=== design 1 ===
Fig. 1: design 1, the metal 3 layer
Drawn at 1 px/um. Cells faint in the background.
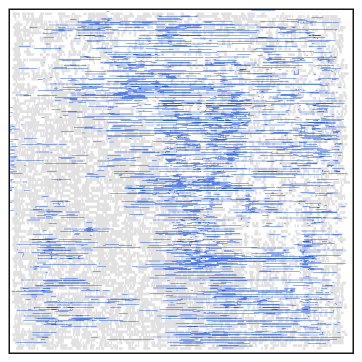

**config.mk**
```make
export PLATFORM = sky130hd
export DESIGN_NAME = dsp_mac_nch
export DESIGN_NICKNAME = d
export VERILOG_FILES = /design/src/rtl/dsp_mac_nch.sv
export SDC_FILE = /design/constraint.sdc
export NUM_CORES = 2
export LEC_CHECK = 0
export ABC_CLOCK_PERIOD_IN_PS = 9480
export CAP_MARGIN = 20
export CORE_MARGIN = 2
export CORE_UTILIZATION = 48
export DETAILED_ROUTE_END_ITERATION = 16
export PLACE_DENSITY = 0.66
export SLEW_MARGIN = 20
export SYNTH_ARGS = -nofsm -noshare
export SYNTH_HDL_FRONTEND = slang
export SYNTH_SLANG_ARGS = --single-unit
```
**constraint.sdc**
```tcl
create_clock -name CLK -period 9.48 [get_ports CLK]
set_input_delay 1.896 -clock CLK [delete_from_list [all_inputs] [get_ports CLK]]
set_output_delay 1.896 -clock CLK [all_outputs]
set_load 0.005 [all_outputs]
```
**src/rtl/dsp_mac_nch.sv**
```systemverilog
// dsp_mac_nch: multi-channel multiply-accumulate engine sharing one multiplier.
// Three pipeline stages plus an output register, all stalled together by output backpressure.

module dsp_mac_nch #(
  parameter int unsigned A_WIDTH   = 20,
  parameter int unsigned B_WIDTH   = 18,
  parameter int unsigned ACC_WIDTH = 64,
  parameter int unsigned Z_WIDTH   = 38,
  parameter int unsigned NUM_CH    = 4,
  parameter int unsigned CH_W      = (NUM_CH > 1) ? $clog2(NUM_CH) : 1
) (
  input  logic                 CLK,
  input  logic                 RESET_N,
  input  logic                 IN_VALID,
  output logic                 IN_READY,
  input  logic [A_WIDTH-1:0]   A,
  input  logic [B_WIDTH-1:0]   B,
  input  logic [CH_W-1:0]      CH,
  input  logic                 UNSIGNED_A,
  input  logic                 UNSIGNED_B,
  input  logic                 SUBTRACT,
  input  logic                 LOAD_ACC,
  input  logic                 LAST,
  input  logic [5:0]           SHIFT_RIGHT,
  input  logic                 ROUND,
  input  logic                 SATURATE,
  output logic                 OUT_VALID,
  input  logic                 OUT_READY,
  output logic [Z_WIDTH-1:0]   Z,
  output logic [CH_W-1:0]      Z_CH,
  output logic                 OVERFLOW
);

  localparam int unsigned PW = A_WIDTH + B_WIDTH + 2;
  localparam int unsigned EW = (ACC_WIDTH > PW) ? ACC_WIDTH : PW;
  localparam int unsigned M  = ACC_WIDTH - 1;
  localparam int unsigned IW = $clog2(ACC_WIDTH);
  localparam logic [CH_W:0] NumChW = (CH_W + 1)'(NUM_CH);

  // Clamp limits held at the rounding width (ACC_WIDTH+1).
  localparam logic signed [ACC_WIDTH:0] UMax = ~({(ACC_WIDTH + 1){1'b1}} << Z_WIDTH);
  localparam logic signed [ACC_WIDTH:0] SMax = ~({(ACC_WIDTH + 1){1'b1}} << (Z_WIDTH - 1));
  localparam logic signed [ACC_WIDTH:0] SMin = {(ACC_WIDTH + 1){1'b1}} << (Z_WIDTH - 1);

  typedef struct packed {
    logic [CH_W-1:0] ch;
    logic            ua;
    logic            ub;
    logic            sub;
    logic            load;
    logic            last;
    logic [5:0]      sh;
    logic            rnd;
    logic            sat;
  } ctrl_t;

  logic                        adv;
  ctrl_t                       in_ctrl;
  logic                        s1_valid_q, s2_valid_q, s3_valid_q;
  ctrl_t                       s1_ctrl_q, s2_ctrl_q, s3_ctrl_q;
  logic [A_WIDTH-1:0]          s1_a_q;
  logic [B_WIDTH-1:0]          s1_b_q;
  logic signed [A_WIDTH:0]     s2_a_q;
  logic signed [B_WIDTH:0]     s2_b_q;
  logic [ACC_WIDTH-1:0]        s3_prod_q;
  logic [ACC_WIDTH-1:0]        acc_q [NUM_CH];
  logic [NUM_CH-1:0]           ovf_q;
  logic                        out_valid_q;
  logic [Z_WIDTH-1:0]          z_q;
  logic [CH_W-1:0]             z_ch_q;
  logic                        ovf_out_q;

  logic signed [A_WIDTH:0]     ext_a;
  logic signed [B_WIDTH:0]     ext_b;
  logic signed [PW-1:0]        prod_full;
  logic signed [EW-1:0]        prod_ext;
  logic [ACC_WIDTH-1:0]        base;
  logic [ACC_WIDTH-1:0]        acc_new;
  logic                        ovf_cur;
  logic                        ovf_new;
  logic signed [ACC_WIDTH-1:0] shifted;
  logic                        rbit;
  logic [IW-1:0]               ridx;
  logic signed [ACC_WIDTH:0]   rounded;
  logic [Z_WIDTH-1:0]          z_new;

  assign adv       = !out_valid_q || OUT_READY;
  assign IN_READY  = adv || !RESET_N;
  assign OUT_VALID = out_valid_q;
  assign Z         = z_q;
  assign Z_CH      = z_ch_q;
  assign OVERFLOW  = ovf_out_q;

  always_comb begin
    in_ctrl      = '0;
    in_ctrl.ch   = CH;
    in_ctrl.ua   = UNSIGNED_A;
    in_ctrl.ub   = UNSIGNED_B;
    in_ctrl.sub  = SUBTRACT;
    in_ctrl.load = LOAD_ACC;
    in_ctrl.last = LAST;
    in_ctrl.sh   = SHIFT_RIGHT;
    in_ctrl.rnd  = ROUND;
    in_ctrl.sat  = SATURATE;
  end

  // One extra bit per operand lets signed and unsigned share one signed multiplier.
  assign ext_a     = {~s1_ctrl_q.ua & s1_a_q[A_WIDTH-1], s1_a_q};
  assign ext_b     = {~s1_ctrl_q.ub & s1_b_q[B_WIDTH-1], s1_b_q};
  assign prod_full = PW'(s2_a_q) * PW'(s2_b_q);
  assign prod_ext  = EW'(prod_full);

  always_comb begin
    base    = s3_ctrl_q.load ? '0 : acc_q[s3_ctrl_q.ch];
    acc_new = '0;
    ovf_cur = 1'b0;
    if (s3_ctrl_q.sub) begin
      acc_new = base - s3_prod_q;
      ovf_cur = (base[M] != s3_prod_q[M]) && (acc_new[M] != base[M]);
    end else begin
      acc_new = base + s3_prod_q;
      ovf_cur = (base[M] == s3_prod_q[M]) && (acc_new[M] != base[M]);
    end
    ovf_new = (!s3_ctrl_q.load && ovf_q[s3_ctrl_q.ch]) || ovf_cur;
  end

  always_comb begin
    shifted = $signed(acc_new) >>> s3_ctrl_q.sh;
    ridx    = IW'(s3_ctrl_q.sh - 6'd1);
    rbit    = 1'b0;
    if (32'(s3_ctrl_q.sh) >= ACC_WIDTH) begin
      shifted = {ACC_WIDTH{acc_new[M]}};
      rbit    = acc_new[M];
    end else if (s3_ctrl_q.sh != 6'd0) begin
      rbit = acc_new[ridx];
    end
    if (!s3_ctrl_q.rnd) rbit = 1'b0;
    rounded = (ACC_WIDTH + 1)'(shifted) + {{ACC_WIDTH{1'b0}}, rbit};

    z_new = rounded[Z_WIDTH-1:0];
    if (s3_ctrl_q.sat) begin
      if (s3_ctrl_q.ua && s3_ctrl_q.ub) begin
        if (rounded[ACC_WIDTH])   z_new = '0;
        else if (rounded > UMax)  z_new = UMax[Z_WIDTH-1:0];
      end else begin
        if (rounded > SMax)       z_new = SMax[Z_WIDTH-1:0];
        else if (rounded < SMin)  z_new = SMin[Z_WIDTH-1:0];
      end
    end
  end

  always_ff @(posedge CLK) begin
    if (!RESET_N) begin
      s1_valid_q  <= 1'b0;
      s2_valid_q  <= 1'b0;
      s3_valid_q  <= 1'b0;
      s1_ctrl_q   <= '0;
      s2_ctrl_q   <= '0;
      s3_ctrl_q   <= '0;
      s1_a_q      <= '0;
      s1_b_q      <= '0;
      s2_a_q      <= '0;
      s2_b_q      <= '0;
      s3_prod_q   <= '0;
      for (int i = 0; i < NUM_CH; i++) acc_q[i] <= '0;
      ovf_q       <= '0;
      out_valid_q <= 1'b0;
      z_q         <= '0;
      z_ch_q      <= '0;
      ovf_out_q   <= 1'b0;
    end else if (adv) begin
      // Out-of-range channels travel as bubbles.
      s1_valid_q <= IN_VALID && ({1'b0, CH} < NumChW);
      s1_ctrl_q  <= in_ctrl;
      s1_a_q     <= A;
      s1_b_q     <= B;
      s2_valid_q <= s1_valid_q;
      s2_ctrl_q  <= s1_ctrl_q;
      s2_a_q     <= ext_a;
      s2_b_q     <= ext_b;
      s3_valid_q <= s2_valid_q;
      s3_ctrl_q  <= s2_ctrl_q;
      s3_prod_q  <= prod_ext[ACC_WIDTH-1:0];
      if (s3_valid_q) begin
        acc_q[s3_ctrl_q.ch] <= acc_new;
        ovf_q[s3_ctrl_q.ch] <= ovf_new;
      end
      out_valid_q <= s3_valid_q && s3_ctrl_q.last;
      if (s3_valid_q && s3_ctrl_q.last) begin
        z_q       <= z_new;
        z_ch_q    <= s3_ctrl_q.ch;
        ovf_out_q <= ovf_new;
      end
    end
  end

endmodule
```
=== design 2 ===
**src/rtl/mem_data_arbiter.sv**
```systemverilog
// rtl/mem_data_arbiter.sv - two-requester round-robin arbiter for the Memory data port
module mem_data_arbiter #(
    parameter int TIMEOUT_CYCLES = 1024
) (
    input  logic        clock,
    input  logic        reset,
    input  logic        req0,
    input  logic        req1,
    input  logic [15:0] addr0,
    input  logic [15:0] addr1,
    input  logic [7:0]  wdata0,
    input  logic [7:0]  wdata1,
    input  logic        write0,
    input  logic        write1,
    output logic        done0,
    output logic        done1,
    output logic [7:0]  rdata0,
    output logic [7:0]  rdata1,
    output logic        err0,
    output logic        err1,
    output logic [15:0] mem_addr,
    output logic [7:0]  mem_din,
    output logic        mem_write,
    output logic        mem_req,
    input  logic        mem_done,
    input  logic [7:0]  mem_dout,
    output logic [1:0]  grant,
    output logic        busy
);

    localparam int CW = (TIMEOUT_CYCLES < 1) ? 1 : $clog2(TIMEOUT_CYCLES + 1);
    localparam logic [CW-1:0] CNT_LAST = CW'((TIMEOUT_CYCLES > 0) ? TIMEOUT_CYCLES - 1 : 0);
    localparam logic [CW-1:0] CNT_MAX  = '1;
    localparam bit WD_EN = (TIMEOUT_CYCLES != 0);

    typedef enum logic [1:0] {
        S_IDLE    = 2'd0,
        S_BUSY    = 2'd1,
        S_RELEASE = 2'd2
    } state_t;

    state_t        state, state_n;
    logic          last, last_n;
    logic [CW-1:0] cnt, cnt_n;
    logic          done0_n, done1_n, err0_n, err1_n;
    logic [7:0]    rdata0_n, rdata1_n;
    logic [15:0]   mem_addr_n;
    logic [7:0]    mem_din_n;
    logic          mem_write_n, mem_req_n, busy_n;
    logic [1:0]    grant_n;
    logic          win0;

    always_ff @(posedge clock or posedge reset) begin
        if (reset) begin
            state     <= S_IDLE;
            last      <= 1'b1;
            cnt       <= '0;
            done0     <= 1'b0;
            done1     <= 1'b0;
            err0      <= 1'b0;
            err1      <= 1'b0;
            rdata0    <= 8'h00;
            rdata1    <= 8'h00;
            mem_addr  <= 16'h0000;
            mem_din   <= 8'h00;
            mem_write <= 1'b0;
            mem_req   <= 1'b0;
            grant     <= 2'b00;
            busy      <= 1'b0;
        end else begin
            state     <= state_n;
            last      <= last_n;
            cnt       <= cnt_n;
            done0     <= done0_n;
            done1     <= done1_n;
            err0      <= err0_n;
            err1      <= err1_n;
            rdata0    <= rdata0_n;
            rdata1    <= rdata1_n;
            mem_addr  <= mem_addr_n;
            mem_din   <= mem_din_n;
            mem_write <= mem_write_n;
            mem_req   <= mem_req_n;
            grant     <= grant_n;
            busy      <= busy_n;
        end
    end

    // On a tie the requester that did not win last time is chosen.
    assign win0 = req0 && (!req1 || last);

    always_comb begin
        state_n     = state;
        last_n      = last;
        cnt_n       = cnt;
        done0_n     = 1'b0;
        done1_n     = 1'b0;
        err0_n      = 1'b0;
        err1_n      = 1'b0;
        rdata0_n    = rdata0;
        rdata1_n    = rdata1;
        mem_addr_n  = mem_addr;
        mem_din_n   = mem_din;
        mem_write_n = mem_write;
        mem_req_n   = mem_req;
        grant_n     = grant;
        busy_n      = busy;
        case (state)
            S_IDLE: begin
                if (req0 || req1) begin
                    mem_addr_n  = win0 ? addr0  : addr1;
                    mem_din_n   = win0 ? wdata0 : wdata1;
                    mem_write_n = win0 ? write0 : write1;
                    mem_req_n   = 1'b1;
                    grant_n     = win0 ? 2'b01 : 2'b10;
                    last_n      = !win0;
                    cnt_n       = '0;
                    busy_n      = 1'b1;
                    state_n     = S_BUSY;
                end
            end
            S_BUSY: begin
                if (mem_done) begin
                    mem_req_n = 1'b0;
                    if (!mem_write) begin
                        if (grant[0]) rdata0_n = mem_dout;
                        else          rdata1_n = mem_dout;
                    end
                    done0_n = grant[0];
                    done1_n = grant[1];
                    state_n = S_RELEASE;
                end else if (WD_EN && (cnt == CNT_LAST)) begin
                    mem_req_n = 1'b0;
                    if (grant[0]) rdata0_n = 8'hFF;
                    else          rdata1_n = 8'hFF;
                    done0_n = grant[0];
                    done1_n = grant[1];
                    err0_n  = grant[0];
                    err1_n  = grant[1];
                    state_n = S_RELEASE;
                end else if (cnt != CNT_MAX) begin
                    cnt_n = cnt + CW'(1);
                end
            end
            S_RELEASE: begin
                grant_n = 2'b00;
                busy_n  = 1'b0;
                state_n = S_IDLE;
            end
            default: begin
                mem_req_n = 1'b0;
                grant_n   = 2'b00;
                busy_n    = 1'b0;
                state_n   = S_IDLE;
            end
        endcase
    end

endmodule

```
**config.mk**
```make
export PLATFORM = sky130hd
export DESIGN_NAME = mem_data_arbiter
export DESIGN_NICKNAME = d
export VERILOG_FILES = /design/src/rtl/mem_data_arbiter.sv
export SDC_FILE = /design/constraint.sdc
export NUM_CORES = 1
export LEC_CHECK = 0
export ABC_AREA = 1
export CORE_MARGIN = 2
export CORE_UTILIZATION = 44
export DETAILED_ROUTE_END_ITERATION = 8
export GPL_TIMING_DRIVEN = 0
export PLACE_DENSITY = 0.8
export SLEW_MARGIN = 25
export SYNTH_ARGS = -nofsm -noshare
export SYNTH_HDL_FRONTEND = slang
export SYNTH_SLANG_ARGS = --single-unit
export TNS_END_PERCENT = 20
```
**constraint.sdc**
```tcl
create_clock -name clock -period 2.37 [get_ports clock]
set_clock_uncertainty 0.1 [all_clocks]
set_input_delay 0.237 -clock clock [delete_from_list [all_inputs] [get_ports clock]]
set_output_delay 0.237 -clock clock [all_outputs]
set_load 0.01 [all_outputs]
```
Fig. 2: design 2, met2 routing
Drawn at 3 px/um.
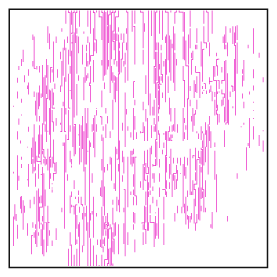
wire length on this layer: 3710 um
longest straight run: 37.4 um
share of all routed wire: 49%
main direction: vertical
final WL: 7.63 mm
vias after detailed routing: 2828
met2 usage in global routing: 0.350

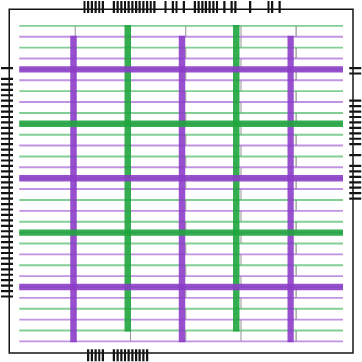
Fig. 3. Power grid (design 2).
Drawn at 4 px/um. Pins as bars on the die edge. Tap cells in grey.
legend:
  VSS:
    colour: purple
  VDD:
    colour: green
rows: 29
met4 straps: 5

==> qor.yml, design 2 <==
outcome:
  outcome: "finished clean"
synthesis:
  synth-edff-count: 0
  ys_sh_xor: 0.00598
  synth_cells: 351
  yosys_area_sq_um: 2930
  yosys-top-cells-area: "dfrtp_1 (53%), nand2_1 (14%), nand3_1 (11%)"
critical_path:
  slowest_delay_ns: 0.40
  startpoint_type: "register"
global_routing:
  use_met1: 0.289
  grt_pass1_wl_mm: 12.7
final_timing:
  relSlewSlack: 0.662
  tns_ns: 0
  hold-worst-slack_ns: 0.0806
finish:
  fill_cells: 511
  layout_top_cell: "clkdlybuf4s50_1"
  logic_area_sq_um: 1170
  post-route-util: 0.682
die:
  fp.dieW_um: 85.6
  taps: 77
  rows: 29
cts:
  numCtsBuffers: 9
place:
  dp_slack_ns: 0.380
pwr:
  pg_seq_w: 0.00174
routing:
  top_layer_used: "met4"
-- design 2: worst max path at each step --
stage          depth (start not counted)  startpoint  slack (ns)    endpoint
2_1_floorplan                          1       reset        0.46        busy
3_3_place_gp                           2       reset       -0.60      cnt[0]
3_5_place_dp                           8        req0        0.38  mem_din[4]
4_1_cts                                9      cnt[0]        0.59      cnt[7]
5_1_grt                                9      cnt[0]        0.42      cnt[7]
6_report                               9      cnt[0]        0.57   rdata1[3]
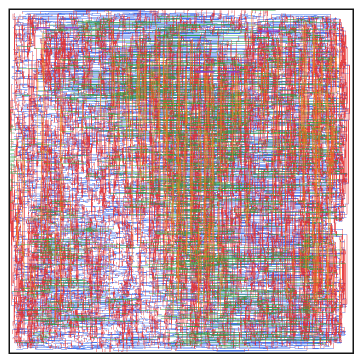
Fig. 4. Metal layers overlaid (design 1).
Drawn at 1 px/um.
legend:
  met4:
    colour: orange
    wire_length: 13700 um
  met3:
    colour: green
    wire_length: 31.1 mm
  met1:
    colour: blue
    wire_length: 104 mm
  met5:
    colour: purple
    wire_length: 87.4 um
  met2:
    colour: red
    wire_length: 104 mm
final WL: 253 mm
Routed WL per cell: 28.5 um
All-Layer GR Usage: 0.422
vias after detailed routing: 56600

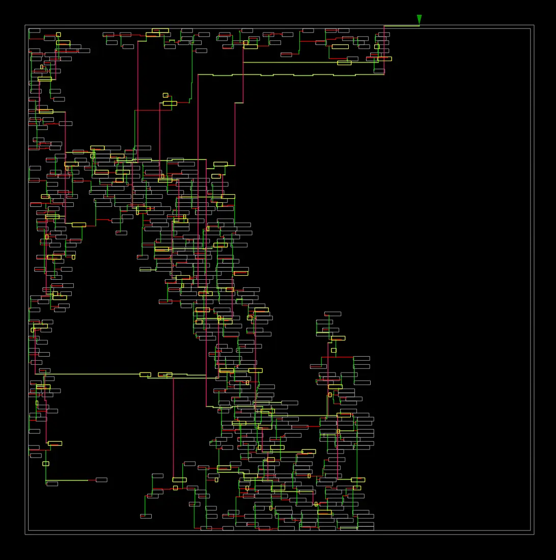
Fig. 5. Clock nets (design 1).
clk latency of the worst-skew pair: 0.63 ns
# clk buffers: 67

About Fig. 1:
share of all routed wire: 12%
main direction: horizontal
nets with wire on the layer: 1146
GR Layer Usage met3: 0.104

==> qor.yml, design 1 <==
outcome:
  outcome: "finished with violations"
  violations: "setup timing"
critical_path:
  reg2reg_to: "Z[16]"
  end_kind: "register"
  r2r_setup_slack_ns: -0.003
  startpoint_type: "register"
  cp_max_fo: 16
  slowest_delay_ns: 0.84
  required_ns: 9.98
  crit_path_end: "Z[16]"
finish:
  fin_area_sq_um: 66400
  regMostFlops: "acc_q"
  layout_top_cells: "buf_4 (1003), nand2_1 (928), inv_1 (552)"
  post-route-util: 0.583
cts:
  path_clk_slew_ns: 0.06
  clk_path_buf_depth: 3
  cts_tree: "done"
  clock_sink_count: 470
  numCtsBuffers: 49
final_timing:
  setup_ws_ns: -0.00350
  setup_viol: 2
  fin_worst_skew_ns: 0.0186
  clock.fmax_mhz: 105
pwr:
  p_leak_nw: 29.2
  power_density_nw_per_um2: 141
  combPwrFrac: 0.540
  cell_internal_pwr_w: 0.00534
  p_total_w: 0.00937
  seqPwrFrac: 0.249
  peakVddDrop_uv: 154
  p_sw_frac: 0.429
synthesis:
  ys_sh_xor: 0.0256
  synth-async-reset-ratio: 0
  synth_cells: 6558
  yosys_area_sq_um: 55000
  ys_ff: 470
  netlist_area_sq_um: 55000
  yosys-top-cells-area: "fa_1 (15%), edfxtp_1 (14%), dfxtp_1 (7.8%)"
  mux_share: 0.0583
  synth-edff-count: 256
  top_logic_kind: "simple AND/OR/NAND/NOR gates"
  top_cell: "nand2_1"
global_routing:
  grt_pass1_wl_mm: 365
die:
  die_h_um: 342
  fp.dieW_um: 342
  fp-utilization: 0.483
  coreArea_sq_um: 114000
routing:
  wl_met1_mm: 104
  drc: 0
  met2WireLength_mm: 104
hold_path:
  whs_endpoint: "s3_ctrl_q[11]"
  hold_depth: 2
place:
  dp_cells: 8751
design 1: layout make-up:
class                   count  area [sq um]
diodes                      3          7.51
flip-flops and latches    470         12000
inverters                 562          2110
clock buffers              67          1370
well taps                1512          1890
repair buffers           1126          9030
clock inverters            25           246
multi-input cells        5100         39800
fillers                 10500         47400
design 1: power groups by stage:
stage,sequential [W],combinational [W],clock [W]
after floorplan,0.00232,0.00238,0
after global placement,0.00237,0.00472,0
after detailed placement,0.00237,0.00471,0
after CTS,0.00233,0.00475,0.00200
after global routing,0.00234,0.00526,0.00206
final,0.00233,0.00506,0.00197

=== design 3 ===
Fig. 6: design 3, metal layers overlaid
Drawn at 2 px/um.
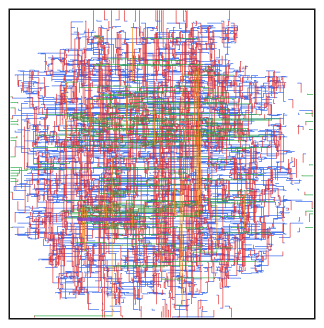

## config.mk

```make
export PLATFORM = sky130hd
export DESIGN_NAME = hazard_scoreboard
export DESIGN_NICKNAME = d
export VERILOG_FILES = /design/src/rtl/hazard_scoreboard.sv
export SDC_FILE = /design/constraint.sdc
export NUM_CORES = 1
export LEC_CHECK = 0
export CAP_MARGIN = 40
export CORE_AREA = 2 2 150 152
export DETAILED_ROUTE_END_ITERATION = 8
export DIE_AREA = 0 0 152 154
export PLACE_DENSITY = 0.71
export SLEW_MARGIN = 20
export SYNTH_ARGS = -nofsm -noshare
export SYNTH_HDL_FRONTEND = slang
export SYNTH_SLANG_ARGS = --single-unit
export TNS_END_PERCENT = 100
```

## constraint.sdc

```tcl
create_clock -name clk -period 4.15 [get_ports clk]
set_input_delay 0.6225 -clock clk [delete_from_list [all_inputs] [get_ports clk]]
set_output_delay 0.6225 -clock clk [all_outputs]
set_load 0.01 [all_outputs]
```

## src/rtl/hazard_scoreboard.sv

```systemverilog
// -----------------------------------------------------------------------------
// hazard_scoreboard
//   Sits beside decode and tracks every register write that ID has issued but
//   WB has not yet committed. Each destination register has a pending bit and
//   a countdown that says how many cycles remain before its value can be
//   forwarded. ID is stalled when a source it reads, or the destination it
//   would overwrite, is pending with a nonzero countdown.
//
//   Optional feature (macro HAZARD_STALL_STATS_EN): adds saturating stall
//   statistics counters perf_stall_cycles and perf_waw_stalls.
//
// Ports
//   clk, rst                 clock, synchronous active-high reset
//   id_valid                 ID holds a real instruction
//   id_rs1/id_rs2            source indices, qualified by id_use_rs1/id_use_rs2
//   id_rd, id_reg_write      destination index and write enable
//   id_is_load, id_is_long   producer class (long has priority)
//   id_flush                 kill the ID instruction this cycle
//   wb_rd, wb_reg_write      WB commit, retires the matching entry
//   stall                    hold PC/IF/ID and bubble EX (combinational)
//   pending_mask             registered per-register pending bits
//   perf_stall_cycles        (stats only) cycles with stall=1
//   perf_waw_stalls          (stats only) stall cycles caused only by WAW
// -----------------------------------------------------------------------------

// One tracking entry per architectural register.
module hazard_sb_entry #(
   parameter int CNT_W    = 3,
   parameter int LOAD_LAT = 1,
   parameter int LONG_LAT = 4
) (
   input  logic             clk,
   input  logic             rst,
   input  logic             issue,
   input  logic             is_load,
   input  logic             is_long,
   input  logic             retire,
   output logic             pend,
   output logic [CNT_W-1:0] cnt
);
   always_ff @(posedge clk) begin
      if (rst) begin
         pend <= 1'b0;
         cnt  <= '0;
      end else if (issue) begin
         // issue beats a same-cycle retire; the fresh count is not decremented
         pend <= 1'b1;
         cnt  <= is_long ? CNT_W'(LONG_LAT) : (is_load ? CNT_W'(LOAD_LAT) : '0);
      end else if (retire) begin
         pend <= 1'b0;
         cnt  <= '0;
      end else if (cnt != '0) begin
         cnt <= cnt - CNT_W'(1);
      end
   end
endmodule

module hazard_scoreboard #(
   parameter int NUM_REGS = 32,
   parameter int REG_SEL  = $clog2(NUM_REGS),
   parameter int LOAD_LAT = 1,
   parameter int LONG_LAT = 4,
   parameter int CNT_W    = $clog2(LONG_LAT + 1)
) (
   input  logic                clk,
   input  logic                rst,
   input  logic                id_valid,
   input  logic [REG_SEL-1:0]  id_rs1,
   input  logic [REG_SEL-1:0]  id_rs2,
   input  logic                id_use_rs1,
   input  logic                id_use_rs2,
   input  logic [REG_SEL-1:0]  id_rd,
   input  logic                id_reg_write,
   input  logic                id_is_load,
   input  logic                id_is_long,
   input  logic                id_flush,
   input  logic [REG_SEL-1:0]  wb_rd,
   input  logic                wb_reg_write,
   output logic                stall,
`ifdef HAZARD_STALL_STATS_EN
   output logic [31:0]         perf_stall_cycles,
   output logic [15:0]         perf_waw_stalls,
`endif
   output logic [NUM_REGS-1:0] pending_mask
);
   logic [NUM_REGS-1:0]            pend;
   logic [NUM_REGS-1:0][CNT_W-1:0] cnt;
   logic [NUM_REGS-1:0]            issue_vec;
   logic [NUM_REGS-1:0]            retire_vec;
   logic [NUM_REGS-1:0]            pend_nxt;
   logic                           raw1, raw2, waw;
   logic                           issue_go, retire_go;

   // A pending entry with cnt=0 is forwardable and never blocks.
   assign raw1 = id_use_rs1 & (id_rs1 != '0) & pend[id_rs1] & (cnt[id_rs1] != '0);
   assign raw2 = id_use_rs2 & (id_rs2 != '0) & pend[id_rs2] & (cnt[id_rs2] != '0);
   assign waw  = id_reg_write & (id_rd != '0) & pend[id_rd] & (cnt[id_rd] != '0);

   assign stall     = id_valid & ~id_flush & (raw1 | raw2 | waw);
   // x0 never issues, so its entry stays idle forever
   assign issue_go  = id_valid & ~stall & ~id_flush & id_reg_write & (id_rd != '0);
   assign retire_go = wb_reg_write & (wb_rd != '0);

   for (genvar r = 0; r < NUM_REGS; r++) begin : g_ent
      assign issue_vec[r]  = issue_go  & (id_rd == REG_SEL'(r));
      assign retire_vec[r] = retire_go & (wb_rd == REG_SEL'(r));
      assign pend_nxt[r]   = issue_vec[r] | (pend[r] & ~retire_vec[r]);

      hazard_sb_entry #(
         .CNT_W    (CNT_W),
         .LOAD_LAT (LOAD_LAT),
         .LONG_LAT (LONG_LAT)
      ) u_ent (
         .clk     (clk),
         .rst     (rst),
         .issue   (issue_vec[r]),
         .is_load (id_is_load),
         .is_long (id_is_long),
         .retire  (retire_vec[r]),
         .pend    (pend[r]),
         .cnt     (cnt[r])
      );
   end

   // Debug copy loaded from the same next-state as the entries, so it always
   // matches pend after each edge.
   always_ff @(posedge clk) begin
      if (rst) pending_mask <= '0;
      else     pending_mask <= pend_nxt;
   end

`ifdef HAZARD_STALL_STATS_EN
   always_ff @(posedge clk) begin
      if (rst) begin
         perf_stall_cycles <= '0;
         perf_waw_stalls   <= '0;
      end else begin
         if (stall && perf_stall_cycles != '1)
            perf_stall_cycles <= perf_stall_cycles + 32'd1;
         if (stall && waw && !raw1 && !raw2 && perf_waw_stalls != '1)
            perf_waw_stalls <= perf_waw_stalls + 16'd1;
      end
   end
`endif
endmodule

```

=== design 4 ===
--- src/rtl/hash_uart_pkg.sv ---
// Shared types and helpers for the MD6 digest UART transmitter (and a future receiver).
package hash_uart_pkg;

  localparam int UART_DATA_BITS = 8;

  typedef enum logic [2:0] {
    IDLE   = 3'd0,
    START  = 3'd1,
    DATA   = 3'd2,
    PARITY = 3'd3,
    STOP   = 3'd4,
    DONE   = 3'd5
  } state_e;

  // Byte count for a digest of d bits, clamped to what the hash register holds.
  function automatic logic [63:0] ceil_bytes(input logic [63:0] d, input int hash_w);
    logic [63:0] c;
    logic [63:0] cap;
    c   = (d + 64'd7) >> 3;
    cap = 64'(hash_w / 8);
    return (c > cap) ? cap : c;
  endfunction

endpackage

--- src/rtl/hash_uart_tx_baud.sv ---
// Bit-period timer: tick marks the last clock of every CLKS_PER_BIT-cycle bit period.
module baud_tick_gen #(
  parameter int CLKS_PER_BIT = 10417
) (
  input  logic clk,
  input  logic reset,
  input  logic clr,
  output logic tick
);

  localparam int CW = (CLKS_PER_BIT > 1) ? $clog2(CLKS_PER_BIT) : 1;
  localparam logic [CW-1:0] LAST = CW'(CLKS_PER_BIT - 1);

  logic [CW-1:0] cnt;

  assign tick = (cnt == LAST);

  always_ff @(posedge clk) begin
    if (reset || clr || tick) cnt <= '0;
    else                      cnt <= cnt + CW'(1);
  end

endmodule

--- src/rtl/hash_uart_tx.sv ---
// Serialises the first ceil(d_bits/8) digest bytes, MSB byte first, as 8N1 frames on TxD.
// Optional even parity bit per frame when HASH_UART_TX_PARITY_EN is defined.
module hash_uart_tx
  import hash_uart_pkg::*;
#(
  parameter int CLKS_PER_BIT = 10417,
  parameter int HASH_W       = 512,
  parameter int LEN_W        = 16,
  parameter int STOP_BITS    = 1
) (
  input  logic              clk,
  input  logic              reset,
  input  logic              start,
  input  logic [HASH_W-1:0] hash_in,
  input  logic [LEN_W-1:0]  d_bits,
  output logic              TxD,
  output logic              busy,
  output logic              done,
  output logic [LEN_W-1:0]  bytes_sent
);

  localparam int BW = $clog2(UART_DATA_BITS);

  state_e                      state;
  logic   [HASH_W-1:0]         shreg;
  logic   [LEN_W:0]            nbytes;
  logic   [LEN_W:0]            nb_calc;
  logic   [BW-1:0]             bit_idx;
  logic                        stop_cnt;
  logic   [UART_DATA_BITS-1:0] cur_byte;
  logic                        tick;
  logic                        clr;
  logic                        accept;
  logic                        stop_last;
  logic                        last_byte;
  logic                        advance;
  logic                        line_bit;

  assign nb_calc   = (LEN_W+1)'(ceil_bytes(64'(d_bits), HASH_W));
  assign accept    = (state == IDLE) && start;
  assign cur_byte  = shreg[HASH_W-1 -: UART_DATA_BITS];
  assign stop_last = (stop_cnt == 1'(STOP_BITS - 1));
  assign last_byte = (((LEN_W+1)'(bytes_sent) + (LEN_W+1)'(1)) == nbytes);
  assign advance   = (state == STOP) && tick && stop_last && !last_byte;

  // Timer is held at zero outside a transfer; every other state change lands on a tick,
  // where the counter wraps to zero, so each state starts with a fresh bit period.
  assign clr = (state == IDLE) || (state == DONE);

  baud_tick_gen #(
    .CLKS_PER_BIT (CLKS_PER_BIT)
  ) u_baud (
    .clk   (clk),
    .reset (reset),
    .clr   (clr),
    .tick  (tick)
  );

  always_comb begin
    line_bit = 1'b1;
    case (state)
      START:  line_bit = 1'b0;
      DATA:   line_bit = cur_byte[bit_idx];
`ifdef HASH_UART_TX_PARITY_EN
      PARITY: line_bit = ^cur_byte;
`endif
      default: line_bit = 1'b1;
    endcase
  end

  // Control path; TxD is registered so the line changes one edge after the state does.
  always_ff @(posedge clk) begin
    if (reset) begin
      state      <= IDLE;
      busy       <= 1'b0;
      done       <= 1'b0;
      bytes_sent <= '0;
      bit_idx    <= '0;
      stop_cnt   <= 1'b0;
      TxD        <= 1'b1;
    end else begin
      done <= 1'b0;
      TxD  <= line_bit;
      case (state)
        IDLE: begin
          if (start) begin
            busy       <= 1'b1;
            bytes_sent <= '0;
            state      <= (nb_calc == '0) ? DONE : START;
          end
        end
        START: begin
          if (tick) begin
            bit_idx <= '0;
            state   <= DATA;
          end
        end
        DATA: begin
          if (tick) begin
            if (bit_idx == BW'(UART_DATA_BITS - 1)) begin
              stop_cnt <= 1'b0;
`ifdef HASH_UART_TX_PARITY_EN
              state    <= PARITY;
`else
              state    <= STOP;
`endif
            end else begin
              bit_idx <= bit_idx + BW'(1);
            end
          end
        end
`ifdef HASH_UART_TX_PARITY_EN
        PARITY: begin
          if (tick) state <= STOP;
        end
`endif
        STOP: begin
          if (tick) begin
            if (stop_last) begin
              bytes_sent <= bytes_sent + LEN_W'(1);
              state      <= last_byte ? DONE : START;
            end else begin
              stop_cnt <= 1'b1;
            end
          end
        end
        DONE: begin
          done  <= 1'b1;
          busy  <= 1'b0;
          state <= IDLE;
        end
        default: state <= IDLE;
      endcase
    end
  end

  // Data path: digest captured at acceptance, shifted one byte per completed frame.
  always_ff @(posedge clk) begin
    if (accept) begin
      shreg  <= hash_in;
      nbytes <= nb_calc;
    end else if (advance) begin
      shreg  <= shreg << UART_DATA_BITS;
    end
  end

endmodule

--- config.mk ---
export PLATFORM = sky130hd
export DESIGN_NAME = hash_uart_tx
export DESIGN_NICKNAME = d
export VERILOG_FILES = /design/src/rtl/hash_uart_pkg.sv /design/src/rtl/hash_uart_tx_baud.sv /design/src/rtl/hash_uart_tx.sv
export SDC_FILE = /design/constraint.sdc
export NUM_CORES = 1
export LEC_CHECK = 0
export CAP_MARGIN = 20
export CORE_MARGIN = 2
export CORE_UTILIZATION = 55
export CTS_CLUSTER_DIAMETER = 120
export CTS_CLUSTER_SIZE = 24
export DETAILED_ROUTE_END_ITERATION = 7
export HOLD_SLACK_MARGIN = 0.1
export PLACE_DENSITY = 0.95
export SYNTH_ARGS = -nofsm -noshare
export SYNTH_HDL_FRONTEND = slang
export SYNTH_HIERARCHICAL = 1
export SYNTH_SLANG_ARGS = --single-unit
--- constraint.sdc ---
create_clock -name clk -period 107.1 [get_ports clk]
set_input_delay 32.13 -clock clk [delete_from_list [all_inputs] [get_ports clk]]
set_output_delay 32.13 -clock clk [all_outputs]
set_load 0.02 [all_outputs]
=== design 5 ===
$ cat src/rtl/interrupt_ctrl.sv
// interrupt_ctrl: interrupt front end for the 6502C core.
// Synchronises NMI/IRQ pins, latches NMI edges, arbitrates NMI > IRQ > BRK
// (reset handled as its own sequence) and drives brkNow/vecSel/bFlag into the
// PLA timing FSM until it returns intHandled.
// Optional macro INT_COUNT_EN adds a saturating 16-bit serviced-interrupt count.
module interrupt_ctrl #(
  parameter int SYNC_STAGES = 2
) (
  input  logic       phi1,
  input  logic       rst,
  input  logic       RDY,
  input  logic       nmi_n,
  input  logic       irq_n,
  input  logic       Iflag,
  input  logic       brkOp,
  input  logic       fetchT1,
  input  logic       intHandled,
  output logic       brkNow,
  output logic [1:0] vecSel,
  output logic       bFlag,
  output logic       nmiPend
`ifdef INT_COUNT_EN
  ,
  output logic [15:0] intCount
`endif
);

  typedef enum logic [1:0] {RSTSEQ, IDLE, SERVICE} state_t;
  typedef enum logic [1:0] {SRC_NMI, SRC_IRQ, SRC_BRK} src_t;

  localparam logic [1:0] VEC_NONE = 2'd0;
  localparam logic [1:0] VEC_NMI  = 2'd1;
  localparam logic [1:0] VEC_RST  = 2'd2;
  localparam logic [1:0] VEC_IRQ  = 2'd3;

  logic [SYNC_STAGES-1:0] nmi_sync_q, irq_sync_q;
  logic                   nmi_prev_q;
  logic                   nmi_pend_q, nmi_pend_d;
  state_t                 state_q;
  src_t                   src_q;
  logic                   brk_now_q, b_flag_q;
  logic [1:0]             vec_sel_q;

  logic nmi_s, irq_s, nmi_edge, irq_req, take, done;

  assign nmi_s    = nmi_sync_q[SYNC_STAGES-1];
  assign irq_s    = irq_sync_q[SYNC_STAGES-1];
  assign nmi_edge = nmi_prev_q & ~nmi_s;
  assign irq_req  = ~irq_s & ~Iflag;
  // A service starts or retires only on ready cycles.
  assign take     = RDY & (state_q == IDLE) & fetchT1;
  assign done     = RDY & (state_q == SERVICE) & intHandled;

  // Pin synchronisers and NMI edge history; free-running, preset to inactive.
  always_ff @(posedge phi1 or posedge rst) begin
    if (rst) begin
      nmi_sync_q <= '1;
      irq_sync_q <= '1;
      nmi_prev_q <= 1'b1;
    end else begin
      nmi_sync_q <= {nmi_sync_q[SYNC_STAGES-2:0], nmi_n};
      irq_sync_q <= {irq_sync_q[SYNC_STAGES-2:0], irq_n};
      nmi_prev_q <= nmi_s;
    end
  end

  // Pending NMI: a new edge beats a same-cycle retire so no edge is lost.
  always_comb begin
    nmi_pend_d = nmi_pend_q;
    if (nmi_edge)
      nmi_pend_d = 1'b1;
    else if (done && src_q == SRC_NMI)
      nmi_pend_d = 1'b0;
  end

  // NMI pending flag register; set path ignores RDY.
  always_ff @(posedge phi1 or posedge rst) begin
    if (rst) nmi_pend_q <= 1'b0;
    else     nmi_pend_q <= nmi_pend_d;
  end

  // Arbitration FSM with registered outputs; frozen while RDY is low.
  always_ff @(posedge phi1 or posedge rst) begin
    if (rst) begin
      state_q   <= RSTSEQ;
      src_q     <= SRC_BRK;
      brk_now_q <= 1'b0;
      vec_sel_q <= VEC_RST;
      b_flag_q  <= 1'b0;
    end else if (RDY) begin
      unique case (state_q)
        RSTSEQ: begin
          if (intHandled) begin
            state_q   <= IDLE;
            vec_sel_q <= VEC_NONE;
          end
        end
        IDLE: begin
          if (fetchT1) begin
            if (nmi_pend_q) begin
              state_q   <= SERVICE;
              src_q     <= SRC_NMI;
              brk_now_q <= 1'b1;
              vec_sel_q <= VEC_NMI;
              b_flag_q  <= 1'b0;
            end else if (irq_req) begin
              state_q   <= SERVICE;
              src_q     <= SRC_IRQ;
              brk_now_q <= 1'b1;
              vec_sel_q <= VEC_IRQ;
              b_flag_q  <= 1'b0;
            end else if (brkOp) begin
              state_q   <= SERVICE;
              src_q     <= SRC_BRK;
              brk_now_q <= 1'b1;
              vec_sel_q <= VEC_IRQ;
              b_flag_q  <= 1'b1;
            end
          end
        end
        SERVICE: begin
          if (intHandled) begin
            state_q   <= IDLE;
            brk_now_q <= 1'b0;
            vec_sel_q <= VEC_NONE;
            b_flag_q  <= 1'b0;
          end
        end
        default: state_q <= RSTSEQ;
      endcase
    end
  end

  assign brkNow  = brk_now_q;
  assign vecSel  = vec_sel_q;
  assign bFlag   = b_flag_q;
  assign nmiPend = nmi_pend_q;

`ifdef INT_COUNT_EN
  logic [15:0] int_count_q;

  // Count every IDLE->SERVICE entry, saturating at all-ones.
  always_ff @(posedge phi1 or posedge rst) begin
    if (rst)
      int_count_q <= '0;
    else if (take && (nmi_pend_q || irq_req || brkOp) && int_count_q != 16'hFFFF)
      int_count_q <= int_count_q + 16'd1;
  end

  assign intCount = int_count_q;
`else
  logic unused_take;
  assign unused_take = take;
`endif

endmodule

$ cat config.mk
export PLATFORM = sky130hd
export DESIGN_NAME = interrupt_ctrl
export DESIGN_NICKNAME = d
export VERILOG_FILES = /design/src/rtl/interrupt_ctrl.sv
export SDC_FILE = /design/constraint.sdc
export NUM_CORES = 1
export LEC_CHECK = 0
export CORE_AREA = 10 10 49 51
export DETAILED_ROUTE_END_ITERATION = 7
export DIE_AREA = 0 0 59 61
export PLACE_DENSITY = 0.71
export SYNTH_ARGS = -nofsm -noshare
export SYNTH_HDL_FRONTEND = slang
export SYNTH_SLANG_ARGS = --single-unit
export TNS_END_PERCENT = 50
$ cat constraint.sdc
create_clock -name phi1 -period 1.4 [get_ports phi1]
set_clock_uncertainty 0.1 [all_clocks]
set_input_delay 0.14 -clock phi1 [delete_from_list [all_inputs] [get_ports phi1]]
set_output_delay 0.14 -clock phi1 [all_outputs]
set_load 0.01 [all_outputs]
=== design 6 ===
### config.mk
export PLATFORM = sky130hd
export DESIGN_NAME = seg_scan_flat
export DESIGN_NICKNAME = d
export VERILOG_FILES = /design/src/rtl/seg_scan_if.sv /design/src/rtl/seg_scan.sv /design/src/flat_wrapper.sv
export SDC_FILE = /design/constraint.sdc
export NUM_CORES = 1
export LEC_CHECK = 0
export ABC_AREA = 1
export CELL_PAD_IN_SITES_DETAIL_PLACEMENT = 1
export CELL_PAD_IN_SITES_GLOBAL_PLACEMENT = 1
export CORE_UTILIZATION = 25
export CTS_BUF_LIST = sky130_fd_sc_hd__clkbuf_8 sky130_fd_sc_hd__clkbuf_16
export DETAILED_ROUTE_END_ITERATION = 8
export PLACE_DENSITY = 0.65
export REMOVE_ABC_BUFFERS = 1
export SYNTH_ARGS = -nofsm -noshare
export SYNTH_HDL_FRONTEND = slang
export SYNTH_SLANG_ARGS = --single-unit
export TNS_END_PERCENT = 50
### constraint.sdc
create_clock -name clk -period 1.67 [get_ports clk]
set_input_delay 0.167 -clock clk [delete_from_list [all_inputs] [get_ports clk]]
set_output_delay 0.167 -clock clk [all_outputs]
set_load 0.05 [all_outputs]
### src/rtl/seg_scan_if.sv
// Digit inputs and display outputs of the four-digit 7-segment scanner.
// The master side feeds the BCD digits; the slave side is the display driver.
interface seg_scan_if;
    logic       en;
    logic [3:0] digit0;
    logic [3:0] digit1;
    logic [3:0] digit2;
    logic [3:0] digit3;
    logic [3:0] dp_mask;
    logic [6:0] seg_out;
    logic       dp_out;
    logic [3:0] dig_sel;
    logic       frame_tick;

    modport master (
        output en, digit0, digit1, digit2, digit3, dp_mask,
        input  seg_out, dp_out, dig_sel, frame_tick
    );

    modport slave (
        input  en, digit0, digit1, digit2, digit3, dp_mask,
        output seg_out, dp_out, dig_sel, frame_tick
    );
endinterface

### src/rtl/seg_scan.sv
// Four-digit multiplexed 7-segment driver: per-frame digit snapshot, leading-zero
// blanking, ghost-suppression gap at each digit switch, active-low outputs.
//
// state | meaning
// SLOT0 | scanning digit0 (rightmost)
// SLOT1 | scanning digit1
// SLOT2 | scanning digit2
// SLOT3 | scanning digit3; its last cycle loads the next snapshot
module seg_scan #(
    parameter int SCAN_DIV  = 50000,
    parameter int BLANK_CYC = 16,
    parameter bit BLANK_LZ  = 1'b1
) (
    input  logic      clk,
    input  logic      sys_rst_n,
    seg_scan_if.slave bus
);
    localparam int CNT_W = (SCAN_DIV > 2) ? $clog2(SCAN_DIV) : 1;
    localparam logic [CNT_W-1:0] CNT_MAX  = CNT_W'(SCAN_DIV - 1);
    localparam logic [CNT_W-1:0] BLANK_TH = CNT_W'(BLANK_CYC);

    typedef enum logic [1:0] {SLOT0 = 2'd0, SLOT1 = 2'd1, SLOT2 = 2'd2, SLOT3 = 2'd3} slot_t;

    slot_t            r_idx;
    slot_t            w_idx_nxt;
    logic [CNT_W-1:0] r_cnt;
    logic [3:0][3:0]  r_snap;
    logic [3:0]       r_dp_snap;
    logic [6:0]       r_seg_out;
    logic             r_dp_out;
    logic [3:0]       r_dig_sel;
    logic             r_frame_tick;

    logic             w_slot_edge;
    logic             w_frame_load;
    logic [3:0]       w_digit;
    logic             w_blank;
    logic [6:0]       w_seg;
    logic [3:0]       w_dig_sel;
    logic             w_dp;

    assign w_slot_edge = (r_cnt == CNT_MAX);

    always_ff @(posedge clk or negedge sys_rst_n) begin
        if (!sys_rst_n) begin
            r_idx <= SLOT0;
            r_cnt <= '0;
        end else begin
            r_idx <= w_idx_nxt;
            r_cnt <= w_slot_edge ? '0 : r_cnt + CNT_W'(1);
        end
    end

    always_comb begin
        w_idx_nxt = r_idx;
        if (w_slot_edge) begin
            case (r_idx)
                SLOT0:   w_idx_nxt = SLOT1;
                SLOT1:   w_idx_nxt = SLOT2;
                SLOT2:   w_idx_nxt = SLOT3;
                default: w_idx_nxt = SLOT0;
            endcase
        end
    end

    // A digit is a leading zero when it and every more significant digit are zero.
    always_comb begin
        w_frame_load = w_slot_edge && (r_idx == SLOT3);
        w_digit      = r_snap[r_idx];
        w_dp         = ~r_dp_snap[r_idx];
        w_dig_sel    = (bus.en && (r_cnt >= BLANK_TH)) ? ~(4'b0001 << r_idx) : 4'hF;
        w_blank      = 1'b0;
        case (r_idx)
            SLOT3:   w_blank = (r_snap[3] == 4'd0);
            SLOT2:   w_blank = (r_snap[3] == 4'd0) && (r_snap[2] == 4'd0);
            SLOT1:   w_blank = (r_snap[3] == 4'd0) && (r_snap[2] == 4'd0) && (r_snap[1] == 4'd0);
            default: w_blank = 1'b0;
        endcase
        case (w_digit)
            4'd0:    w_seg = 7'h40;
            4'd1:    w_seg = 7'h79;
            4'd2:    w_seg = 7'h24;
            4'd3:    w_seg = 7'h30;
            4'd4:    w_seg = 7'h19;
            4'd5:    w_seg = 7'h12;
            4'd6:    w_seg = 7'h02;
            4'd7:    w_seg = 7'h78;
            4'd8:    w_seg = 7'h00;
            4'd9:    w_seg = 7'h10;
            default: w_seg = 7'h3F;
        endcase
        if (BLANK_LZ && w_blank) begin
            w_seg = 7'h7F;
        end
    end

    always_ff @(posedge clk or negedge sys_rst_n) begin
        if (!sys_rst_n) begin
            r_snap    <= '0;
            r_dp_snap <= '0;
        end else if (w_frame_load) begin
            r_snap    <= {bus.digit3, bus.digit2, bus.digit1, bus.digit0};
            r_dp_snap <= bus.dp_mask;
        end
    end

    always_ff @(posedge clk or negedge sys_rst_n) begin
        if (!sys_rst_n) begin
            r_seg_out    <= 7'h7F;
            r_dp_out     <= 1'b1;
            r_dig_sel    <= 4'hF;
            r_frame_tick <= 1'b0;
        end else begin
            r_seg_out    <= w_seg;
            r_dp_out     <= w_dp;
            r_dig_sel    <= w_dig_sel;
            r_frame_tick <= w_frame_load;
        end
    end

    assign bus.seg_out    = r_seg_out;
    assign bus.dp_out     = r_dp_out;
    assign bus.dig_sel    = r_dig_sel;
    assign bus.frame_tick = r_frame_tick;
endmodule

### src/flat_wrapper.sv
// flat-port wrapper written by rule: the top's interface ports become plain ports
module seg_scan_flat 
#(
    parameter int SCAN_DIV  = 50000,
    parameter int BLANK_CYC = 16,
    parameter bit BLANK_LZ  = 1'b1
)
  (clk, sys_rst_n, bus_en, bus_digit0, bus_digit1, bus_digit2, bus_digit3, bus_dp_mask, bus_seg_out, bus_dp_out, bus_dig_sel, bus_frame_tick);
  seg_scan_if bus_i ();
  input  logic clk;
  input  logic sys_rst_n;
  input wire logic [$bits(bus_i.en)-1:0] bus_en;
  input wire logic [$bits(bus_i.digit0)-1:0] bus_digit0;
  input wire logic [$bits(bus_i.digit1)-1:0] bus_digit1;
  input wire logic [$bits(bus_i.digit2)-1:0] bus_digit2;
  input wire logic [$bits(bus_i.digit3)-1:0] bus_digit3;
  input wire logic [$bits(bus_i.dp_mask)-1:0] bus_dp_mask;
  output wire logic [$bits(bus_i.seg_out)-1:0] bus_seg_out;
  output wire logic [$bits(bus_i.dp_out)-1:0] bus_dp_out;
  output wire logic [$bits(bus_i.dig_sel)-1:0] bus_dig_sel;
  output wire logic [$bits(bus_i.frame_tick)-1:0] bus_frame_tick;
  assign bus_i.en = bus_en;
  assign bus_i.digit0 = bus_digit0;
  assign bus_i.digit1 = bus_digit1;
  assign bus_i.digit2 = bus_digit2;
  assign bus_i.digit3 = bus_digit3;
  assign bus_i.dp_mask = bus_dp_mask;
  assign bus_seg_out = bus_i.seg_out;
  assign bus_dp_out = bus_i.dp_out;
  assign bus_dig_sel = bus_i.dig_sel;
  assign bus_frame_tick = bus_i.frame_tick;
  seg_scan #(.SCAN_DIV(SCAN_DIV), .BLANK_CYC(BLANK_CYC), .BLANK_LZ(BLANK_LZ)) u_core (.clk(clk), .sys_rst_n(sys_rst_n), .bus(bus_i));
endmodule

==> screenshots <==
Met2 routing.
Plate I
Drawn at 2 px/um.
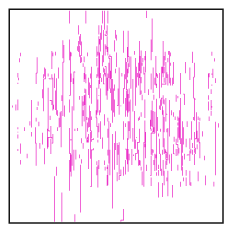
Plate II
Drawn at 1 px/um.
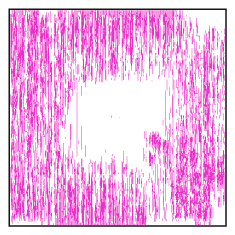
Plate III
Drawn at 4 px/um.
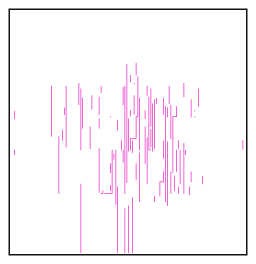
Plate IV
Drawn at 2 px/um.
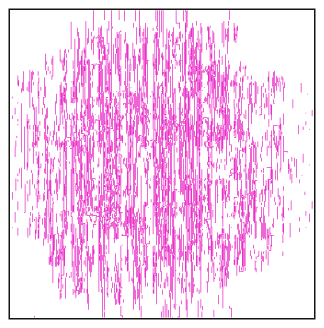
Plate II is design 4.
Plate IV is design 3.
Plate I is design 6.
Plate III is design 5.
Of these, largest die: Plate II
Of these, smallest die: Plate III

Key to Plate IV:
main direction: vertical
share of all routed wire: 43%
nets with wire on the layer: 1163
wire length on this layer: 13900 um

Fig. 7: design 3, clock nets
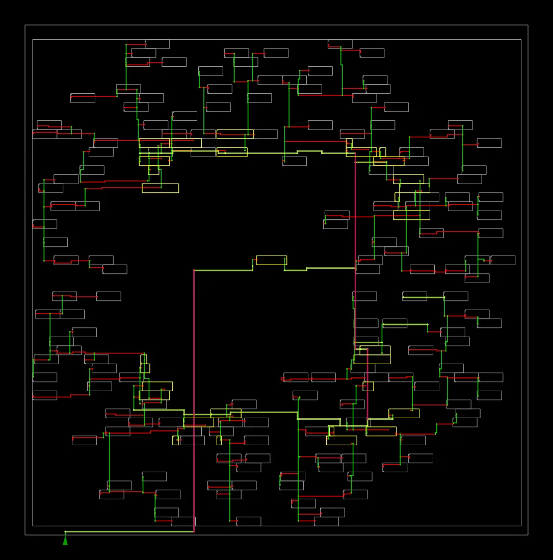
Final Skew: 0.00986 ns
Clk power: 0.00165 W
CTS Sinks: 160
# clk buffers: 20
cts bufs inserted: 17

About Fig. 6:
legend:
  met4:
    colour: orange
    wire_length: 1020 um
  met1:
    colour: blue
    wire_length: 13600 um
  met2:
    colour: red
    wire_length: 13900 um
  met3:
    colour: green
    wire_length: 3480 um
  met5:
    colour: purple
    wire_length: 24.8 um

==> qor.yml, design 3 <==
place:
  gp_congestion: 1.01
  place_hpwl_mm: 24.0
  dp_cells: 1592
synthesis:
  yosys-top-cells-area: "dfxtp_1 (32%), ha_1 (7.9%), a21oi_1 (6.5%)"
  netlist_area_sq_um: 10200
  ys_sh_xor: 0.0276
  aoi_share: 0.173
  synth-edff-count: 0
  yosys_area_sq_um: 10200
  adder_share: 0.0789
  synth-async-reset-ratio: 0
  yosysSeqAreaShare: 0.315
  mux_share: 0.0929
  synth_cells: 1265
finish:
  comb_area_share: 0.520
  multiInputCombCellCount: 919
  final-clk-cell-share: 0.0504
  fill_cells: 2007
  nFlopsAndLatches: 160
  nets: 1425
routing:
  viasPerCell: 6.10
  top_layer_used: "met5"
  wl_per_cell_um: 19.7
  antenna_left: 0
  wl_met1_mm: 13.6
  drc: 0
global_routing:
  grt_use_total: 0.271
  met2_usage: 0.417
  use_met1: 0.371
  grt_pass1_vias: 9098
  grt_pass1_wl_mm: 49.9
  antenna_found_initial: 0
  grt.busiest_layer: "met2"
pwr:
  p_sw_frac: 0.405
  power-top-group: "combinational logic"
  pg_seq_w: 0.00240
  seqPwrFrac: 0.304
  cell_internal_pwr_w: 0.00469
  power_density_nw_per_um2: 659
critical_path:
  startpoint_type: "input pin"
  reg2reg_to: "g_ent[21].u_ent.cnt[1]"
  reg2reg_depth: 9
  cp.arrival_ns: 3.45
  crit_path_end: "stall"
  cp_max_fo: 6
cts:
  cts_hold_buf: 0
  cts_resized: 0
  path_clk_slew_ns: 0.07
outcome:
  outcome: "finished clean"
die:
  taps: 280
  rows: 54
hold_path:
  min_from: "g_ent[0].u_ent.cnt[1]"
final_timing:
  setup_viol: 0
  setup_ws_ns: 0.0732
[design 3: critical path, stage by stage]
cell and delay, ns:
clkdlybuf4s50_1 0.59, buf_4 0.19, mux4_2 0.50, mux2i_1 0.23, mux2i_1 0.10, o21ai_0 0.19, nand4b_2 0.20, o21ai_4 0.09
a21oi_1 0.17, nor2b_2 0.09, clkdlybuf4s50_1 0.48
[design 3: logic make-up (layout without fill, tap and decap cells)]
kind of cell,after synthesis,after routing
flip-flops,160,160
AND/OR/NAND/NOR,475,475
AND-OR/OR-AND,279,279
adder cells (fa/ha/maj),64,64
buffers and inverters,186,264
XOR/XNOR,32,32
multiplexers,69,69
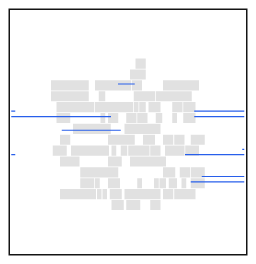
Fig. 8. The metal 3 layer (design 5).
Drawn at 4 px/um. Cells faint in the background.
wire length on this layer: 107 um
nets with wire on the layer: 10
share of all routed wire: 9.1%
longest straight run: 24.6 um
main direction: horizontal
vias after detailed routing: 394
final WL: 1.17 mm
GR Layer Usage met3: 0.0480

==> qor.yml, design 5 <==
critical_path:
  reg2reg_to: "src_q[0]"
  slowest_delay_ns: 0.39
  startpoint_type: "register"
synthesis:
  synth_top_flop_cell: "dfstp_2"
  synth-async-reset-ratio: 1.00
  ys_types: 19
  syn_avg_cell_area_sq_um: 12.9
  ys_ff: 14
  fp_nets: 53
place:
  dp_slack_ns: -0.130
routing:
  wl_met3_um: 106
  drtIter0Drc: 5
finish:
  final_cells: 83
  comb_area_share: 0.254
  num-nonclk-inverters: 4
  multiInputCombCellCount: 26
  layout_top_cell: "clkdlybuf4s50_1"
pwr:
  cell_internal_pwr_w: 0.000898
  power_switching_w: 0.000354
  combPwrFrac: 0.320
  peakVddDrop_uv: 691
  power_density_nw_per_um2: 1550
final_timing:
  hold-worst-slack_ns: 0.0801
  clock.fmax_mhz: 716
global_routing:
  grt_pass1_vias: 467
  grt_use_total: 0.0739
die:
  taps: 16
  ios: 14
  coreArea_sq_um: 1470
run:
  tool_warnings: 28
cts:
  h-tree-depth: 1
outcome:
  outcome: "finished clean"
design 5: what timing repair did:
item                                    in CTS  in global routing
resized                                      6                  2
pin swaps                                    0                  1
endpoints found under the setup margin       5                  5
setup buffers                                1                  1
endpoints found under the hold margin        0                  0
design 5: cells by family (layout without fill, tap and decap cells):
| family | count (synthesis) | in the layout | synth area share |
|---|---|---|---|
| flip-flops | 14 | 14 | 0.631 |
| AND/OR/NAND/NOR | 13 | 13 | 0.141 |
| AND-OR/OR-AND | 11 | 11 | 0.158 |
| buffers and inverters | 4 | 27 | 0.0264 |
| multiplexers | 2 | 2 | 0.0439 |
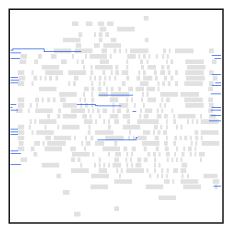
Fig. 9. The metal 3 layer (design 6).
Drawn at 2 px/um. Cells faint in the background.
main direction: horizontal
longest straight run: 19.1 um
share of all routed wire: 3.0%
vias after detailed routing: 2147
GR Layer Usage met3: 0.0258
final WL: 6.50 mm

==> qor.yml, design 6 <==
critical_path:
  end_kind: "register"
  cpMostUsedCell: "nand2_1"
  cp.arrival_ns: 1.77
  startpoint_type: "register"
  reg2reg_depth: 9
  worst-path-buf-inv: 2
  r2r_setup_slack_ns: 0.1
  cp_slowest_cell: "dfrtp_1"
final_timing:
  hold-worst-slack_ns: 0.361
  fin_worst_skew_ns: 0.00807
  period_used_share: 0.941
  rsz0062_at_grt: "true"
  relSlewSlack: 0.794
  hold_viol_final: 0
finish:
  logic_area_sq_um: 1200
  buffer_area_frac: 0.135
  comb_area_share: 0.351
  largest_class: "registers"
  area_growth_pct: 25.9
  nets: 407
  signal_buffers: 49
  layout_top_cell: "nand2_1"
  fin_area_sq_um: 3410
  final-clk-cell-share: 0.0345
  clkbuf_count: 6
  antennaDiodeCount: 0
  layout_top_cells: "nand2_1 (76), inv_1 (40), dfrtp_1 (37)"
synthesis:
  ys_types: 30
  top_cell_area_share: 0.360
  yosysSeqAreaShare: 0.476
  top_cell: "nand2_1"
  yosysWarnings: 0
  synth-async-reset-ratio: 1.00
  adder_share: 0.0508
  simple_gate_area_frac: 0.287
  synth-edff-count: 0
  mux_share: 0
  ys_sh_xor: 0.0194
  yosys_area_sq_um: 2710
  yosys-top-cells-area: "dfrtp_1 (36%), dfstp_2 (12%), nand2_1 (11%)"
  netlist_area_sq_um: 2710
  syn_avg_cell_area_sq_um: 8.37
  top_logic_kind: "simple AND/OR/NAND/NOR gates"
pwr:
  pg_comb_w: 0.0000955
  p_sw_frac: 0.207
  pg_seq_w: 0.00124
  cell_internal_pwr_w: 0.00178
routing:
  dr.pass1.iters: 4
  wl_per_cell_um: 12.8
  viasPerCell: 4.21
global_routing:
  use_met1: 0.173
  grt_use_total: 0.126
  grt_max_degree: 52
  grt-ovfl-total: 0
  met2_usage: 0.205
  antenna_found_initial: 0
  grt_pass1_vias: 2284
run:
  drv_cap: 0
outcome:
  outcome: "finished clean"
place:
  place_hpwl_mm: 4.83
  gp_congestion: 0.805
  port_buffers: 35
cts:
  cts_tree: "done"
  path_clk_slew_ns: 0.10
  clock_sink_count: 51
  clk_path_buf_depth: 2
  post-cts-setup-buffers: 0
die:
  rows: 37
  fp-utilization: 0.260
[design 6: metrics by stage]
step	worst slack (ns)	TNS, ns
5_1_grt	-0.0322	-0.106
3_3_place_gp	0.0434	0
2_1_floorplan	0.0473	0
3_5_place_dp	-0.0269	-0.0269
4_1_cts	0.0110	0
6_report	0.0986	0
[design 6: registers in the layout, summed over array words and instances, names as in the netlist]
register               count
u_core.bus.dig_sel         4
u_core.bus.dp_out          1
u_core.bus.frame_tick      1
u_core.bus.seg_out         7
u_core.r_cnt              16
u_core.r_dp_snap           4
u_core.r_idx               2
u_core.r_snap             16
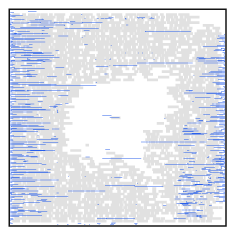
Fig. 10. The metal 3 layer (design 4).
Drawn at 1 px/um. Cells faint in the background.
wire length on this layer: 5340 um
main direction: horizontal

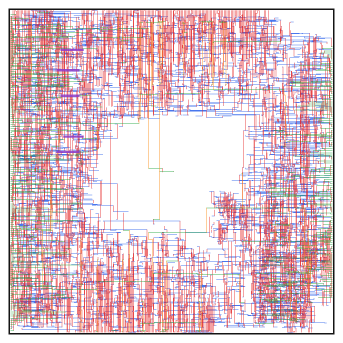
Fig. 11. Metal layers overlaid (design 4).
Drawn at 1.5 px/um.
legend:
  met1:
    colour: blue
    wire_length: 21.7 mm
  met4:
    colour: orange
    wire_length: 1810 um
  met2:
    colour: red
    wire_length: 32.7 mm
  met5:
    colour: purple
    wire_length: 64.4 um
  met3:
    colour: green
    wire_length: 5340 um

==> qor.yml, design 4 <==
outcome:
  outcome: "finished clean"
synthesis:
  yosysSeqAreaShare: 0.675
  netlist_area_sq_um: 24600
  top_cell_area_share: 0.643
  adder_share: 0.00255
  top_cell: "edfxtp_1"
  largest_area_cell: "edfxtp_1"
  yosys_area_sq_um: 24600
  yosysWarnings: 6
  top_cells_by_count: "edfxtp_1 (526), mux2_1 (464), nor2_1 (52)"
  simple_gate_area_frac: 0.0402
  top_logic_kind: "multiplexers"
  ys_types: 66
pwr:
  combPwrFrac: 0.121
  pg_seq_w: 0.000266
  p_leak_nw: 10.5
  p_total_w: 0.000431
  peakVddDrop_uv: 13.5
critical_path:
  worst-path-buf-inv: 5
  crit_type: "in2reg"
  cp.arrival_ns: 36.31
  required_ns: 107.35
  r2r_setup_slack_ns: 102.23
  crit_path_end: "shreg[96]"
  cp_slowest_cell: "buf_12"
  slowest_delay_ns: 0.70
  crit_chain: "clkdlybuf4s50_1, nor4b_2, buf_12, nor4_1, a21oi_4, buf_12, buf_4, buf_16"
  path_depth: 8
finish:
  largest_class: "registers"
  num-nonclk-inverters: 6
  fill_cells: 2662
  regArea_sq_um: 16600
  antennaDiodeCount: 11
  nFlopsAndLatches: 565
  seq_share: 0.529
  fin_area_sq_um: 31300
  layout-drive-gt1-share: 0.0472
  area_growth_pct: 27.6
  multiInputCombCellCount: 805
  regMostFlops: "shreg"
  logic_area_sq_um: 7590
  comb_area_share: 0.242
  top_regs: "shreg: 512 flops, bytes_sent: 16 flops"
  largest_reg_flops: 512
final_timing:
  finalMaxSlewViolations: 0
  worstMarginPinSlew_ns: 1.23
  period_used_share: 0.337
  rsz0062_at_grt: "false"
  fin_worst_skew_ns: 0.0152
  clock.fmax_mhz: 27.7
routing:
  drtIter0Drc: 1457
  met2WireLength_mm: 32.7
  top_layer_used: "met5"
  antenna_left: 0
  viasPerCell: 5.68
global_routing:
  grt-ovfl-total: 0
  grt_max_degree: 209
  grt_use_met3: 0.0698
  grt.busiest_layer: "met2"
  met2_usage: 0.471
cts:
  numCtsBuffers: 27
  clk_latency_ns: 0.58
  cts_tree: "done"
  post-cts-setup-buffers: 0
die:
  die_h_um: 215
  fp.dieW_um: 215
  fp-utilization: 0.556
  coreArea_sq_um: 44100
hold_path:
  whs_endpoint: "u_baud/cnt[0]"
place:
  dp_cells: 2524
-- design 4: through the flow --
| stage | utilization | setup slack [ns] | hold slack [ns] |
|---|---|---|---|
| 5_1_grt | 0.710 | 70.87 | 0.527 |
| 3_3_place_gp | 0.692 | 69.83 | 0.459 |
| 4_1_cts | 0.708 | 70.34 | 0.504 |
| 3_5_place_dp | 0.692 | 69.69 | 0.478 |
| 2_1_floorplan | - | 47.56 | 0.446 |
| 6_report | 0.710 | 71.04 | 0.500 |

=== design 7 ===
Fig. 12: design 7, metal layers overlaid
Drawn at 3 px/um.
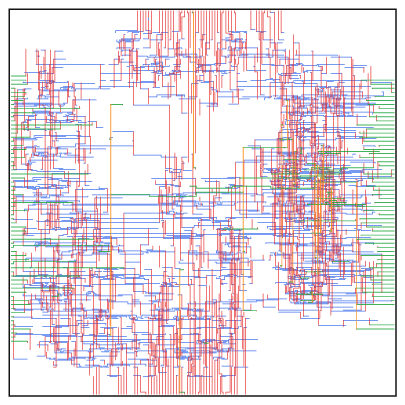

## config.mk

```make
export PLATFORM = sky130hd
export DESIGN_NAME = lsu_flat
export DESIGN_NICKNAME = d
export VERILOG_FILES = /design/src/rtl/lsu_if.sv /design/src/rtl/lsu.sv /design/src/flat_wrapper.sv
export SDC_FILE = /design/constraint.sdc
export NUM_CORES = 1
export LEC_CHECK = 0
export ABC_CLOCK_PERIOD_IN_PS = 1600
export CAP_MARGIN = 20
export CORE_MARGIN = 4
export CORE_UTILIZATION = 34
export DETAILED_ROUTE_END_ITERATION = 12
export MAX_ROUTING_LAYER = met4
export PLACE_DENSITY = 0.73
export SETUP_SLACK_MARGIN = 0.05
export SLEW_MARGIN = 20
export SYNTH_ARGS = -nofsm -noshare
export SYNTH_HDL_FRONTEND = slang
export SYNTH_SLANG_ARGS = --single-unit
```

## constraint.sdc

```tcl
create_clock -name clk -period 1.6 [get_ports clk]
set_input_delay 0.24 -clock clk [delete_from_list [all_inputs] [get_ports clk]]
set_output_delay 0.24 -clock clk [all_outputs]
set_load 0.05 [all_outputs]
```

## src/rtl/lsu_if.sv

```systemverilog
// Core-request and data-memory signals of the load/store unit.
// master = the LSU itself; slave = core plus data memory around it.
interface lsu_if #(
  parameter int unsigned WIDTH = 32
);
  logic             start;
  logic             we;
  logic [2:0]       funct3;
  logic [WIDTH-1:0] addr;
  logic [WIDTH-1:0] wdata;
  logic             busy;
  logic             done;
  logic [WIDTH-1:0] rdata;
  logic             err;
  logic             mem_req;
  logic             mem_we;
  logic [WIDTH-1:0] mem_addr;
  logic [3:0]       mem_be;
  logic [WIDTH-1:0] mem_wdata;
  logic [WIDTH-1:0] mem_rdata;
  logic             mem_ack;

  modport master (
    input  start, we, funct3, addr, wdata, mem_rdata, mem_ack,
    output busy, done, rdata, err, mem_req, mem_we, mem_addr, mem_be, mem_wdata
  );

  modport slave (
    output start, we, funct3, addr, wdata, mem_rdata, mem_ack,
    input  busy, done, rdata, err, mem_req, mem_we, mem_addr, mem_be, mem_wdata
  );
endinterface

```

## src/rtl/lsu.sv

```systemverilog
// RV32I load/store unit: byte-lane steering, load extension and req/ack memory access.
// Define LSU_TIMEOUT_EN to abort accesses that see no mem_ack within TIMEOUT cycles.
module lsu #(
  parameter int unsigned WIDTH   = 32,
  parameter int unsigned TIMEOUT = 16
) (
  input  logic  clk,
  input  logic  rst_n,
  lsu_if.master bus
);

  localparam logic [1:0] IDLE   = 2'd0;
  localparam logic [1:0] ACCESS = 2'd1;
  localparam logic [1:0] RESP   = 2'd2;

  if (WIDTH != 32 || TIMEOUT == 0) begin : g_cfg_check
    $error("lsu: only WIDTH=32 and TIMEOUT>0 are supported");
  end

  logic [1:0]       state_q, state_d;
  logic [2:0]       f3_q, f3_d;
  logic [1:0]       off_q, off_d;
  logic             err_q, err_d;
  logic [WIDTH-1:0] rdata_q, rdata_d;
  logic             mem_we_q, mem_we_d;
  logic [WIDTH-1:0] mem_addr_q, mem_addr_d;
  logic [3:0]       mem_be_q, mem_be_d;
  logic [WIDTH-1:0] mem_wdata_q, mem_wdata_d;

  logic             legal;
  logic [3:0]       be_req;
  logic [WIDTH-1:0] wdata_req;
  logic [7:0]       ld_byte;
  logic [15:0]      ld_half;
  logic [WIDTH-1:0] load_val;

`ifdef LSU_TIMEOUT_EN
  localparam int unsigned CW = $clog2(TIMEOUT + 1);
  logic [CW-1:0] cnt_q, cnt_d, cnt_inc;
`endif

  always_comb begin
    legal = 1'b0;
    case (bus.funct3)
      3'b000:  legal = 1'b1;
      3'b001:  legal = ~bus.addr[0];
      3'b010:  legal = (bus.addr[1:0] == 2'b00);
      3'b100:  legal = ~bus.we;
      3'b101:  legal = ~bus.we & ~bus.addr[0];
      default: legal = 1'b0;
    endcase
  end

  // Lane pattern is computed for loads too so memory sees the accessed bytes.
  always_comb begin
    be_req    = 4'b1111;
    wdata_req = bus.wdata;
    case (bus.funct3[1:0])
      2'b00: begin
        be_req    = 4'b0001 << bus.addr[1:0];
        wdata_req = {4{bus.wdata[7:0]}};
      end
      2'b01: begin
        be_req    = bus.addr[1] ? 4'b1100 : 4'b0011;
        wdata_req = {2{bus.wdata[15:0]}};
      end
      default: ;
    endcase
  end

  always_comb begin
    ld_byte = bus.mem_rdata[{off_q, 3'b000} +: 8];
    ld_half = bus.mem_rdata[{off_q[1], 4'b0000} +: 16];
    case (f3_q[1:0])
      2'b00:   load_val = {{24{ld_byte[7] & ~f3_q[2]}}, ld_byte};
      2'b01:   load_val = {{16{ld_half[15] & ~f3_q[2]}}, ld_half};
      default: load_val = bus.mem_rdata;
    endcase
  end

  always_comb begin
    state_d     = state_q;
    f3_d        = f3_q;
    off_d       = off_q;
    err_d       = err_q;
    rdata_d     = rdata_q;
    mem_we_d    = mem_we_q;
    mem_addr_d  = mem_addr_q;
    mem_be_d    = mem_be_q;
    mem_wdata_d = mem_wdata_q;
`ifdef LSU_TIMEOUT_EN
    cnt_d   = cnt_q;
    cnt_inc = cnt_q + 1'b1;
`endif
    case (state_q)
      IDLE: begin
        if (bus.start) begin
          f3_d        = bus.funct3;
          off_d       = bus.addr[1:0];
          mem_we_d    = bus.we;
          mem_addr_d  = {bus.addr[WIDTH-1:2], 2'b00};
          mem_be_d    = be_req;
          mem_wdata_d = wdata_req;
          err_d       = ~legal;
          if (legal) begin
            state_d = ACCESS;
`ifdef LSU_TIMEOUT_EN
            cnt_d   = '0;
`endif
          end else begin
            state_d = RESP;
            rdata_d = '0;
          end
        end
      end
      ACCESS: begin
        if (bus.mem_ack) begin
          state_d = RESP;
          if (!mem_we_q) rdata_d = load_val;
        end
`ifdef LSU_TIMEOUT_EN
        // An ack on the final cycle takes priority over the abort.
        else begin
          cnt_d = cnt_inc;
          if (cnt_inc == CW'(TIMEOUT)) begin
            state_d = RESP;
            err_d   = 1'b1;
          end
        end
`endif
      end
      RESP:    state_d = IDLE;
      default: state_d = IDLE;
    endcase
  end

  always_ff @(posedge clk or negedge rst_n) begin
    if (!rst_n) begin
      state_q     <= IDLE;
      f3_q        <= '0;
      off_q       <= '0;
      err_q       <= 1'b0;
      rdata_q     <= '0;
      mem_we_q    <= 1'b0;
      mem_addr_q  <= '0;
      mem_be_q    <= '0;
      mem_wdata_q <= '0;
`ifdef LSU_TIMEOUT_EN
      cnt_q       <= '0;
`endif
    end else begin
      state_q     <= state_d;
      f3_q        <= f3_d;
      off_q       <= off_d;
      err_q       <= err_d;
      rdata_q     <= rdata_d;
      mem_we_q    <= mem_we_d;
      mem_addr_q  <= mem_addr_d;
      mem_be_q    <= mem_be_d;
      mem_wdata_q <= mem_wdata_d;
`ifdef LSU_TIMEOUT_EN
      cnt_q       <= cnt_d;
`endif
    end
  end

  assign bus.busy      = (state_q != IDLE);
  assign bus.done      = (state_q == RESP);
  assign bus.err       = (state_q == RESP) & err_q;
  assign bus.rdata     = rdata_q;
  assign bus.mem_req   = (state_q == ACCESS);
  assign bus.mem_we    = mem_we_q;
  assign bus.mem_addr  = mem_addr_q;
  assign bus.mem_be    = mem_be_q;
  assign bus.mem_wdata = mem_wdata_q;

endmodule

```

## src/flat_wrapper.sv

```systemverilog
// flat-port wrapper written by rule: the top's interface ports become plain ports
module lsu_flat 
#(
  parameter int unsigned WIDTH   = 32,
  parameter int unsigned TIMEOUT = 16
)
  (clk, rst_n, bus_start, bus_we, bus_funct3, bus_addr, bus_wdata, bus_mem_rdata, bus_mem_ack, bus_busy, bus_done, bus_rdata, bus_err, bus_mem_req, bus_mem_we, bus_mem_addr, bus_mem_be, bus_mem_wdata);
  lsu_if #(.WIDTH(WIDTH)) bus_i ();
  input  logic clk;
  input  logic rst_n;
  input wire logic [$bits(bus_i.start)-1:0] bus_start;
  input wire logic [$bits(bus_i.we)-1:0] bus_we;
  input wire logic [$bits(bus_i.funct3)-1:0] bus_funct3;
  input wire logic [$bits(bus_i.addr)-1:0] bus_addr;
  input wire logic [$bits(bus_i.wdata)-1:0] bus_wdata;
  input wire logic [$bits(bus_i.mem_rdata)-1:0] bus_mem_rdata;
  input wire logic [$bits(bus_i.mem_ack)-1:0] bus_mem_ack;
  output wire logic [$bits(bus_i.busy)-1:0] bus_busy;
  output wire logic [$bits(bus_i.done)-1:0] bus_done;
  output wire logic [$bits(bus_i.rdata)-1:0] bus_rdata;
  output wire logic [$bits(bus_i.err)-1:0] bus_err;
  output wire logic [$bits(bus_i.mem_req)-1:0] bus_mem_req;
  output wire logic [$bits(bus_i.mem_we)-1:0] bus_mem_we;
  output wire logic [$bits(bus_i.mem_addr)-1:0] bus_mem_addr;
  output wire logic [$bits(bus_i.mem_be)-1:0] bus_mem_be;
  output wire logic [$bits(bus_i.mem_wdata)-1:0] bus_mem_wdata;
  assign bus_i.start = bus_start;
  assign bus_i.we = bus_we;
  assign bus_i.funct3 = bus_funct3;
  assign bus_i.addr = bus_addr;
  assign bus_i.wdata = bus_wdata;
  assign bus_i.mem_rdata = bus_mem_rdata;
  assign bus_i.mem_ack = bus_mem_ack;
  assign bus_busy = bus_i.busy;
  assign bus_done = bus_i.done;
  assign bus_rdata = bus_i.rdata;
  assign bus_err = bus_i.err;
  assign bus_mem_req = bus_i.mem_req;
  assign bus_mem_we = bus_i.mem_we;
  assign bus_mem_addr = bus_i.mem_addr;
  assign bus_mem_be = bus_i.mem_be;
  assign bus_mem_wdata = bus_i.mem_wdata;
  lsu #(.WIDTH(WIDTH), .TIMEOUT(TIMEOUT)) u_core (.clk(clk), .rst_n(rst_n), .bus(bus_i));
endmodule
```

=== design 8 ===
==> src/rtl/kf8259_in_service_control.sv <==
// kf8259_in_service_control
// Interrupt acknowledge sequencer for an 8259-style controller: raises INT,
// runs the two-pulse INTA handshake, drives the vector byte, and maintains
// the In-Service Register including specific, non-specific and automatic EOI.
module kf8259_in_service_control (
    input  logic       clock,
    input  logic       reset_n,
    input  logic [7:0] interrupt,
    input  logic       inta_n,
    input  logic [4:0] vector_base,
    input  logic       auto_eoi,
    input  logic       eoi_nonspecific,
    input  logic       eoi_specific,
    input  logic [2:0] eoi_level,
    output logic       int_out,
    output logic [7:0] clear_irr,
    output logic [7:0] in_service_register,
    output logic [7:0] vector,
    output logic       vector_valid
);

    typedef enum logic [1:0] {
        ST_IDLE,
        ST_REQ,
        ST_ACK1,
        ST_ACK2
    } state_t;

    state_t     r_state;
    state_t     w_state_next;

    logic       r_inta_q;
    logic       w_inta_fall;
    logic       w_inta_rise;

    logic       w_first_ack;
    logic       w_second_ack;
    logic       w_ack_done;

    logic       w_irq_any;
    logic [2:0] w_irq_idx;

    logic [2:0] r_idx;
    logic       r_spurious;
    logic       r_int_out;
    logic [7:0] r_clear_irr;
    logic [7:0] r_isr;
    logic [7:0] r_vector;
    logic       r_vector_valid;

    logic [7:0] w_set_mask;
    logic [7:0] w_eoi_ns_mask;
    logic [7:0] w_eoi_sp_mask;
    logic [7:0] w_aeoi_mask;
    logic [7:0] w_clear_mask;

    assign w_inta_fall = r_inta_q & ~inta_n;
    assign w_inta_rise = ~r_inta_q & inta_n;
    assign w_irq_any   = |interrupt;

    // Register the acknowledge strobe for edge detection
    always_ff @(posedge clock or negedge reset_n) begin
        if (!reset_n) begin
            r_inta_q <= 1'b1;
        end else begin
            r_inta_q <= inta_n;
        end
    end

    // Priority encode the request: lowest index wins, 7 when nothing requests
    always_comb begin
        w_irq_idx = 3'd7;
        for (int unsigned i = 0; i < 8; i++) begin
            if (interrupt[7 - i]) begin
                w_irq_idx = 3'(7 - i);
            end
        end
    end

    // Next-state decode for the acknowledge handshake
    always_comb begin
        w_state_next = r_state;
        w_first_ack  = 1'b0;
        w_second_ack = 1'b0;
        w_ack_done   = 1'b0;
        case (r_state)
            ST_IDLE: begin
                if (w_inta_fall) begin
                    w_first_ack  = 1'b1;
                    w_state_next = ST_ACK1;
                end else if (w_irq_any) begin
                    w_state_next = ST_REQ;
                end
            end
            ST_REQ: begin
                if (w_inta_fall) begin
                    w_first_ack  = 1'b1;
                    w_state_next = ST_ACK1;
                end
            end
            ST_ACK1: begin
                if (w_inta_fall) begin
                    w_second_ack = 1'b1;
                    w_state_next = ST_ACK2;
                end
            end
            ST_ACK2: begin
                if (w_inta_rise) begin
                    w_ack_done   = 1'b1;
                    w_state_next = ST_IDLE;
                end
            end
            default: begin
                w_state_next = ST_IDLE;
            end
        endcase
    end

    // State register
    always_ff @(posedge clock or negedge reset_n) begin
        if (!reset_n) begin
            r_state <= ST_IDLE;
        end else begin
            r_state <= w_state_next;
        end
    end

    // INT is high exactly while the handshake is waiting for the first INTA
    always_ff @(posedge clock or negedge reset_n) begin
        if (!reset_n) begin
            r_int_out <= 1'b0;
        end else begin
            r_int_out <= (w_state_next == ST_REQ);
        end
    end

    // Capture the acknowledged level and whether the acknowledge was spurious
    always_ff @(posedge clock or negedge reset_n) begin
        if (!reset_n) begin
            r_idx      <= 3'd0;
            r_spurious <= 1'b0;
        end else if (w_first_ack) begin
            r_idx      <= w_irq_idx;
            r_spurious <= ~w_irq_any;
        end
    end

    // Set mask isolates the lowest requesting bit; empty on a spurious acknowledge
    assign w_set_mask    = w_first_ack ? (interrupt & (~interrupt + 8'd1)) : '0;
    // Lowest set ISR bit via two's-complement isolation; zero when ISR is empty
    assign w_eoi_ns_mask = eoi_nonspecific ? (r_isr & (~r_isr + 8'd1)) : '0;
    assign w_eoi_sp_mask = eoi_specific ? (8'd1 << eoi_level) : '0;
    assign w_aeoi_mask   = (w_ack_done && auto_eoi && !r_spurious) ? (8'd1 << r_idx) : '0;
    assign w_clear_mask  = w_eoi_ns_mask | w_eoi_sp_mask | w_aeoi_mask;

    // One-cycle IRR clear pulse for the acknowledged level
    always_ff @(posedge clock or negedge reset_n) begin
        if (!reset_n) begin
            r_clear_irr <= '0;
        end else begin
            r_clear_irr <= w_set_mask;
        end
    end

    // In-Service Register: clears apply first so a same-cycle set wins
    always_ff @(posedge clock or negedge reset_n) begin
        if (!reset_n) begin
            r_isr <= '0;
        end else begin
            r_isr <= (r_isr & ~w_clear_mask) | w_set_mask;
        end
    end

    // Vector byte is loaded on the second INTA and held afterwards
    always_ff @(posedge clock or negedge reset_n) begin
        if (!reset_n) begin
            r_vector       <= '0;
            r_vector_valid <= 1'b0;
        end else if (w_second_ack) begin
            r_vector       <= {vector_base, r_idx};
            r_vector_valid <= 1'b1;
        end else if (w_ack_done) begin
            r_vector_valid <= 1'b0;
        end
    end

    assign int_out             = r_int_out;
    assign clear_irr           = r_clear_irr;
    assign in_service_register = r_isr;
    assign vector              = r_vector;
    assign vector_valid        = r_vector_valid;

endmodule

==> config.mk <==
export PLATFORM = sky130hd
export DESIGN_NAME = kf8259_in_service_control
export DESIGN_NICKNAME = d
export VERILOG_FILES = /design/src/rtl/kf8259_in_service_control.sv
export SDC_FILE = /design/constraint.sdc
export NUM_CORES = 1
export LEC_CHECK = 0
export CORE_MARGIN = 1
export CORE_UTILIZATION = 41
export DETAILED_ROUTE_END_ITERATION = 7
export HOLD_SLACK_MARGIN = 0.03
export PLACE_DENSITY = 0.79
export SYNTH_ARGS = -nofsm -noshare
export SYNTH_HDL_FRONTEND = slang
export SYNTH_SLANG_ARGS = --single-unit
==> constraint.sdc <==
create_clock -name clock -period 1.5 [get_ports clock]
set_input_delay 0.375 -clock clock [delete_from_list [all_inputs] [get_ports clock]]
set_output_delay 0.375 -clock clock [all_outputs]
set_load 0.01 [all_outputs]
=== design 9 ===
File: src/rtl/word_serializer_32_bit_if.sv
// Word handshake bundle for the serializer.
// Source side drives the word and valid, sink answers with ready.
interface word_serializer_32_bit_if #(
    parameter int DATA_WIDTH = 32
);
    logic [DATA_WIDTH-1:0] Word_In;
    logic                  Word_Valid_In;
    logic                  Word_Ready_Out;

    modport master (
        output Word_In,
        output Word_Valid_In,
        input  Word_Ready_Out
    );

    modport slave (
        input  Word_In,
        input  Word_Valid_In,
        output Word_Ready_Out
    );
endinterface

File: src/rtl/word_serializer_32_bit.sv
// Parallel-to-serial transmit stage feeding the SISO shift register.
// One word per handshake, one strobe per bit, optional inter-word gap.
module word_serializer_32_bit #(
    parameter int DATA_WIDTH = 32,
    parameter int BIT_PERIOD = 1,
    parameter int GAP_CYCLES = 0,
    parameter bit MSB_FIRST  = 1'b1
) (
    input  logic Clk_In,
    input  logic Reset_In,
    input  logic Enable_In,
    word_serializer_32_bit_if.slave word_bus,
    output logic Serial_Data_Out,
    output logic Shift_Data_Signal_Out,
    output logic Busy_Out,
    output logic Word_Done_Out
);
    localparam int BW = $clog2(DATA_WIDTH);
    localparam int PW = (BIT_PERIOD > 1) ? $clog2(BIT_PERIOD) : 1;
    localparam int GW = (GAP_CYCLES > 0) ? $clog2(GAP_CYCLES + 1) : 1;
    localparam int GL = (GAP_CYCLES > 0) ? GAP_CYCLES - 1 : 0;

    localparam logic [BW-1:0] BIT_LAST = BW'(DATA_WIDTH - 1);
    localparam logic [PW-1:0] PER_LAST = PW'(BIT_PERIOD - 1);
    localparam logic [GW-1:0] GAP_LAST = GW'(GL);

    typedef enum logic [1:0] {
        S_IDLE,
        S_SHIFT,
        S_GAP
    } state_t;

    state_t                state_q;
    state_t                state_d;
    logic [DATA_WIDTH-1:0] shreg_q;
    logic [BW-1:0]         bit_cnt_q;
    logic [PW-1:0]         per_cnt_q;
    logic [GW-1:0]         gap_cnt_q;
    logic                  sdo_q;
    logic                  done_q;

    logic per_last;
    logic bit_last;
    logic gap_last;
    logic first_bit;
    logic next_bit;
    logic [DATA_WIDTH-1:0] shreg_next;

    assign per_last = (per_cnt_q == PER_LAST);
    assign bit_last = (bit_cnt_q == '0);
    assign gap_last = (gap_cnt_q == GAP_LAST);

    // The output end of the register is the MSB or LSB depending on order.
    always_comb begin
        first_bit  = word_bus.Word_In[0];
        next_bit   = shreg_q[1];
        shreg_next = {1'b0, shreg_q[DATA_WIDTH-1:1]};
        if (MSB_FIRST) begin
            first_bit  = word_bus.Word_In[DATA_WIDTH-1];
            next_bit   = shreg_q[DATA_WIDTH-2];
            shreg_next = {shreg_q[DATA_WIDTH-2:0], 1'b0};
        end
    end

    always_ff @(posedge Clk_In) begin
        if (Reset_In) begin
            state_q <= S_IDLE;
        end else begin
            state_q <= state_d;
        end
    end

    always_comb begin
        state_d = state_q;
        if (Enable_In) begin
            case (state_q)
                S_IDLE: begin
                    if (word_bus.Word_Valid_In) begin
                        state_d = S_SHIFT;
                    end
                end
                S_SHIFT: begin
                    if (per_last && bit_last) begin
                        state_d = (GAP_CYCLES > 0) ? S_GAP : S_IDLE;
                    end
                end
                S_GAP: begin
                    if (gap_last) begin
                        state_d = S_IDLE;
                    end
                end
                default: state_d = S_IDLE;
            endcase
        end
    end

    // Ready is held low while reset is asserted so it rises only after.
    always_comb begin
        word_bus.Word_Ready_Out = (state_q == S_IDLE) && Enable_In && !Reset_In;
        Shift_Data_Signal_Out   = (state_q == S_SHIFT) && per_last && Enable_In;
        Busy_Out                = (state_q != S_IDLE);
        Word_Done_Out           = done_q && Enable_In;
        Serial_Data_Out         = sdo_q;
    end

    always_ff @(posedge Clk_In) begin
        if (Reset_In) begin
            shreg_q   <= '0;
            bit_cnt_q <= '0;
            per_cnt_q <= '0;
            gap_cnt_q <= '0;
            sdo_q     <= 1'b0;
            done_q    <= 1'b0;
        end else if (Enable_In) begin
            done_q <= 1'b0;
            case (state_q)
                S_IDLE: begin
                    if (word_bus.Word_Valid_In) begin
                        shreg_q   <= word_bus.Word_In;
                        bit_cnt_q <= BIT_LAST;
                        per_cnt_q <= '0;
                        sdo_q     <= first_bit;
                    end
                end
                S_SHIFT: begin
                    if (!per_last) begin
                        per_cnt_q <= per_cnt_q + 1'b1;
                    end else if (!bit_last) begin
                        shreg_q   <= shreg_next;
                        sdo_q     <= next_bit;
                        bit_cnt_q <= bit_cnt_q - 1'b1;
                        per_cnt_q <= '0;
                    end else begin
                        sdo_q     <= 1'b0;
                        done_q    <= 1'b1;
                        per_cnt_q <= '0;
                        gap_cnt_q <= '0;
                    end
                end
                S_GAP: begin
                    if (!gap_last) begin
                        gap_cnt_q <= gap_cnt_q + 1'b1;
                    end
                end
                default: begin
                    sdo_q <= 1'b0;
                end
            endcase
        end
    end
endmodule

File: src/flat_wrapper.sv
// flat-port wrapper written by rule: the top's interface ports become plain ports
module word_serializer_32_bit_flat 
#(
    parameter int DATA_WIDTH = 32,
    parameter int BIT_PERIOD = 1,
    parameter int GAP_CYCLES = 0,
    parameter bit MSB_FIRST  = 1'b1
)
  (Clk_In, Reset_In, Enable_In, Serial_Data_Out, Shift_Data_Signal_Out, Busy_Out, Word_Done_Out, word_bus_Word_In, word_bus_Word_Valid_In, word_bus_Word_Ready_Out);
  word_serializer_32_bit_if #(.DATA_WIDTH(DATA_WIDTH)) word_bus_i ();
  input  logic Clk_In;
  input  logic Reset_In;
  input  logic Enable_In;
  output logic Serial_Data_Out;
  output logic Shift_Data_Signal_Out;
  output logic Busy_Out;
  output logic Word_Done_Out;
  input wire logic [$bits(word_bus_i.Word_In)-1:0] word_bus_Word_In;
  input wire logic [$bits(word_bus_i.Word_Valid_In)-1:0] word_bus_Word_Valid_In;
  output wire logic [$bits(word_bus_i.Word_Ready_Out)-1:0] word_bus_Word_Ready_Out;
  assign word_bus_i.Word_In = word_bus_Word_In;
  assign word_bus_i.Word_Valid_In = word_bus_Word_Valid_In;
  assign word_bus_Word_Ready_Out = word_bus_i.Word_Ready_Out;
  word_serializer_32_bit #(.DATA_WIDTH(DATA_WIDTH), .BIT_PERIOD(BIT_PERIOD), .GAP_CYCLES(GAP_CYCLES), .MSB_FIRST(MSB_FIRST)) u_core (.Clk_In(Clk_In), .Reset_In(Reset_In), .Enable_In(Enable_In), .word_bus(word_bus_i), .Serial_Data_Out(Serial_Data_Out), .Shift_Data_Signal_Out(Shift_Data_Signal_Out), .Busy_Out(Busy_Out), .Word_Done_Out(Word_Done_Out));
endmodule
File: config.mk
export PLATFORM = sky130hd
export DESIGN_NAME = word_serializer_32_bit_flat
export DESIGN_NICKNAME = d
export VERILOG_FILES = /design/src/rtl/word_serializer_32_bit_if.sv /design/src/rtl/word_serializer_32_bit.sv /design/src/flat_wrapper.sv
export SDC_FILE = /design/constraint.sdc
export NUM_CORES = 1
export LEC_CHECK = 0
export CELL_PAD_IN_SITES_DETAIL_PLACEMENT = 0
export CELL_PAD_IN_SITES_GLOBAL_PLACEMENT = 1
export CORE_MARGIN = 2
export CORE_UTILIZATION = 43
export CTS_CLUSTER_DIAMETER = 120
export DETAILED_ROUTE_END_ITERATION = 12
export PLACE_DENSITY_LB_ADDON = 0.08
export RECOVER_POWER = 25
export SLEW_MARGIN = 20
export SYNTH_ARGS = -nofsm -noshare
export SYNTH_HDL_FRONTEND = slang
export SYNTH_SLANG_ARGS = --single-unit
export TNS_END_PERCENT = 1
File: constraint.sdc
create_clock -name Clk_In -period 4.7 [get_ports Clk_In]
set_input_delay 0.47 -clock Clk_In [delete_from_list [all_inputs] [get_ports Clk_In]]
set_output_delay 0.47 -clock Clk_In [all_outputs]
set_load 0.02 [all_outputs]
=== design 10 ===
$ cat src/rtl/comp_pkg.sv
// comp_pkg: shared width, FSM state encoding and operand-select constants for the min/max sequencer
package comp_pkg;
    localparam int DATA_W = 16;
    typedef enum logic [2:0] {IDLE, FIRST, ACCEPT, CMP_MIN, CMP_MAX, DONE} state_t;
    localparam logic SEL_MIN = 1'b0;
    localparam logic SEL_MAX = 1'b1;
endpackage

$ cat src/rtl/cmp_sub_share.sv
// cmp_sub_share: single time-shared subtractor, operand-B mux (min/max) and energy gating
//   en     in   subtractor enable (compare states only)
//   sel    in   SEL_MIN picks b_min, SEL_MAX picks b_max
//   a      in   hold register
//   b_min  in   running minimum
//   b_max  in   running maximum
//   lt     out  bit 15 of (a - b): "a less than b" under the wrap ordering
//   active out  energy enable seen by the subtractor
module cmp_sub_share import comp_pkg::*; (
    input  logic              en,
    input  logic              sel,
    input  logic [DATA_W-1:0] a,
    input  logic [DATA_W-1:0] b_min,
    input  logic [DATA_W-1:0] b_max,
    output logic              lt,
    output logic              active
);
    logic [DATA_W-1:0] a_g, b_g, diff;
    // operands forced to zero when idle so the adder inputs do not toggle
    always_comb begin
        a_g    = en ? a : '0;
        b_g    = en ? (sel == SEL_MAX ? b_max : b_min) : '0;
        diff   = a_g - b_g;
        lt     = diff[DATA_W-1];
        active = en;
    end
endmodule

$ cat src/rtl/comp_minmax_seq.sv
// comp_minmax_seq: streams a block of samples and tracks its running min/max with one shared subtractor
//   clk, rst          clock, asynchronous active-high reset
//   start, len        begin a block of len samples (sampled in IDLE)
//   abort             drop the block, back to IDLE without done
//   in_valid/in_data  sample input, in_ready accepts it
//   busy, done        not IDLE / one-cycle completion pulse
//   min_out, max_out  running minimum / maximum
//   cnt_out           samples consumed in this block
//   sub_active        subtractor energy enable
module comp_minmax_seq import comp_pkg::*; #(
    parameter int LEN_W = 8
) (
    input  logic              clk,
    input  logic              rst,
    input  logic              start,
    input  logic              abort,
    input  logic [LEN_W-1:0]  len,
    input  logic              in_valid,
    input  logic [DATA_W-1:0] in_data,
    output logic              in_ready,
    output logic              busy,
    output logic              done,
    output logic [DATA_W-1:0] min_out,
    output logic [DATA_W-1:0] max_out,
    output logic [LEN_W-1:0]  cnt_out,
    output logic              sub_active
);
    state_t            st, nxt;
    logic [LEN_W-1:0]  len_q, cnt_inc;
    logic [DATA_W-1:0] hold;
    logic              hs, cmp_en, lt;
    assign hs      = in_valid & in_ready;
    assign cnt_inc = cnt_out + LEN_W'(1);
    assign cmp_en  = st == CMP_MIN || st == CMP_MAX;
    cmp_sub_share u_sub (
        .en     (cmp_en),
        .sel    (st == CMP_MAX ? SEL_MAX : SEL_MIN),
        .a      (hold),
        .b_min  (min_out),
        .b_max  (max_out),
        .lt     (lt),
        .active (sub_active)
    );
    always_ff @(posedge clk or posedge rst) begin
        if (rst) st <= IDLE;
        else     st <= nxt;
    end
    always_comb begin
        nxt = st;
        case (st)
            IDLE:    nxt = start ? (len == '0 ? DONE : FIRST) : IDLE;
            FIRST:   nxt = hs ? (len_q == LEN_W'(1) ? DONE : ACCEPT) : FIRST;
            ACCEPT:  nxt = hs ? CMP_MIN : ACCEPT;
            CMP_MIN: nxt = CMP_MAX;
            CMP_MAX: nxt = cnt_inc == len_q ? DONE : ACCEPT;
            DONE:    nxt = IDLE;
            default: nxt = IDLE;
        endcase
        if (abort) nxt = IDLE;
    end
    always_comb begin
        in_ready = st == FIRST || st == ACCEPT;
        busy     = st != IDLE;
        done     = st == DONE;
    end
    // abort suppresses every register update in its cycle, so partial results stay visible
    always_ff @(posedge clk or posedge rst) begin
        if (rst) begin
            len_q   <= '0;
            cnt_out <= '0;
            hold    <= '0;
            min_out <= '0;
            max_out <= '0;
        end else if (!abort) begin
            case (st)
                IDLE: if (start) begin
                    len_q   <= len;
                    cnt_out <= '0;
                    min_out <= '0;
                    max_out <= '0;
                end
                FIRST: if (in_valid) begin
                    min_out <= in_data;
                    max_out <= in_data;
                    cnt_out <= LEN_W'(1);
                end
                ACCEPT: if (in_valid) hold <= in_data;
                CMP_MIN: if (lt) min_out <= hold;
                CMP_MAX: begin
                    if (!lt) max_out <= hold;
                    cnt_out <= cnt_inc;
                end
                default: ;
            endcase
        end
    end
endmodule

$ cat config.mk
export PLATFORM = sky130hd
export DESIGN_NAME = comp_minmax_seq
export DESIGN_NICKNAME = d
export VERILOG_FILES = /design/src/rtl/comp_pkg.sv /design/src/rtl/cmp_sub_share.sv /design/src/rtl/comp_minmax_seq.sv
export SDC_FILE = /design/constraint.sdc
export NUM_CORES = 1
export LEC_CHECK = 0
export ABC_AREA = 0
export CORE_MARGIN = 5
export CORE_UTILIZATION = 30
export CTS_CLUSTER_DIAMETER = 120
export CTS_CLUSTER_SIZE = 14
export DETAILED_ROUTE_END_ITERATION = 16
export SLEW_MARGIN = 20
export SYNTH_ARGS = -nofsm -noshare
export SYNTH_HDL_FRONTEND = slang
export SYNTH_SLANG_ARGS = --single-unit
$ cat constraint.sdc
create_clock -name clk -period 3.5 [get_ports clk]
set_input_delay 0.35 -clock clk [delete_from_list [all_inputs] [get_ports clk]]
set_output_delay 0.35 -clock clk [all_outputs]
set_load 0.01 [all_outputs]
Fig. 13: design 7, the metal 3 layer
Drawn at 2 px/um. Cells faint in the background.
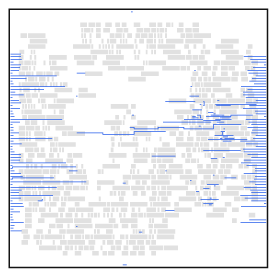
main direction: horizontal
share of all routed wire: 8.3%
nets with wire on the layer: 157
final WL: 15.7 mm
GR Layer Usage met3: 0.0440
vias after detailed routing: 4696

## Picture notes: Fig. 12
legend:
  met2:
    colour: red
    wire_length: 7230 um
  met4:
    colour: orange
    wire_length: 517 um
  met3:
    colour: green
    wire_length: 1300 um
  met1:
    colour: blue
    wire_length: 6640 um
Routed WL per cell: 17.1 um
All-Layer GR Usage: 0.189

==> qor.yml, design 7 <==
critical_path:
  cp_max_fo: 32
  end_kind: "register"
  required_ns: 1.82
  startpoint_type: "register"
die:
  die_area_sq_um: 16500
final_timing:
  period_needed_ns: 1.55
  period_used_share: 0.968
  fin_worst_skew_ns: 0.00613
cts:
  clk_latency_ns: 0.35
  clk_path_buf_depth: 2
  ctsRootBufferMaster: "clkbuf_16"
finish:
  antennaDiodeCount: 0
  layout-drive-gt1-share: 0.264
  layout_top_cell: "nand2_1"
outcome:
  outcome: "finished clean"
synthesis:
  top_logic_kind: "simple AND/OR/NAND/NOR gates"
  synth-edff-count: 0
  ys_cells: 513
pwr:
  peakVddDrop_uv: 850
  p_leak_nw: 3.69
routing:
  drtIter0Drc: 485
  wl_met3_mm: 1.30
  wl_met1_mm: 6.64
  antenna_left: 0
hold_path:
  whs_endpoint: "u_core.bus.mem_we"
==> design 7: cell type report <==
cell class | instances | area share
flip-flops and latches | 107 | 0.352
repair buffers | 248 | 0.295
multi-input cells | 367 | 0.283
clock buffers | 11 | 0.0332
well taps | 180 | 0.0296
clock inverters | 2 | 0.00493
inverters | 4 | 0.00197
==> design 7: worst min-delay path: cells and delay by family <==
kind	cells	cell delay, ns
and+or+nand+nor	2	0.11
buffers and inverters	1	0.17
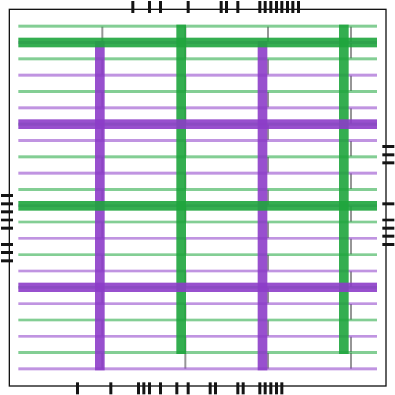
Fig. 14. Power grid (design 8).
Drawn at 6 px/um. Pins as bars on the die edge. Tap cells in grey.
legend:
  VSS:
    colour: purple
  VDD:
    colour: green
met1 rails: 22
signal pins: 48
met5 straps: 4
met4 straps: 4
Core Region: 3420 sq um
peak supply drop: 467 uV
Die X-Extent: 62.5 um
DIE HEIGHT: 62.5 um

==> qor.yml, design 8 <==
outcome:
  outcome: "finished with violations"
  violations: "setup timing"
synthesis:
  ys_types: 44
  netlist_area_sq_um: 1500
  synth_cells: 134
  yosysSeqAreaShare: 0.550
  ys_cells: 134
  yosys-top-cells-area: "dfrtp_1 (53%), mux2_2 (6.0%), nand2_1 (3.5%)"
  yosys_area_sq_um: 1500
  top_cells_by_count: "dfrtp_1 (32), nand2_1 (14), nor2_1 (11)"
cts:
  clock_sink_count: 33
  ctsRootBufferMaster: "clkbuf_4"
  numCtsBuffers: 5
final_timing:
  worstMarginPinSlew_ns: 0.531
  setup_viol: 22
  tns_ns: -1.78
  hold_viol_final: 0
  relSlewSlack: 0.642
  setup_ws_ns: -0.229
global_routing:
  met2_usage: 0.378
  grt.busiest_layer: "met2"
  antenna_found_initial: 0
  grt_use_total: 0.220
  grt_pass1_wl_mm: 6.61
pwr:
  p_leak_nw: 1.25
  p_sw_frac: 0.317
  p_clk_w: 0.000472
  cell_internal_pwr_w: 0.00175
  seqPwrFrac: 0.448
  power-top-group: "sequential cells"
  power_switching_w: 0.000816
  combPwrFrac: 0.368
die:
  rows: 21
  ios: 48
  die_area_sq_um: 3910
  fp-utilization: 0.440
place:
  dp_cells: 250
  placed_cell_area_sq_um: 2230
  gp_congestion: 0.840
routing:
  wl_met1_mm: 1.78
  wl_met3_um: 146
  viasPerCell: 5.16
critical_path:
  reg2reg_depth: 4
  slowest_delay_ns: 0.54
  cp_max_fo: 3
  end_kind: "register"
  startpoint: "in_service_register[2]"
  crit_type: "reg2reg"
  reg2reg_to: "in_service_register[7]"
finish:
  layout_top_cells: "dfrtp_1 (32), buf_4 (30), dlygate4sd2_1 (24)"
  antennaDiodeCount: 0
  nets: 240
hold_path:
  whs_endpoint: "r_inta_q"
-- design 8: area by class of cell --
class                   count  area [sq um]
fillers                   225           930
well taps                  46          57.6
clock inverters             2          10.0
multi-input cells          91           795
repair buffers             82           737
inverters                   5          18.8
clock buffers               6          41.3
flip-flops and latches     33           827
-- design 8: repair_timing --
action,4_1_cts,5_1_grt
buffers inserted,7,6
hold buffers,0,0
setup endpoints to repair,48,28
resized,48,32
pin swaps,4,11
-- design 8: worst register-to-register path, delay by kind of cell, from the launching register on --
kind            cells  cell delay (ns)
simple gates        3             1.14
flops               1             0.40
compound gates      1             0.08
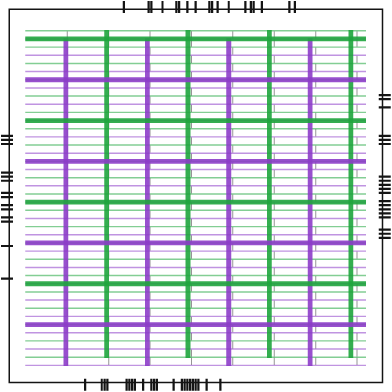
Fig. 15. Power grid (design 10).
Drawn at 3 px/um. Pins as bars on the die edge. Tap cells in grey.
legend:
  VSS:
    colour: purple
  VDD:
    colour: green
signal pins: 73
tap cells: 172
peak supply drop: 257 uV
DIE HEIGHT: 124 um
Die X-Extent: 124 um
Core Region: 12700 sq um

==> qor.yml, design 10 <==
final_timing:
  setup_ws_ns: 0.195
  tns_ns: 0
routing:
  wl_met1_mm: 4.71
  drc: 0
  drtIter0Drc: 222
synthesis:
  ys_sh_xor: 0.0315
  largest_area_cell: "dfrtp_1"
  simple_gate_area_frac: 0.107
pwr:
  power_switching_w: 0.000837
  power_density_nw_per_um2: 551
  pg_seq_w: 0.00116
global_routing:
  grt_pass1_wl_mm: 17.1
  grt_use_met3: 0.0413
finish:
  nets: 477
  logic_area_sq_um: 2100
  largest_class: "combinational gates"
  clkbuf_count: 14
cts:
  ctsRootBufferMaster: "clkbuf_16"
outcome:
  outcome: "finished clean"
design 10: worst max-delay path, cell delays in order (launching register included):
cell       delay, ns
dfrtp_1         0.38
or2_1           0.24
buf_4           0.16
nor2_4          0.15
buf_12          0.17
a22oi_1         0.11
ha_1            0.31
a21oi_2         0.17
o21ai_0         0.09
a221oi_1        0.25
o21ai_1         0.13
xnor2_1         0.23
o211a_1         0.29
clkbuf_16       0.20
mux2_4          0.30
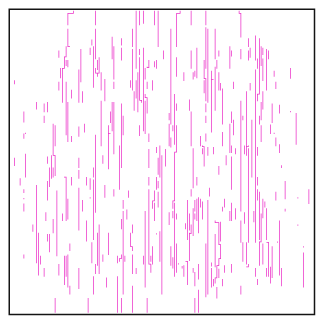
Fig. 16. Met2 routing (design 9).
Drawn at 4 px/um.
main direction: vertical
nets with wire on the layer: 234
longest straight run: 43.2 um
share of all routed wire: 44%
final WL: 4.01 mm
met2 usage in global routing: 0.228

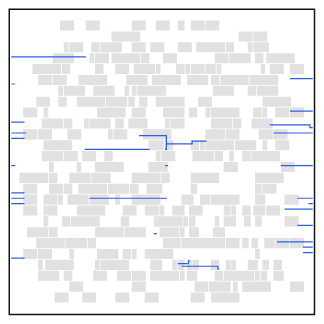
Fig. 17. The metal 3 layer (design 9).
Drawn at 4 px/um. Cells faint in the background.
nets with wire on the layer: 25
wire length on this layer: 178 um
share of all routed wire: 4.4%
longest straight run: 19.1 um
vias after detailed routing: 1577
GR Layer Usage met3: 0.0452

==> qor.yml, design 9 <==
final_timing:
  finalMaxSlewViolations: 33
  worstMarginPinSlew_ns: 1.90
  setup_viol: 0
  fin_worst_skew_ns: 0.00352
  setup_ws_ns: 1.48
critical_path:
  r2r_setup_slack_ns: 1.48
  required_ns: 4.88
  reg2reg_depth: 4
synthesis:
  fp_nets: 256
  top_cell_area_share: 0.351
  top_logic_kind: "multiplexers"
  synth_cells: 219
  aoi_share: 0.0680
  top_cells_by_count: "dfxtp_1 (39), nor2_1 (34), mux2i_1 (30), nor2b_1 (30), mux2_4 (28)"
  ys_ff: 39
die:
  coreArea_sq_um: 5040
  rows: 26
  fp.dieW_um: 76.0
  die_area_sq_um: 5770
  taps: 70
  fp-utilization: 0.442
run:
  drv_cap: 1
cts:
  cts_tree: "done"
  cts_resized: 0
  cts_hold_buf: 0
  clk_latency_ns: 0.29
  h-tree-depth: 2
pwr:
  p_leak_nw: 1.13
  clock_power_share: 0.353
  seqPwrFrac: 0.443
  p_sw_frac: 0.247
  power-top-group: "sequential cells"
  power_switching_w: 0.000204
  p_clk_w: 0.000292
  combPwrFrac: 0.204
hold_path:
  min_from: "u_core.shreg_q[0]"
  hold_path_class: "reg2reg"
routing:
  dr.pass1.iters: 5
  drtIter0Drc: 75
  drc: 0
  met2WireLength_mm: 1.75
  top_layer_used: "met4"
  viasPerCell: 4.87
  wl_met3_um: 177
global_routing:
  grt_pass1_vias: 1499
  grt_use_total: 0.147
  grt_max_degree: 72
  grt-ovfl-total: 0
  antenna_found_initial: 0
finish:
  final-clk-cell-share: 0.0433
  nFlopsAndLatches: 39
  layout-drive-gt1-share: 0.177
  area_growth_pct: 22.1
  post-route-util: 0.539
  comb_area_share: 0.476
outcome:
  outcome: "finished with violations"
  violations: "capacitance limit, slew limit"
place:
  dp_cells: 316
  gp_congestion: 0.736
  dp_slack_ns: 2.20
==> design 9: worst max-delay path, delay by kind of cell (launching register included) <==
family,cells,cell delay [ns]
compound gates,2,2.01
mux,1,0.44
flops,1,0.34
buf+inv,1,0.30
==> design 9: cell families after synthesis <==
family	after synthesis
multiplexers	60
buffers and inverters	22
AND-OR/OR-AND	18
AND/OR/NAND/NOR	79
flip-flops	39
adder cells (fa/ha/maj)	1
==> design 9: sequential cells by signal (all words and copies together) (netlist names) <==
register / count
u_core.shreg_q: 31
u_core.bit_cnt_q: 5
u_core.Serial_Data_Out: 1
u_core.done_q: 1
u_core.state_q: 1

=== design 11 ===
Fig. 18: design 11, clock nets
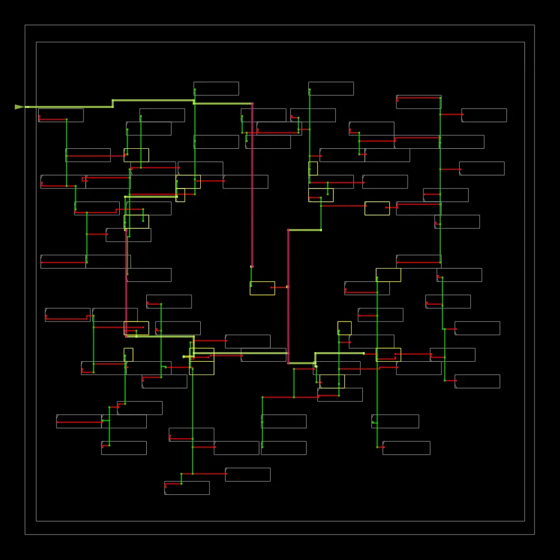

[src/rtl/rvga_stage_queue_pkg.sv]
// rtl/rvga_stage_queue_pkg.sv - rvga shared types: stage queue depth default and count width helper
package rvga_types;

  localparam int rvga_stage_depth_default = 2;

  // Occupancy spans 0..DEPTH inclusive, so it needs one more code than the pointer.
  function automatic int rvga_stage_cnt_w(input int depth);
    return $clog2(depth + 1);
  endfunction

endpackage

[src/rtl/rvga_stage_queue_ptr.sv]
// rtl/rvga_stage_queue_ptr.sv - wrapping queue pointer with increment enable and synchronous clear
module rvga_stage_queue_ptr #(
  parameter int W = 1
) (
  input  logic         clk,
  input  logic         rst_n,
  input  logic         clr_i,
  input  logic         inc_i,
  output logic [W-1:0] ptr_o
);

  logic [W-1:0] ptr_q;
  logic [W-1:0] ptr_d;

  always_comb begin
    ptr_d = ptr_q;
    if (clr_i) begin
      ptr_d = '0;
    end else if (inc_i) begin
      ptr_d = ptr_q + W'(1);
    end
  end

  always_ff @(posedge clk or negedge rst_n) begin
    if (!rst_n) begin
      ptr_q <= '0;
    end else begin
      ptr_q <= ptr_d;
    end
  end

  assign ptr_o = ptr_q;

endmodule

[src/rtl/rvga_stage_queue.sv]
// rtl/rvga_stage_queue.sv - elastic valid/ready buffer between two rvga pipeline stages
module rvga_stage_queue
  import rvga_types::*;
#(
  parameter int  WIDTH  = 32,
  parameter int  DEPTH  = rvga_stage_depth_default,
  parameter bit  BYPASS = 1'b0,
  localparam int CW     = rvga_stage_cnt_w(DEPTH),
  localparam int PW     = $clog2(DEPTH)
) (
  input  logic             clk,
  input  logic             rst_n,
  input  logic             flush_i,
  input  logic             v_i,
  input  logic [WIDTH-1:0] data_i,
  output logic             ready_o,
  output logic             v_o,
  output logic [WIDTH-1:0] data_o,
  input  logic             ready_i,
  output logic [CW-1:0]    count_o
);

  logic [WIDTH-1:0] mem_q [DEPTH];
  logic [WIDTH-1:0] mem_d [DEPTH];
  logic [CW-1:0]    count_q;
  logic [CW-1:0]    count_d;
  logic [PW-1:0]    rptr;
  logic [PW-1:0]    wptr;
  logic             empty;
  logic             full;
  logic             pass;
  logic             enq;
  logic             deq;

  assign empty   = (count_q == '0);
  assign full    = (count_q == CW'(DEPTH));
  assign ready_o = !full;

  // A pass-through word is consumed straight from data_i and never touches storage.
  assign pass = BYPASS && empty && v_i && ready_i;
  assign enq  = v_i && !full && !flush_i && !pass;
  assign deq  = !empty && ready_i;

  always_comb begin
    v_o    = !empty;
    data_o = mem_q[rptr];
    if (BYPASS) begin
      v_o = !empty || v_i;
      if (empty) begin
        data_o = data_i;
      end
    end
  end

  always_comb begin
    count_d = count_q;
    unique case ({enq, deq})
      2'b10:   count_d = count_q + CW'(1);
      2'b01:   count_d = count_q - CW'(1);
      default: count_d = count_q;
    endcase
    if (flush_i) begin
      count_d = '0;
    end
  end

  always_comb begin
    mem_d = mem_q;
    if (enq) begin
      mem_d[wptr] = data_i;
    end
  end

  always_ff @(posedge clk or negedge rst_n) begin
    if (!rst_n) begin
      count_q <= '0;
      for (int i = 0; i < DEPTH; i++) begin
        mem_q[i] <= '0;
      end
    end else begin
      count_q <= count_d;
      mem_q   <= mem_d;
    end
  end

  rvga_stage_queue_ptr #(.W(PW)) u_rptr (
    .clk   (clk),
    .rst_n (rst_n),
    .clr_i (flush_i),
    .inc_i (deq),
    .ptr_o (rptr)
  );

  rvga_stage_queue_ptr #(.W(PW)) u_wptr (
    .clk   (clk),
    .rst_n (rst_n),
    .clr_i (flush_i),
    .inc_i (enq),
    .ptr_o (wptr)
  );

  assign count_o = count_q;

endmodule

[config.mk]
export PLATFORM = sky130hd
export DESIGN_NAME = rvga_stage_queue
export DESIGN_NICKNAME = d
export VERILOG_FILES = /design/src/rtl/rvga_stage_queue_pkg.sv /design/src/rtl/rvga_stage_queue_ptr.sv /design/src/rtl/rvga_stage_queue.sv
export SDC_FILE = /design/constraint.sdc
export NUM_CORES = 1
export LEC_CHECK = 0
export CORE_MARGIN = 2
export CORE_UTILIZATION = 30
export DETAILED_ROUTE_END_ITERATION = 6
export PLACE_DENSITY = 0.6
export SYNTH_ARGS = -nofsm -noshare
export SYNTH_HDL_FRONTEND = slang
export SYNTH_SLANG_ARGS = --single-unit
[constraint.sdc]
create_clock -name clk -period 1.6 [get_ports clk]
set_clock_uncertainty 0.15 [all_clocks]
set_input_delay 0.32 -clock clk [delete_from_list [all_inputs] [get_ports clk]]
set_output_delay 0.32 -clock clk [all_outputs]
set_load 0.02 [all_outputs]
=== design 12 ===
[src/rtl/adc_spi_capture.sv]
// adc_spi_capture: SPI master front-end for a 12-bit ADC (16-clock frames).
// Generates chip select and serial clock, shifts in each conversion, and
// hands sample[11:4] to a downstream byte FIFO with a stretched push pulse
// long enough to be seen exactly once by the FIFO's divided clock.
module adc_spi_capture #(
  parameter int CLK_DIV    = 4,
  parameter int PUSH_HOLD  = 10,
  parameter int SAMPLE_GAP = 8
) (
  input  logic        clk,
  input  logic        rst_n,
  input  logic        en,
  input  logic        adc_miso,
  input  logic        fifo_full,
  input  logic        ovr_clr,
  output logic        adc_cs_n,
  output logic        adc_sclk,
  output logic [7:0]  dout,
  output logic        push_out,
  output logic [11:0] sample,
  output logic        frame_err,
  output logic        overrun,
  output logic        busy
);

  typedef enum logic [2:0] {
    IDLE     = 3'd0,
    CS_SETUP = 3'd1,
    SHIFT    = 3'd2,
    CS_HOLD  = 3'd3,
    PUSH     = 3'd4,
    GAP      = 3'd5
  } state_t;

  localparam logic [15:0] DIV_LAST  = 16'(CLK_DIV - 1);
  localparam logic [15:0] HOLD_LAST = 16'(PUSH_HOLD - 1);
  localparam logic [15:0] GAP_LAST  = 16'(SAMPLE_GAP - 1);
  localparam logic [4:0]  BIT_LAST  = 5'd15;

  state_t      state_r, state_n;
  logic [15:0] cnt_r, cnt_n;
  logic [4:0]  bit_r, bit_n;
  logic [15:0] shift_r, shift_n;
  logic        cs_n_r, cs_n_n;
  logic        sclk_r, sclk_n;
  logic        push_r, push_n;
  logic [7:0]  dout_r, dout_n;
  logic [11:0] sample_r, sample_n;
  logic        ferr_r, ferr_n;
  logic        ovr_r, ovr_n;
  logic        busy_r;

  // State, counters, shift register and all outputs are registered here.
  always_ff @(posedge clk or negedge rst_n) begin
    if (!rst_n) begin
      state_r  <= IDLE;
      cnt_r    <= 16'd0;
      bit_r    <= 5'd0;
      shift_r  <= 16'd0;
      cs_n_r   <= 1'b1;
      sclk_r   <= 1'b1;
      push_r   <= 1'b0;
      dout_r   <= 8'd0;
      sample_r <= 12'd0;
      ferr_r   <= 1'b0;
      ovr_r    <= 1'b0;
      busy_r   <= 1'b0;
    end else begin
      state_r  <= state_n;
      cnt_r    <= cnt_n;
      bit_r    <= bit_n;
      shift_r  <= shift_n;
      cs_n_r   <= cs_n_n;
      sclk_r   <= sclk_n;
      push_r   <= push_n;
      dout_r   <= dout_n;
      sample_r <= sample_n;
      ferr_r   <= ferr_n;
      ovr_r    <= ovr_n;
      busy_r   <= (state_n != IDLE);
    end
  end

  // Next-state and next-output logic; outputs change on the edge that enters a phase.
  always_comb begin
    state_n  = state_r;
    cnt_n    = cnt_r;
    bit_n    = bit_r;
    shift_n  = shift_r;
    cs_n_n   = cs_n_r;
    sclk_n   = sclk_r;
    push_n   = push_r;
    dout_n   = dout_r;
    sample_n = sample_r;
    ferr_n   = ferr_r;
    ovr_n    = ovr_r;

    // A drop in the same cycle overrides the clear (assigned later below).
    if (ovr_clr) begin
      ovr_n = 1'b0;
    end else begin
      ovr_n = ovr_r;
    end

    case (state_r)
      IDLE: begin
        if (en) begin
          state_n = CS_SETUP;
          cnt_n   = 16'd0;
          cs_n_n  = 1'b0;
        end else begin
          state_n = IDLE;
        end
      end
      CS_SETUP: begin
        if (cnt_r == DIV_LAST) begin
          state_n = SHIFT;
          cnt_n   = 16'd0;
          bit_n   = 5'd0;
          sclk_n  = 1'b0;
        end else begin
          cnt_n = cnt_r + 16'd1;
        end
      end
      SHIFT: begin
        if (cnt_r != DIV_LAST) begin
          cnt_n = cnt_r + 16'd1;
        end else if (!sclk_r) begin
          // End of low phase: sclk rises and the ADC bit is captured together.
          cnt_n   = 16'd0;
          sclk_n  = 1'b1;
          shift_n = {shift_r[14:0], adc_miso};
        end else if (bit_r == BIT_LAST) begin
          state_n = CS_HOLD;
          cnt_n   = 16'd0;
          cs_n_n  = 1'b1;
        end else begin
          cnt_n  = 16'd0;
          bit_n  = bit_r + 5'd1;
          sclk_n = 1'b0;
        end
      end
      CS_HOLD: begin
        if (cnt_r == DIV_LAST) begin
          state_n  = PUSH;
          cnt_n    = 16'd0;
          sample_n = shift_r[11:0];
          dout_n   = shift_r[11:4];
          ferr_n   = |shift_r[15:12];
          // fifo_full is looked at only here, on the edge entering PUSH.
          if (fifo_full) begin
            ovr_n  = 1'b1;
            push_n = 1'b0;
          end else begin
            push_n = 1'b1;
          end
        end else begin
          cnt_n = cnt_r + 16'd1;
        end
      end
      PUSH: begin
        if (!push_r) begin
          state_n = GAP;
          cnt_n   = 16'd0;
        end else if (cnt_r == HOLD_LAST) begin
          state_n = GAP;
          cnt_n   = 16'd0;
          push_n  = 1'b0;
        end else begin
          cnt_n = cnt_r + 16'd1;
        end
      end
      GAP: begin
        if (cnt_r == GAP_LAST) begin
          cnt_n = 16'd0;
          if (en) begin
            state_n = CS_SETUP;
            cs_n_n  = 1'b0;
          end else begin
            state_n = IDLE;
          end
        end else begin
          cnt_n = cnt_r + 16'd1;
        end
      end
      default: begin
        state_n = IDLE;
        cnt_n   = 16'd0;
        bit_n   = 5'd0;
        cs_n_n  = 1'b1;
        sclk_n  = 1'b1;
        push_n  = 1'b0;
      end
    endcase
  end

  assign adc_cs_n  = cs_n_r;
  assign adc_sclk  = sclk_r;
  assign push_out  = push_r;
  assign dout      = dout_r;
  assign sample    = sample_r;
  assign frame_err = ferr_r;
  assign overrun   = ovr_r;
  assign busy      = busy_r;

endmodule

[config.mk]
export PLATFORM = sky130hd
export DESIGN_NAME = adc_spi_capture
export DESIGN_NICKNAME = d
export VERILOG_FILES = /design/src/rtl/adc_spi_capture.sv
export SDC_FILE = /design/constraint.sdc
export NUM_CORES = 1
export LEC_CHECK = 0
export ABC_AREA = 1
export CORE_UTILIZATION = 45
export DETAILED_ROUTE_END_ITERATION = 8
export PLACE_DENSITY = 0.68
export REMOVE_ABC_BUFFERS = 1
export SLEW_MARGIN = 20
export SYNTH_ARGS = -nofsm -noshare
export SYNTH_HDL_FRONTEND = slang
export SYNTH_SLANG_ARGS = --single-unit
[constraint.sdc]
create_clock -name clk -period 1.57 [get_ports clk]
set_input_delay 0.157 -clock clk [delete_from_list [all_inputs] [get_ports clk]]
set_output_delay 0.157 -clock clk [all_outputs]
set_load 0.005 [all_outputs]
Fig. 19: design 11, the metal 3 layer
Drawn at 3 px/um. Cells faint in the background.
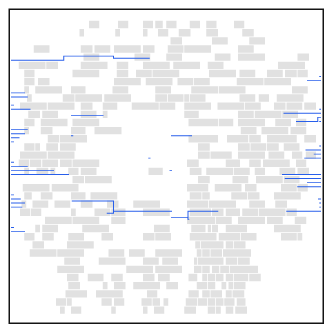
nets with wire on the layer: 38
wire length on this layer: 297 um
main direction: horizontal
longest straight run: 19.3 um
share of all routed wire: 3.9%

Notes on Fig. 18 above:
seq_cells: 68
cts bufs inserted: 9
# clk buffers: 12
clk latency of the worst-skew pair: 0.34 ns

==> qor.yml, design 11 <==
outcome:
  outcome: "finished with violations"
  violations: "setup timing"
pwr:
  p_sw_frac: 0.286
  pg_comb_w: 0.00191
  pg_seq_w: 0.00235
  p_leak_nw: 2.20
  seqPwrFrac: 0.419
  power_density_nw_per_um2: 1180
  p_clk_w: 0.00133
routing:
  vias: 2013
  wl_per_cell_um: 16.9
critical_path:
  required_ns: 1.13
  crit_chain: "buf_6, buf_12, mux2_4, buf_6"
  r2r_start: "count_o[1]"
  worst-path-buf-inv: 3
  path_depth: 4
  cp_slowest_cell: "dfrtp_2"
  reg2reg_depth: 6
finish:
  nets: 346
  antennaDiodeCount: 0
  area_growth_pct: 57.9
  comb_area_share: 0.311
  largest_reg_flops: 64
  regArea_sq_um: 1710
  post-route-util: 0.486
  fill_cells: 879
  layout-drive-gt1-share: 0.634
  seq_share: 0.359
  final-clk-cell-share: 0.0395
synthesis:
  top_logic_kind: "multiplexers"
  yosysSeqAreaShare: 0.566
  synth_top_flop_cell: "dfrtp_1"
  top_cell: "mux2_2"
  largest_area_cell: "dfrtp_1"
  synth-async-reset-ratio: 1.00
  mux_share: 0.363
  fp_nets: 232
  synth-edff-count: 0
  adder_share: 0
die:
  fp-utilization: 0.308
  die_area_sq_um: 10800
  taps: 133
  fp.dieW_um: 104
final_timing:
  setup_viol: 95
  period_used_share: 1.23
  hold-worst-slack_ns: 0.352
  setup_ws_ns: -0.360
  tns_ns: -23.04
cts:
  cts_tree: "done"
  clk_path_buf_depth: 2
  clock_sink_count: 68
  ctsRootBufferMaster: "clkbuf_8"
global_routing:
  grt_use_total: 0.147
  grt_pass1_wl_mm: 12.3
hold_path:
  min_from: "mem_q[1]"
place:
  placed_cell_area_sq_um: 3980
  place_hpwl_mm: 3.89
design 11: routing by layer:
| metal | track usage | vias to the layer above | routed length [um] |
|---|---|---|---|
| met2 | 0.249 | 46 | 3760 |
| li1 | - | 930 | - |
| met4 | 0.0405 | 0 | 82 |
| met3 | 0.0420 | 8 | 296 |
| met1 | 0.183 | 1029 | 3400 |
| met5 | 0 | - | 0 |
design 11: timing repair:
item                       4_1_cts  5_1_grt
pin swaps                        0        1
hold endpoints to repair        68        0
cloned                           7        1
hold buffers                     1        0
gates resized                  216       66
setup endpoints to repair      100      100
buffers inserted                17       11
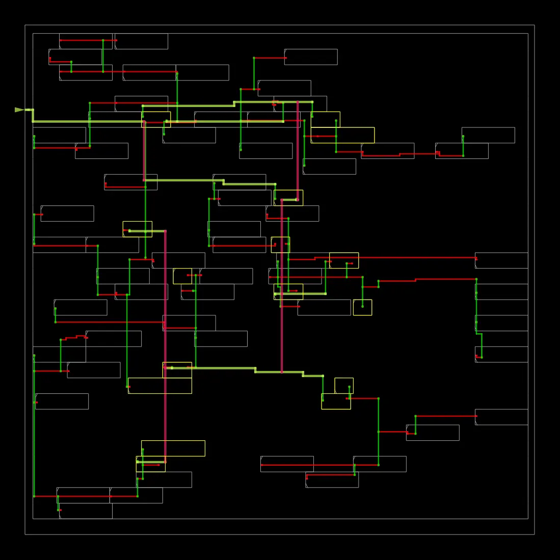
Fig. 20. Clock nets (design 12).
clk latency of the worst-skew pair: 0.35 ns
seq_cells: 58
cts bufs inserted: 9

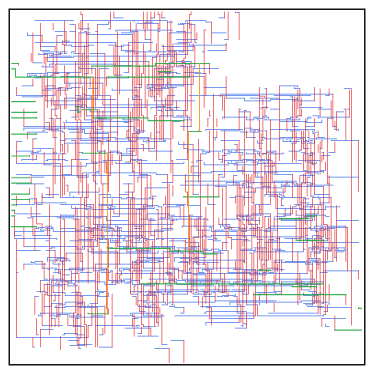
Fig. 21. Metal layers overlaid (design 12).
Drawn at 4 px/um.
legend:
  met2:
    colour: red
    wire_length: 4270 um
  met1:
    colour: blue
    wire_length: 3800 um
  met4:
    colour: orange
    wire_length: 97.2 um
  met3:
    colour: green
    wire_length: 315 um
Routed WL per cell: 13.8 um
final WL: 8.47 mm
vias after detailed routing: 3083
All-Layer GR Usage: 0.202

==> qor.yml, design 12 <==
critical_path:
  startpoint: "bit_r[1]"
  path_delay_family: "simple AND/OR/NAND/NOR gates"
  startpoint_type: "register"
  required_ns: 1.81
  crit_type: "reg2reg"
  path_depth: 10
outcome:
  violations: "setup timing"
  outcome: "finished with violations"
finish:
  antennaDiodeCount: 0
  post-route-util: 0.657
  layout-drive-gt1-share: 0.341
  logic_area_sq_um: 1860
final_timing:
  setup_viol: 15
  period_used_share: 1.02
  fin_worst_skew_ns: 0.0108
  setup_ws_ns: -0.0271
  tns_ns: -0.175
  worstMarginPinSlew_ns: 0.381
pwr:
  clock_power_share: 0.533
  combPwrFrac: 0.016
  power_density_nw_per_um2: 695
  p_clk_w: 0.00176
  p_leak_nw: 2.19
run:
  drv_cap: 0
  tool_warnings: 28
synthesis:
  synth-async-reset-ratio: 1.00
  ys_types: 38
  ys_ff: 58
  netlist_area_sq_um: 3370
  yosys_area_sq_um: 3370
place:
  dp_slack_ns: -0.0657
  gp_congestion: 0.874
  place_hpwl_mm: 5.25
global_routing:
  grt_max_degree: 59
  antenna_found_initial: 0
cts:
  cts_hold_buf: 1
die:
  taps: 99
-- design 12: logic make-up after synthesis --
logic type / after synthesis / share of synthesized area
simple gates: 226 / 0.316
buf+inv: 77 / 0.108
compound gates: 61 / 0.122
flops: 58 / 0.432
fa+ha+maj: 4 / 0.0149
xor+xnor: 3 / 0.00780
-- design 12: metal layers --
layer | GRT usage | routed length, um | vias up
li1 | - | - | 1533
met1 | 0.280 | 3800 | 1487
met2 | 0.313 | 4270 | 53
met3 | 0.0532 | 314 | 10
met4 | 0.0587 | 97 | 0
met5 | 0 | 0 | -

==> gallery <==
Met2 routing.
Drawn at 3 px/um.
picture 1
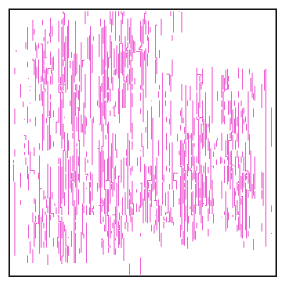
picture 2
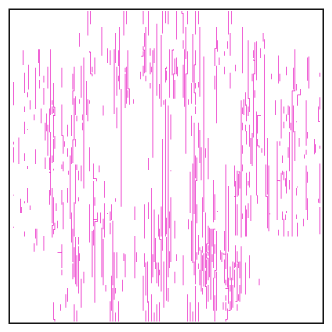
Picture 2 is design 11.
Picture 1 is design 12.
- largest die: picture 2

Key to picture 1:
main direction: vertical
nets with wire on the layer: 437



==> notes/layouts.md <==
Pictures saved along the way, in no particular order.

Metal layers overlaid.
shot_01.png
Drawn at 4 px/um.
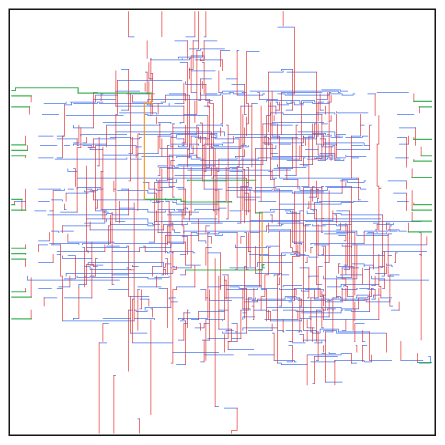
shot_02.png
Drawn at 6 px/um.
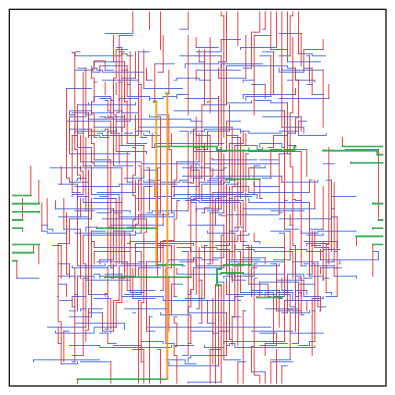
shot_03.png
Drawn at 6 px/um.
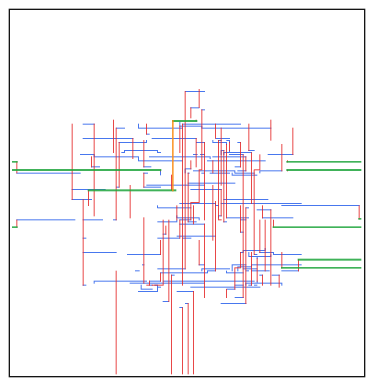
shot_04.png
Drawn at 3 px/um.
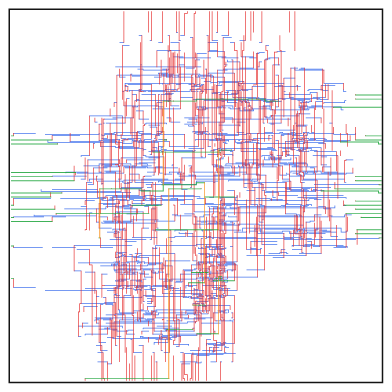
shot_05.png
Drawn at 4 px/um.
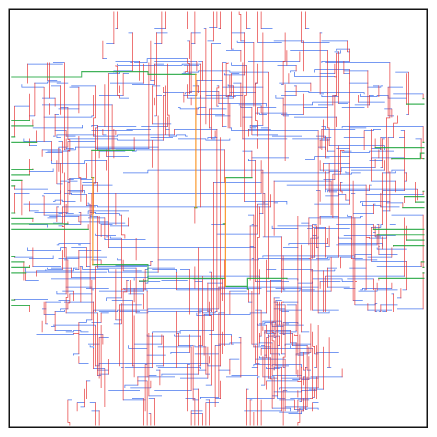
shot_06.png
Drawn at 4 px/um.
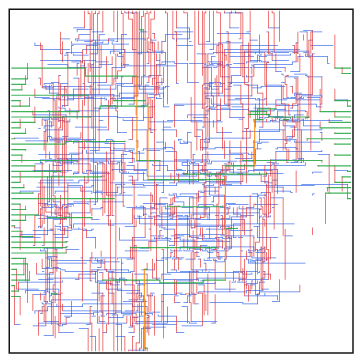
| picture | from |
|---|---|
| shot_06.png | design 2 |
| shot_04.png | design 10 |
| shot_05.png | design 11 |
| shot_02.png | design 8 |
| shot_01.png | design 6 |
| shot_03.png | design 5 |
- most wire: shot_04.png


==> screenshots <==
The metal 3 layer.
panel A
Drawn at 3 px/um. Cells faint in the background.
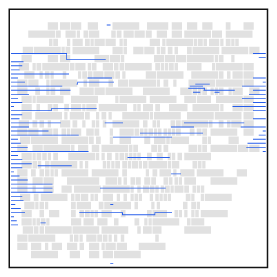
panel B
Drawn at 3 px/um. Cells faint in the background.
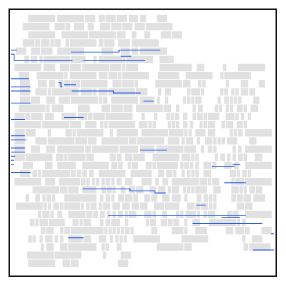
panel C
Drawn at 2 px/um. Cells faint in the background.
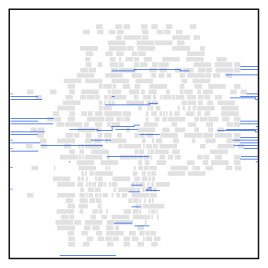
panel D
Drawn at 4 px/um. Cells faint in the background.
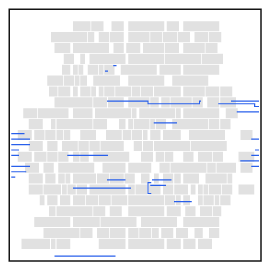
panel E
Drawn at 2 px/um. Cells faint in the background.
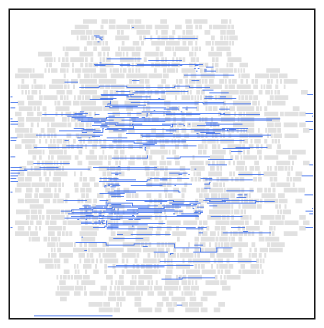
| picture | from |
|---|---|
| panel B | design 12 |
| panel C | design 10 |
| panel E | design 3 |
| panel D | design 8 |
| panel A | design 2 |
Of these, smallest die: panel D

Key to panel C:
nets with wire on the layer: 45
longest straight run: 30.8 um

Power and IR drop assume default switching activity.
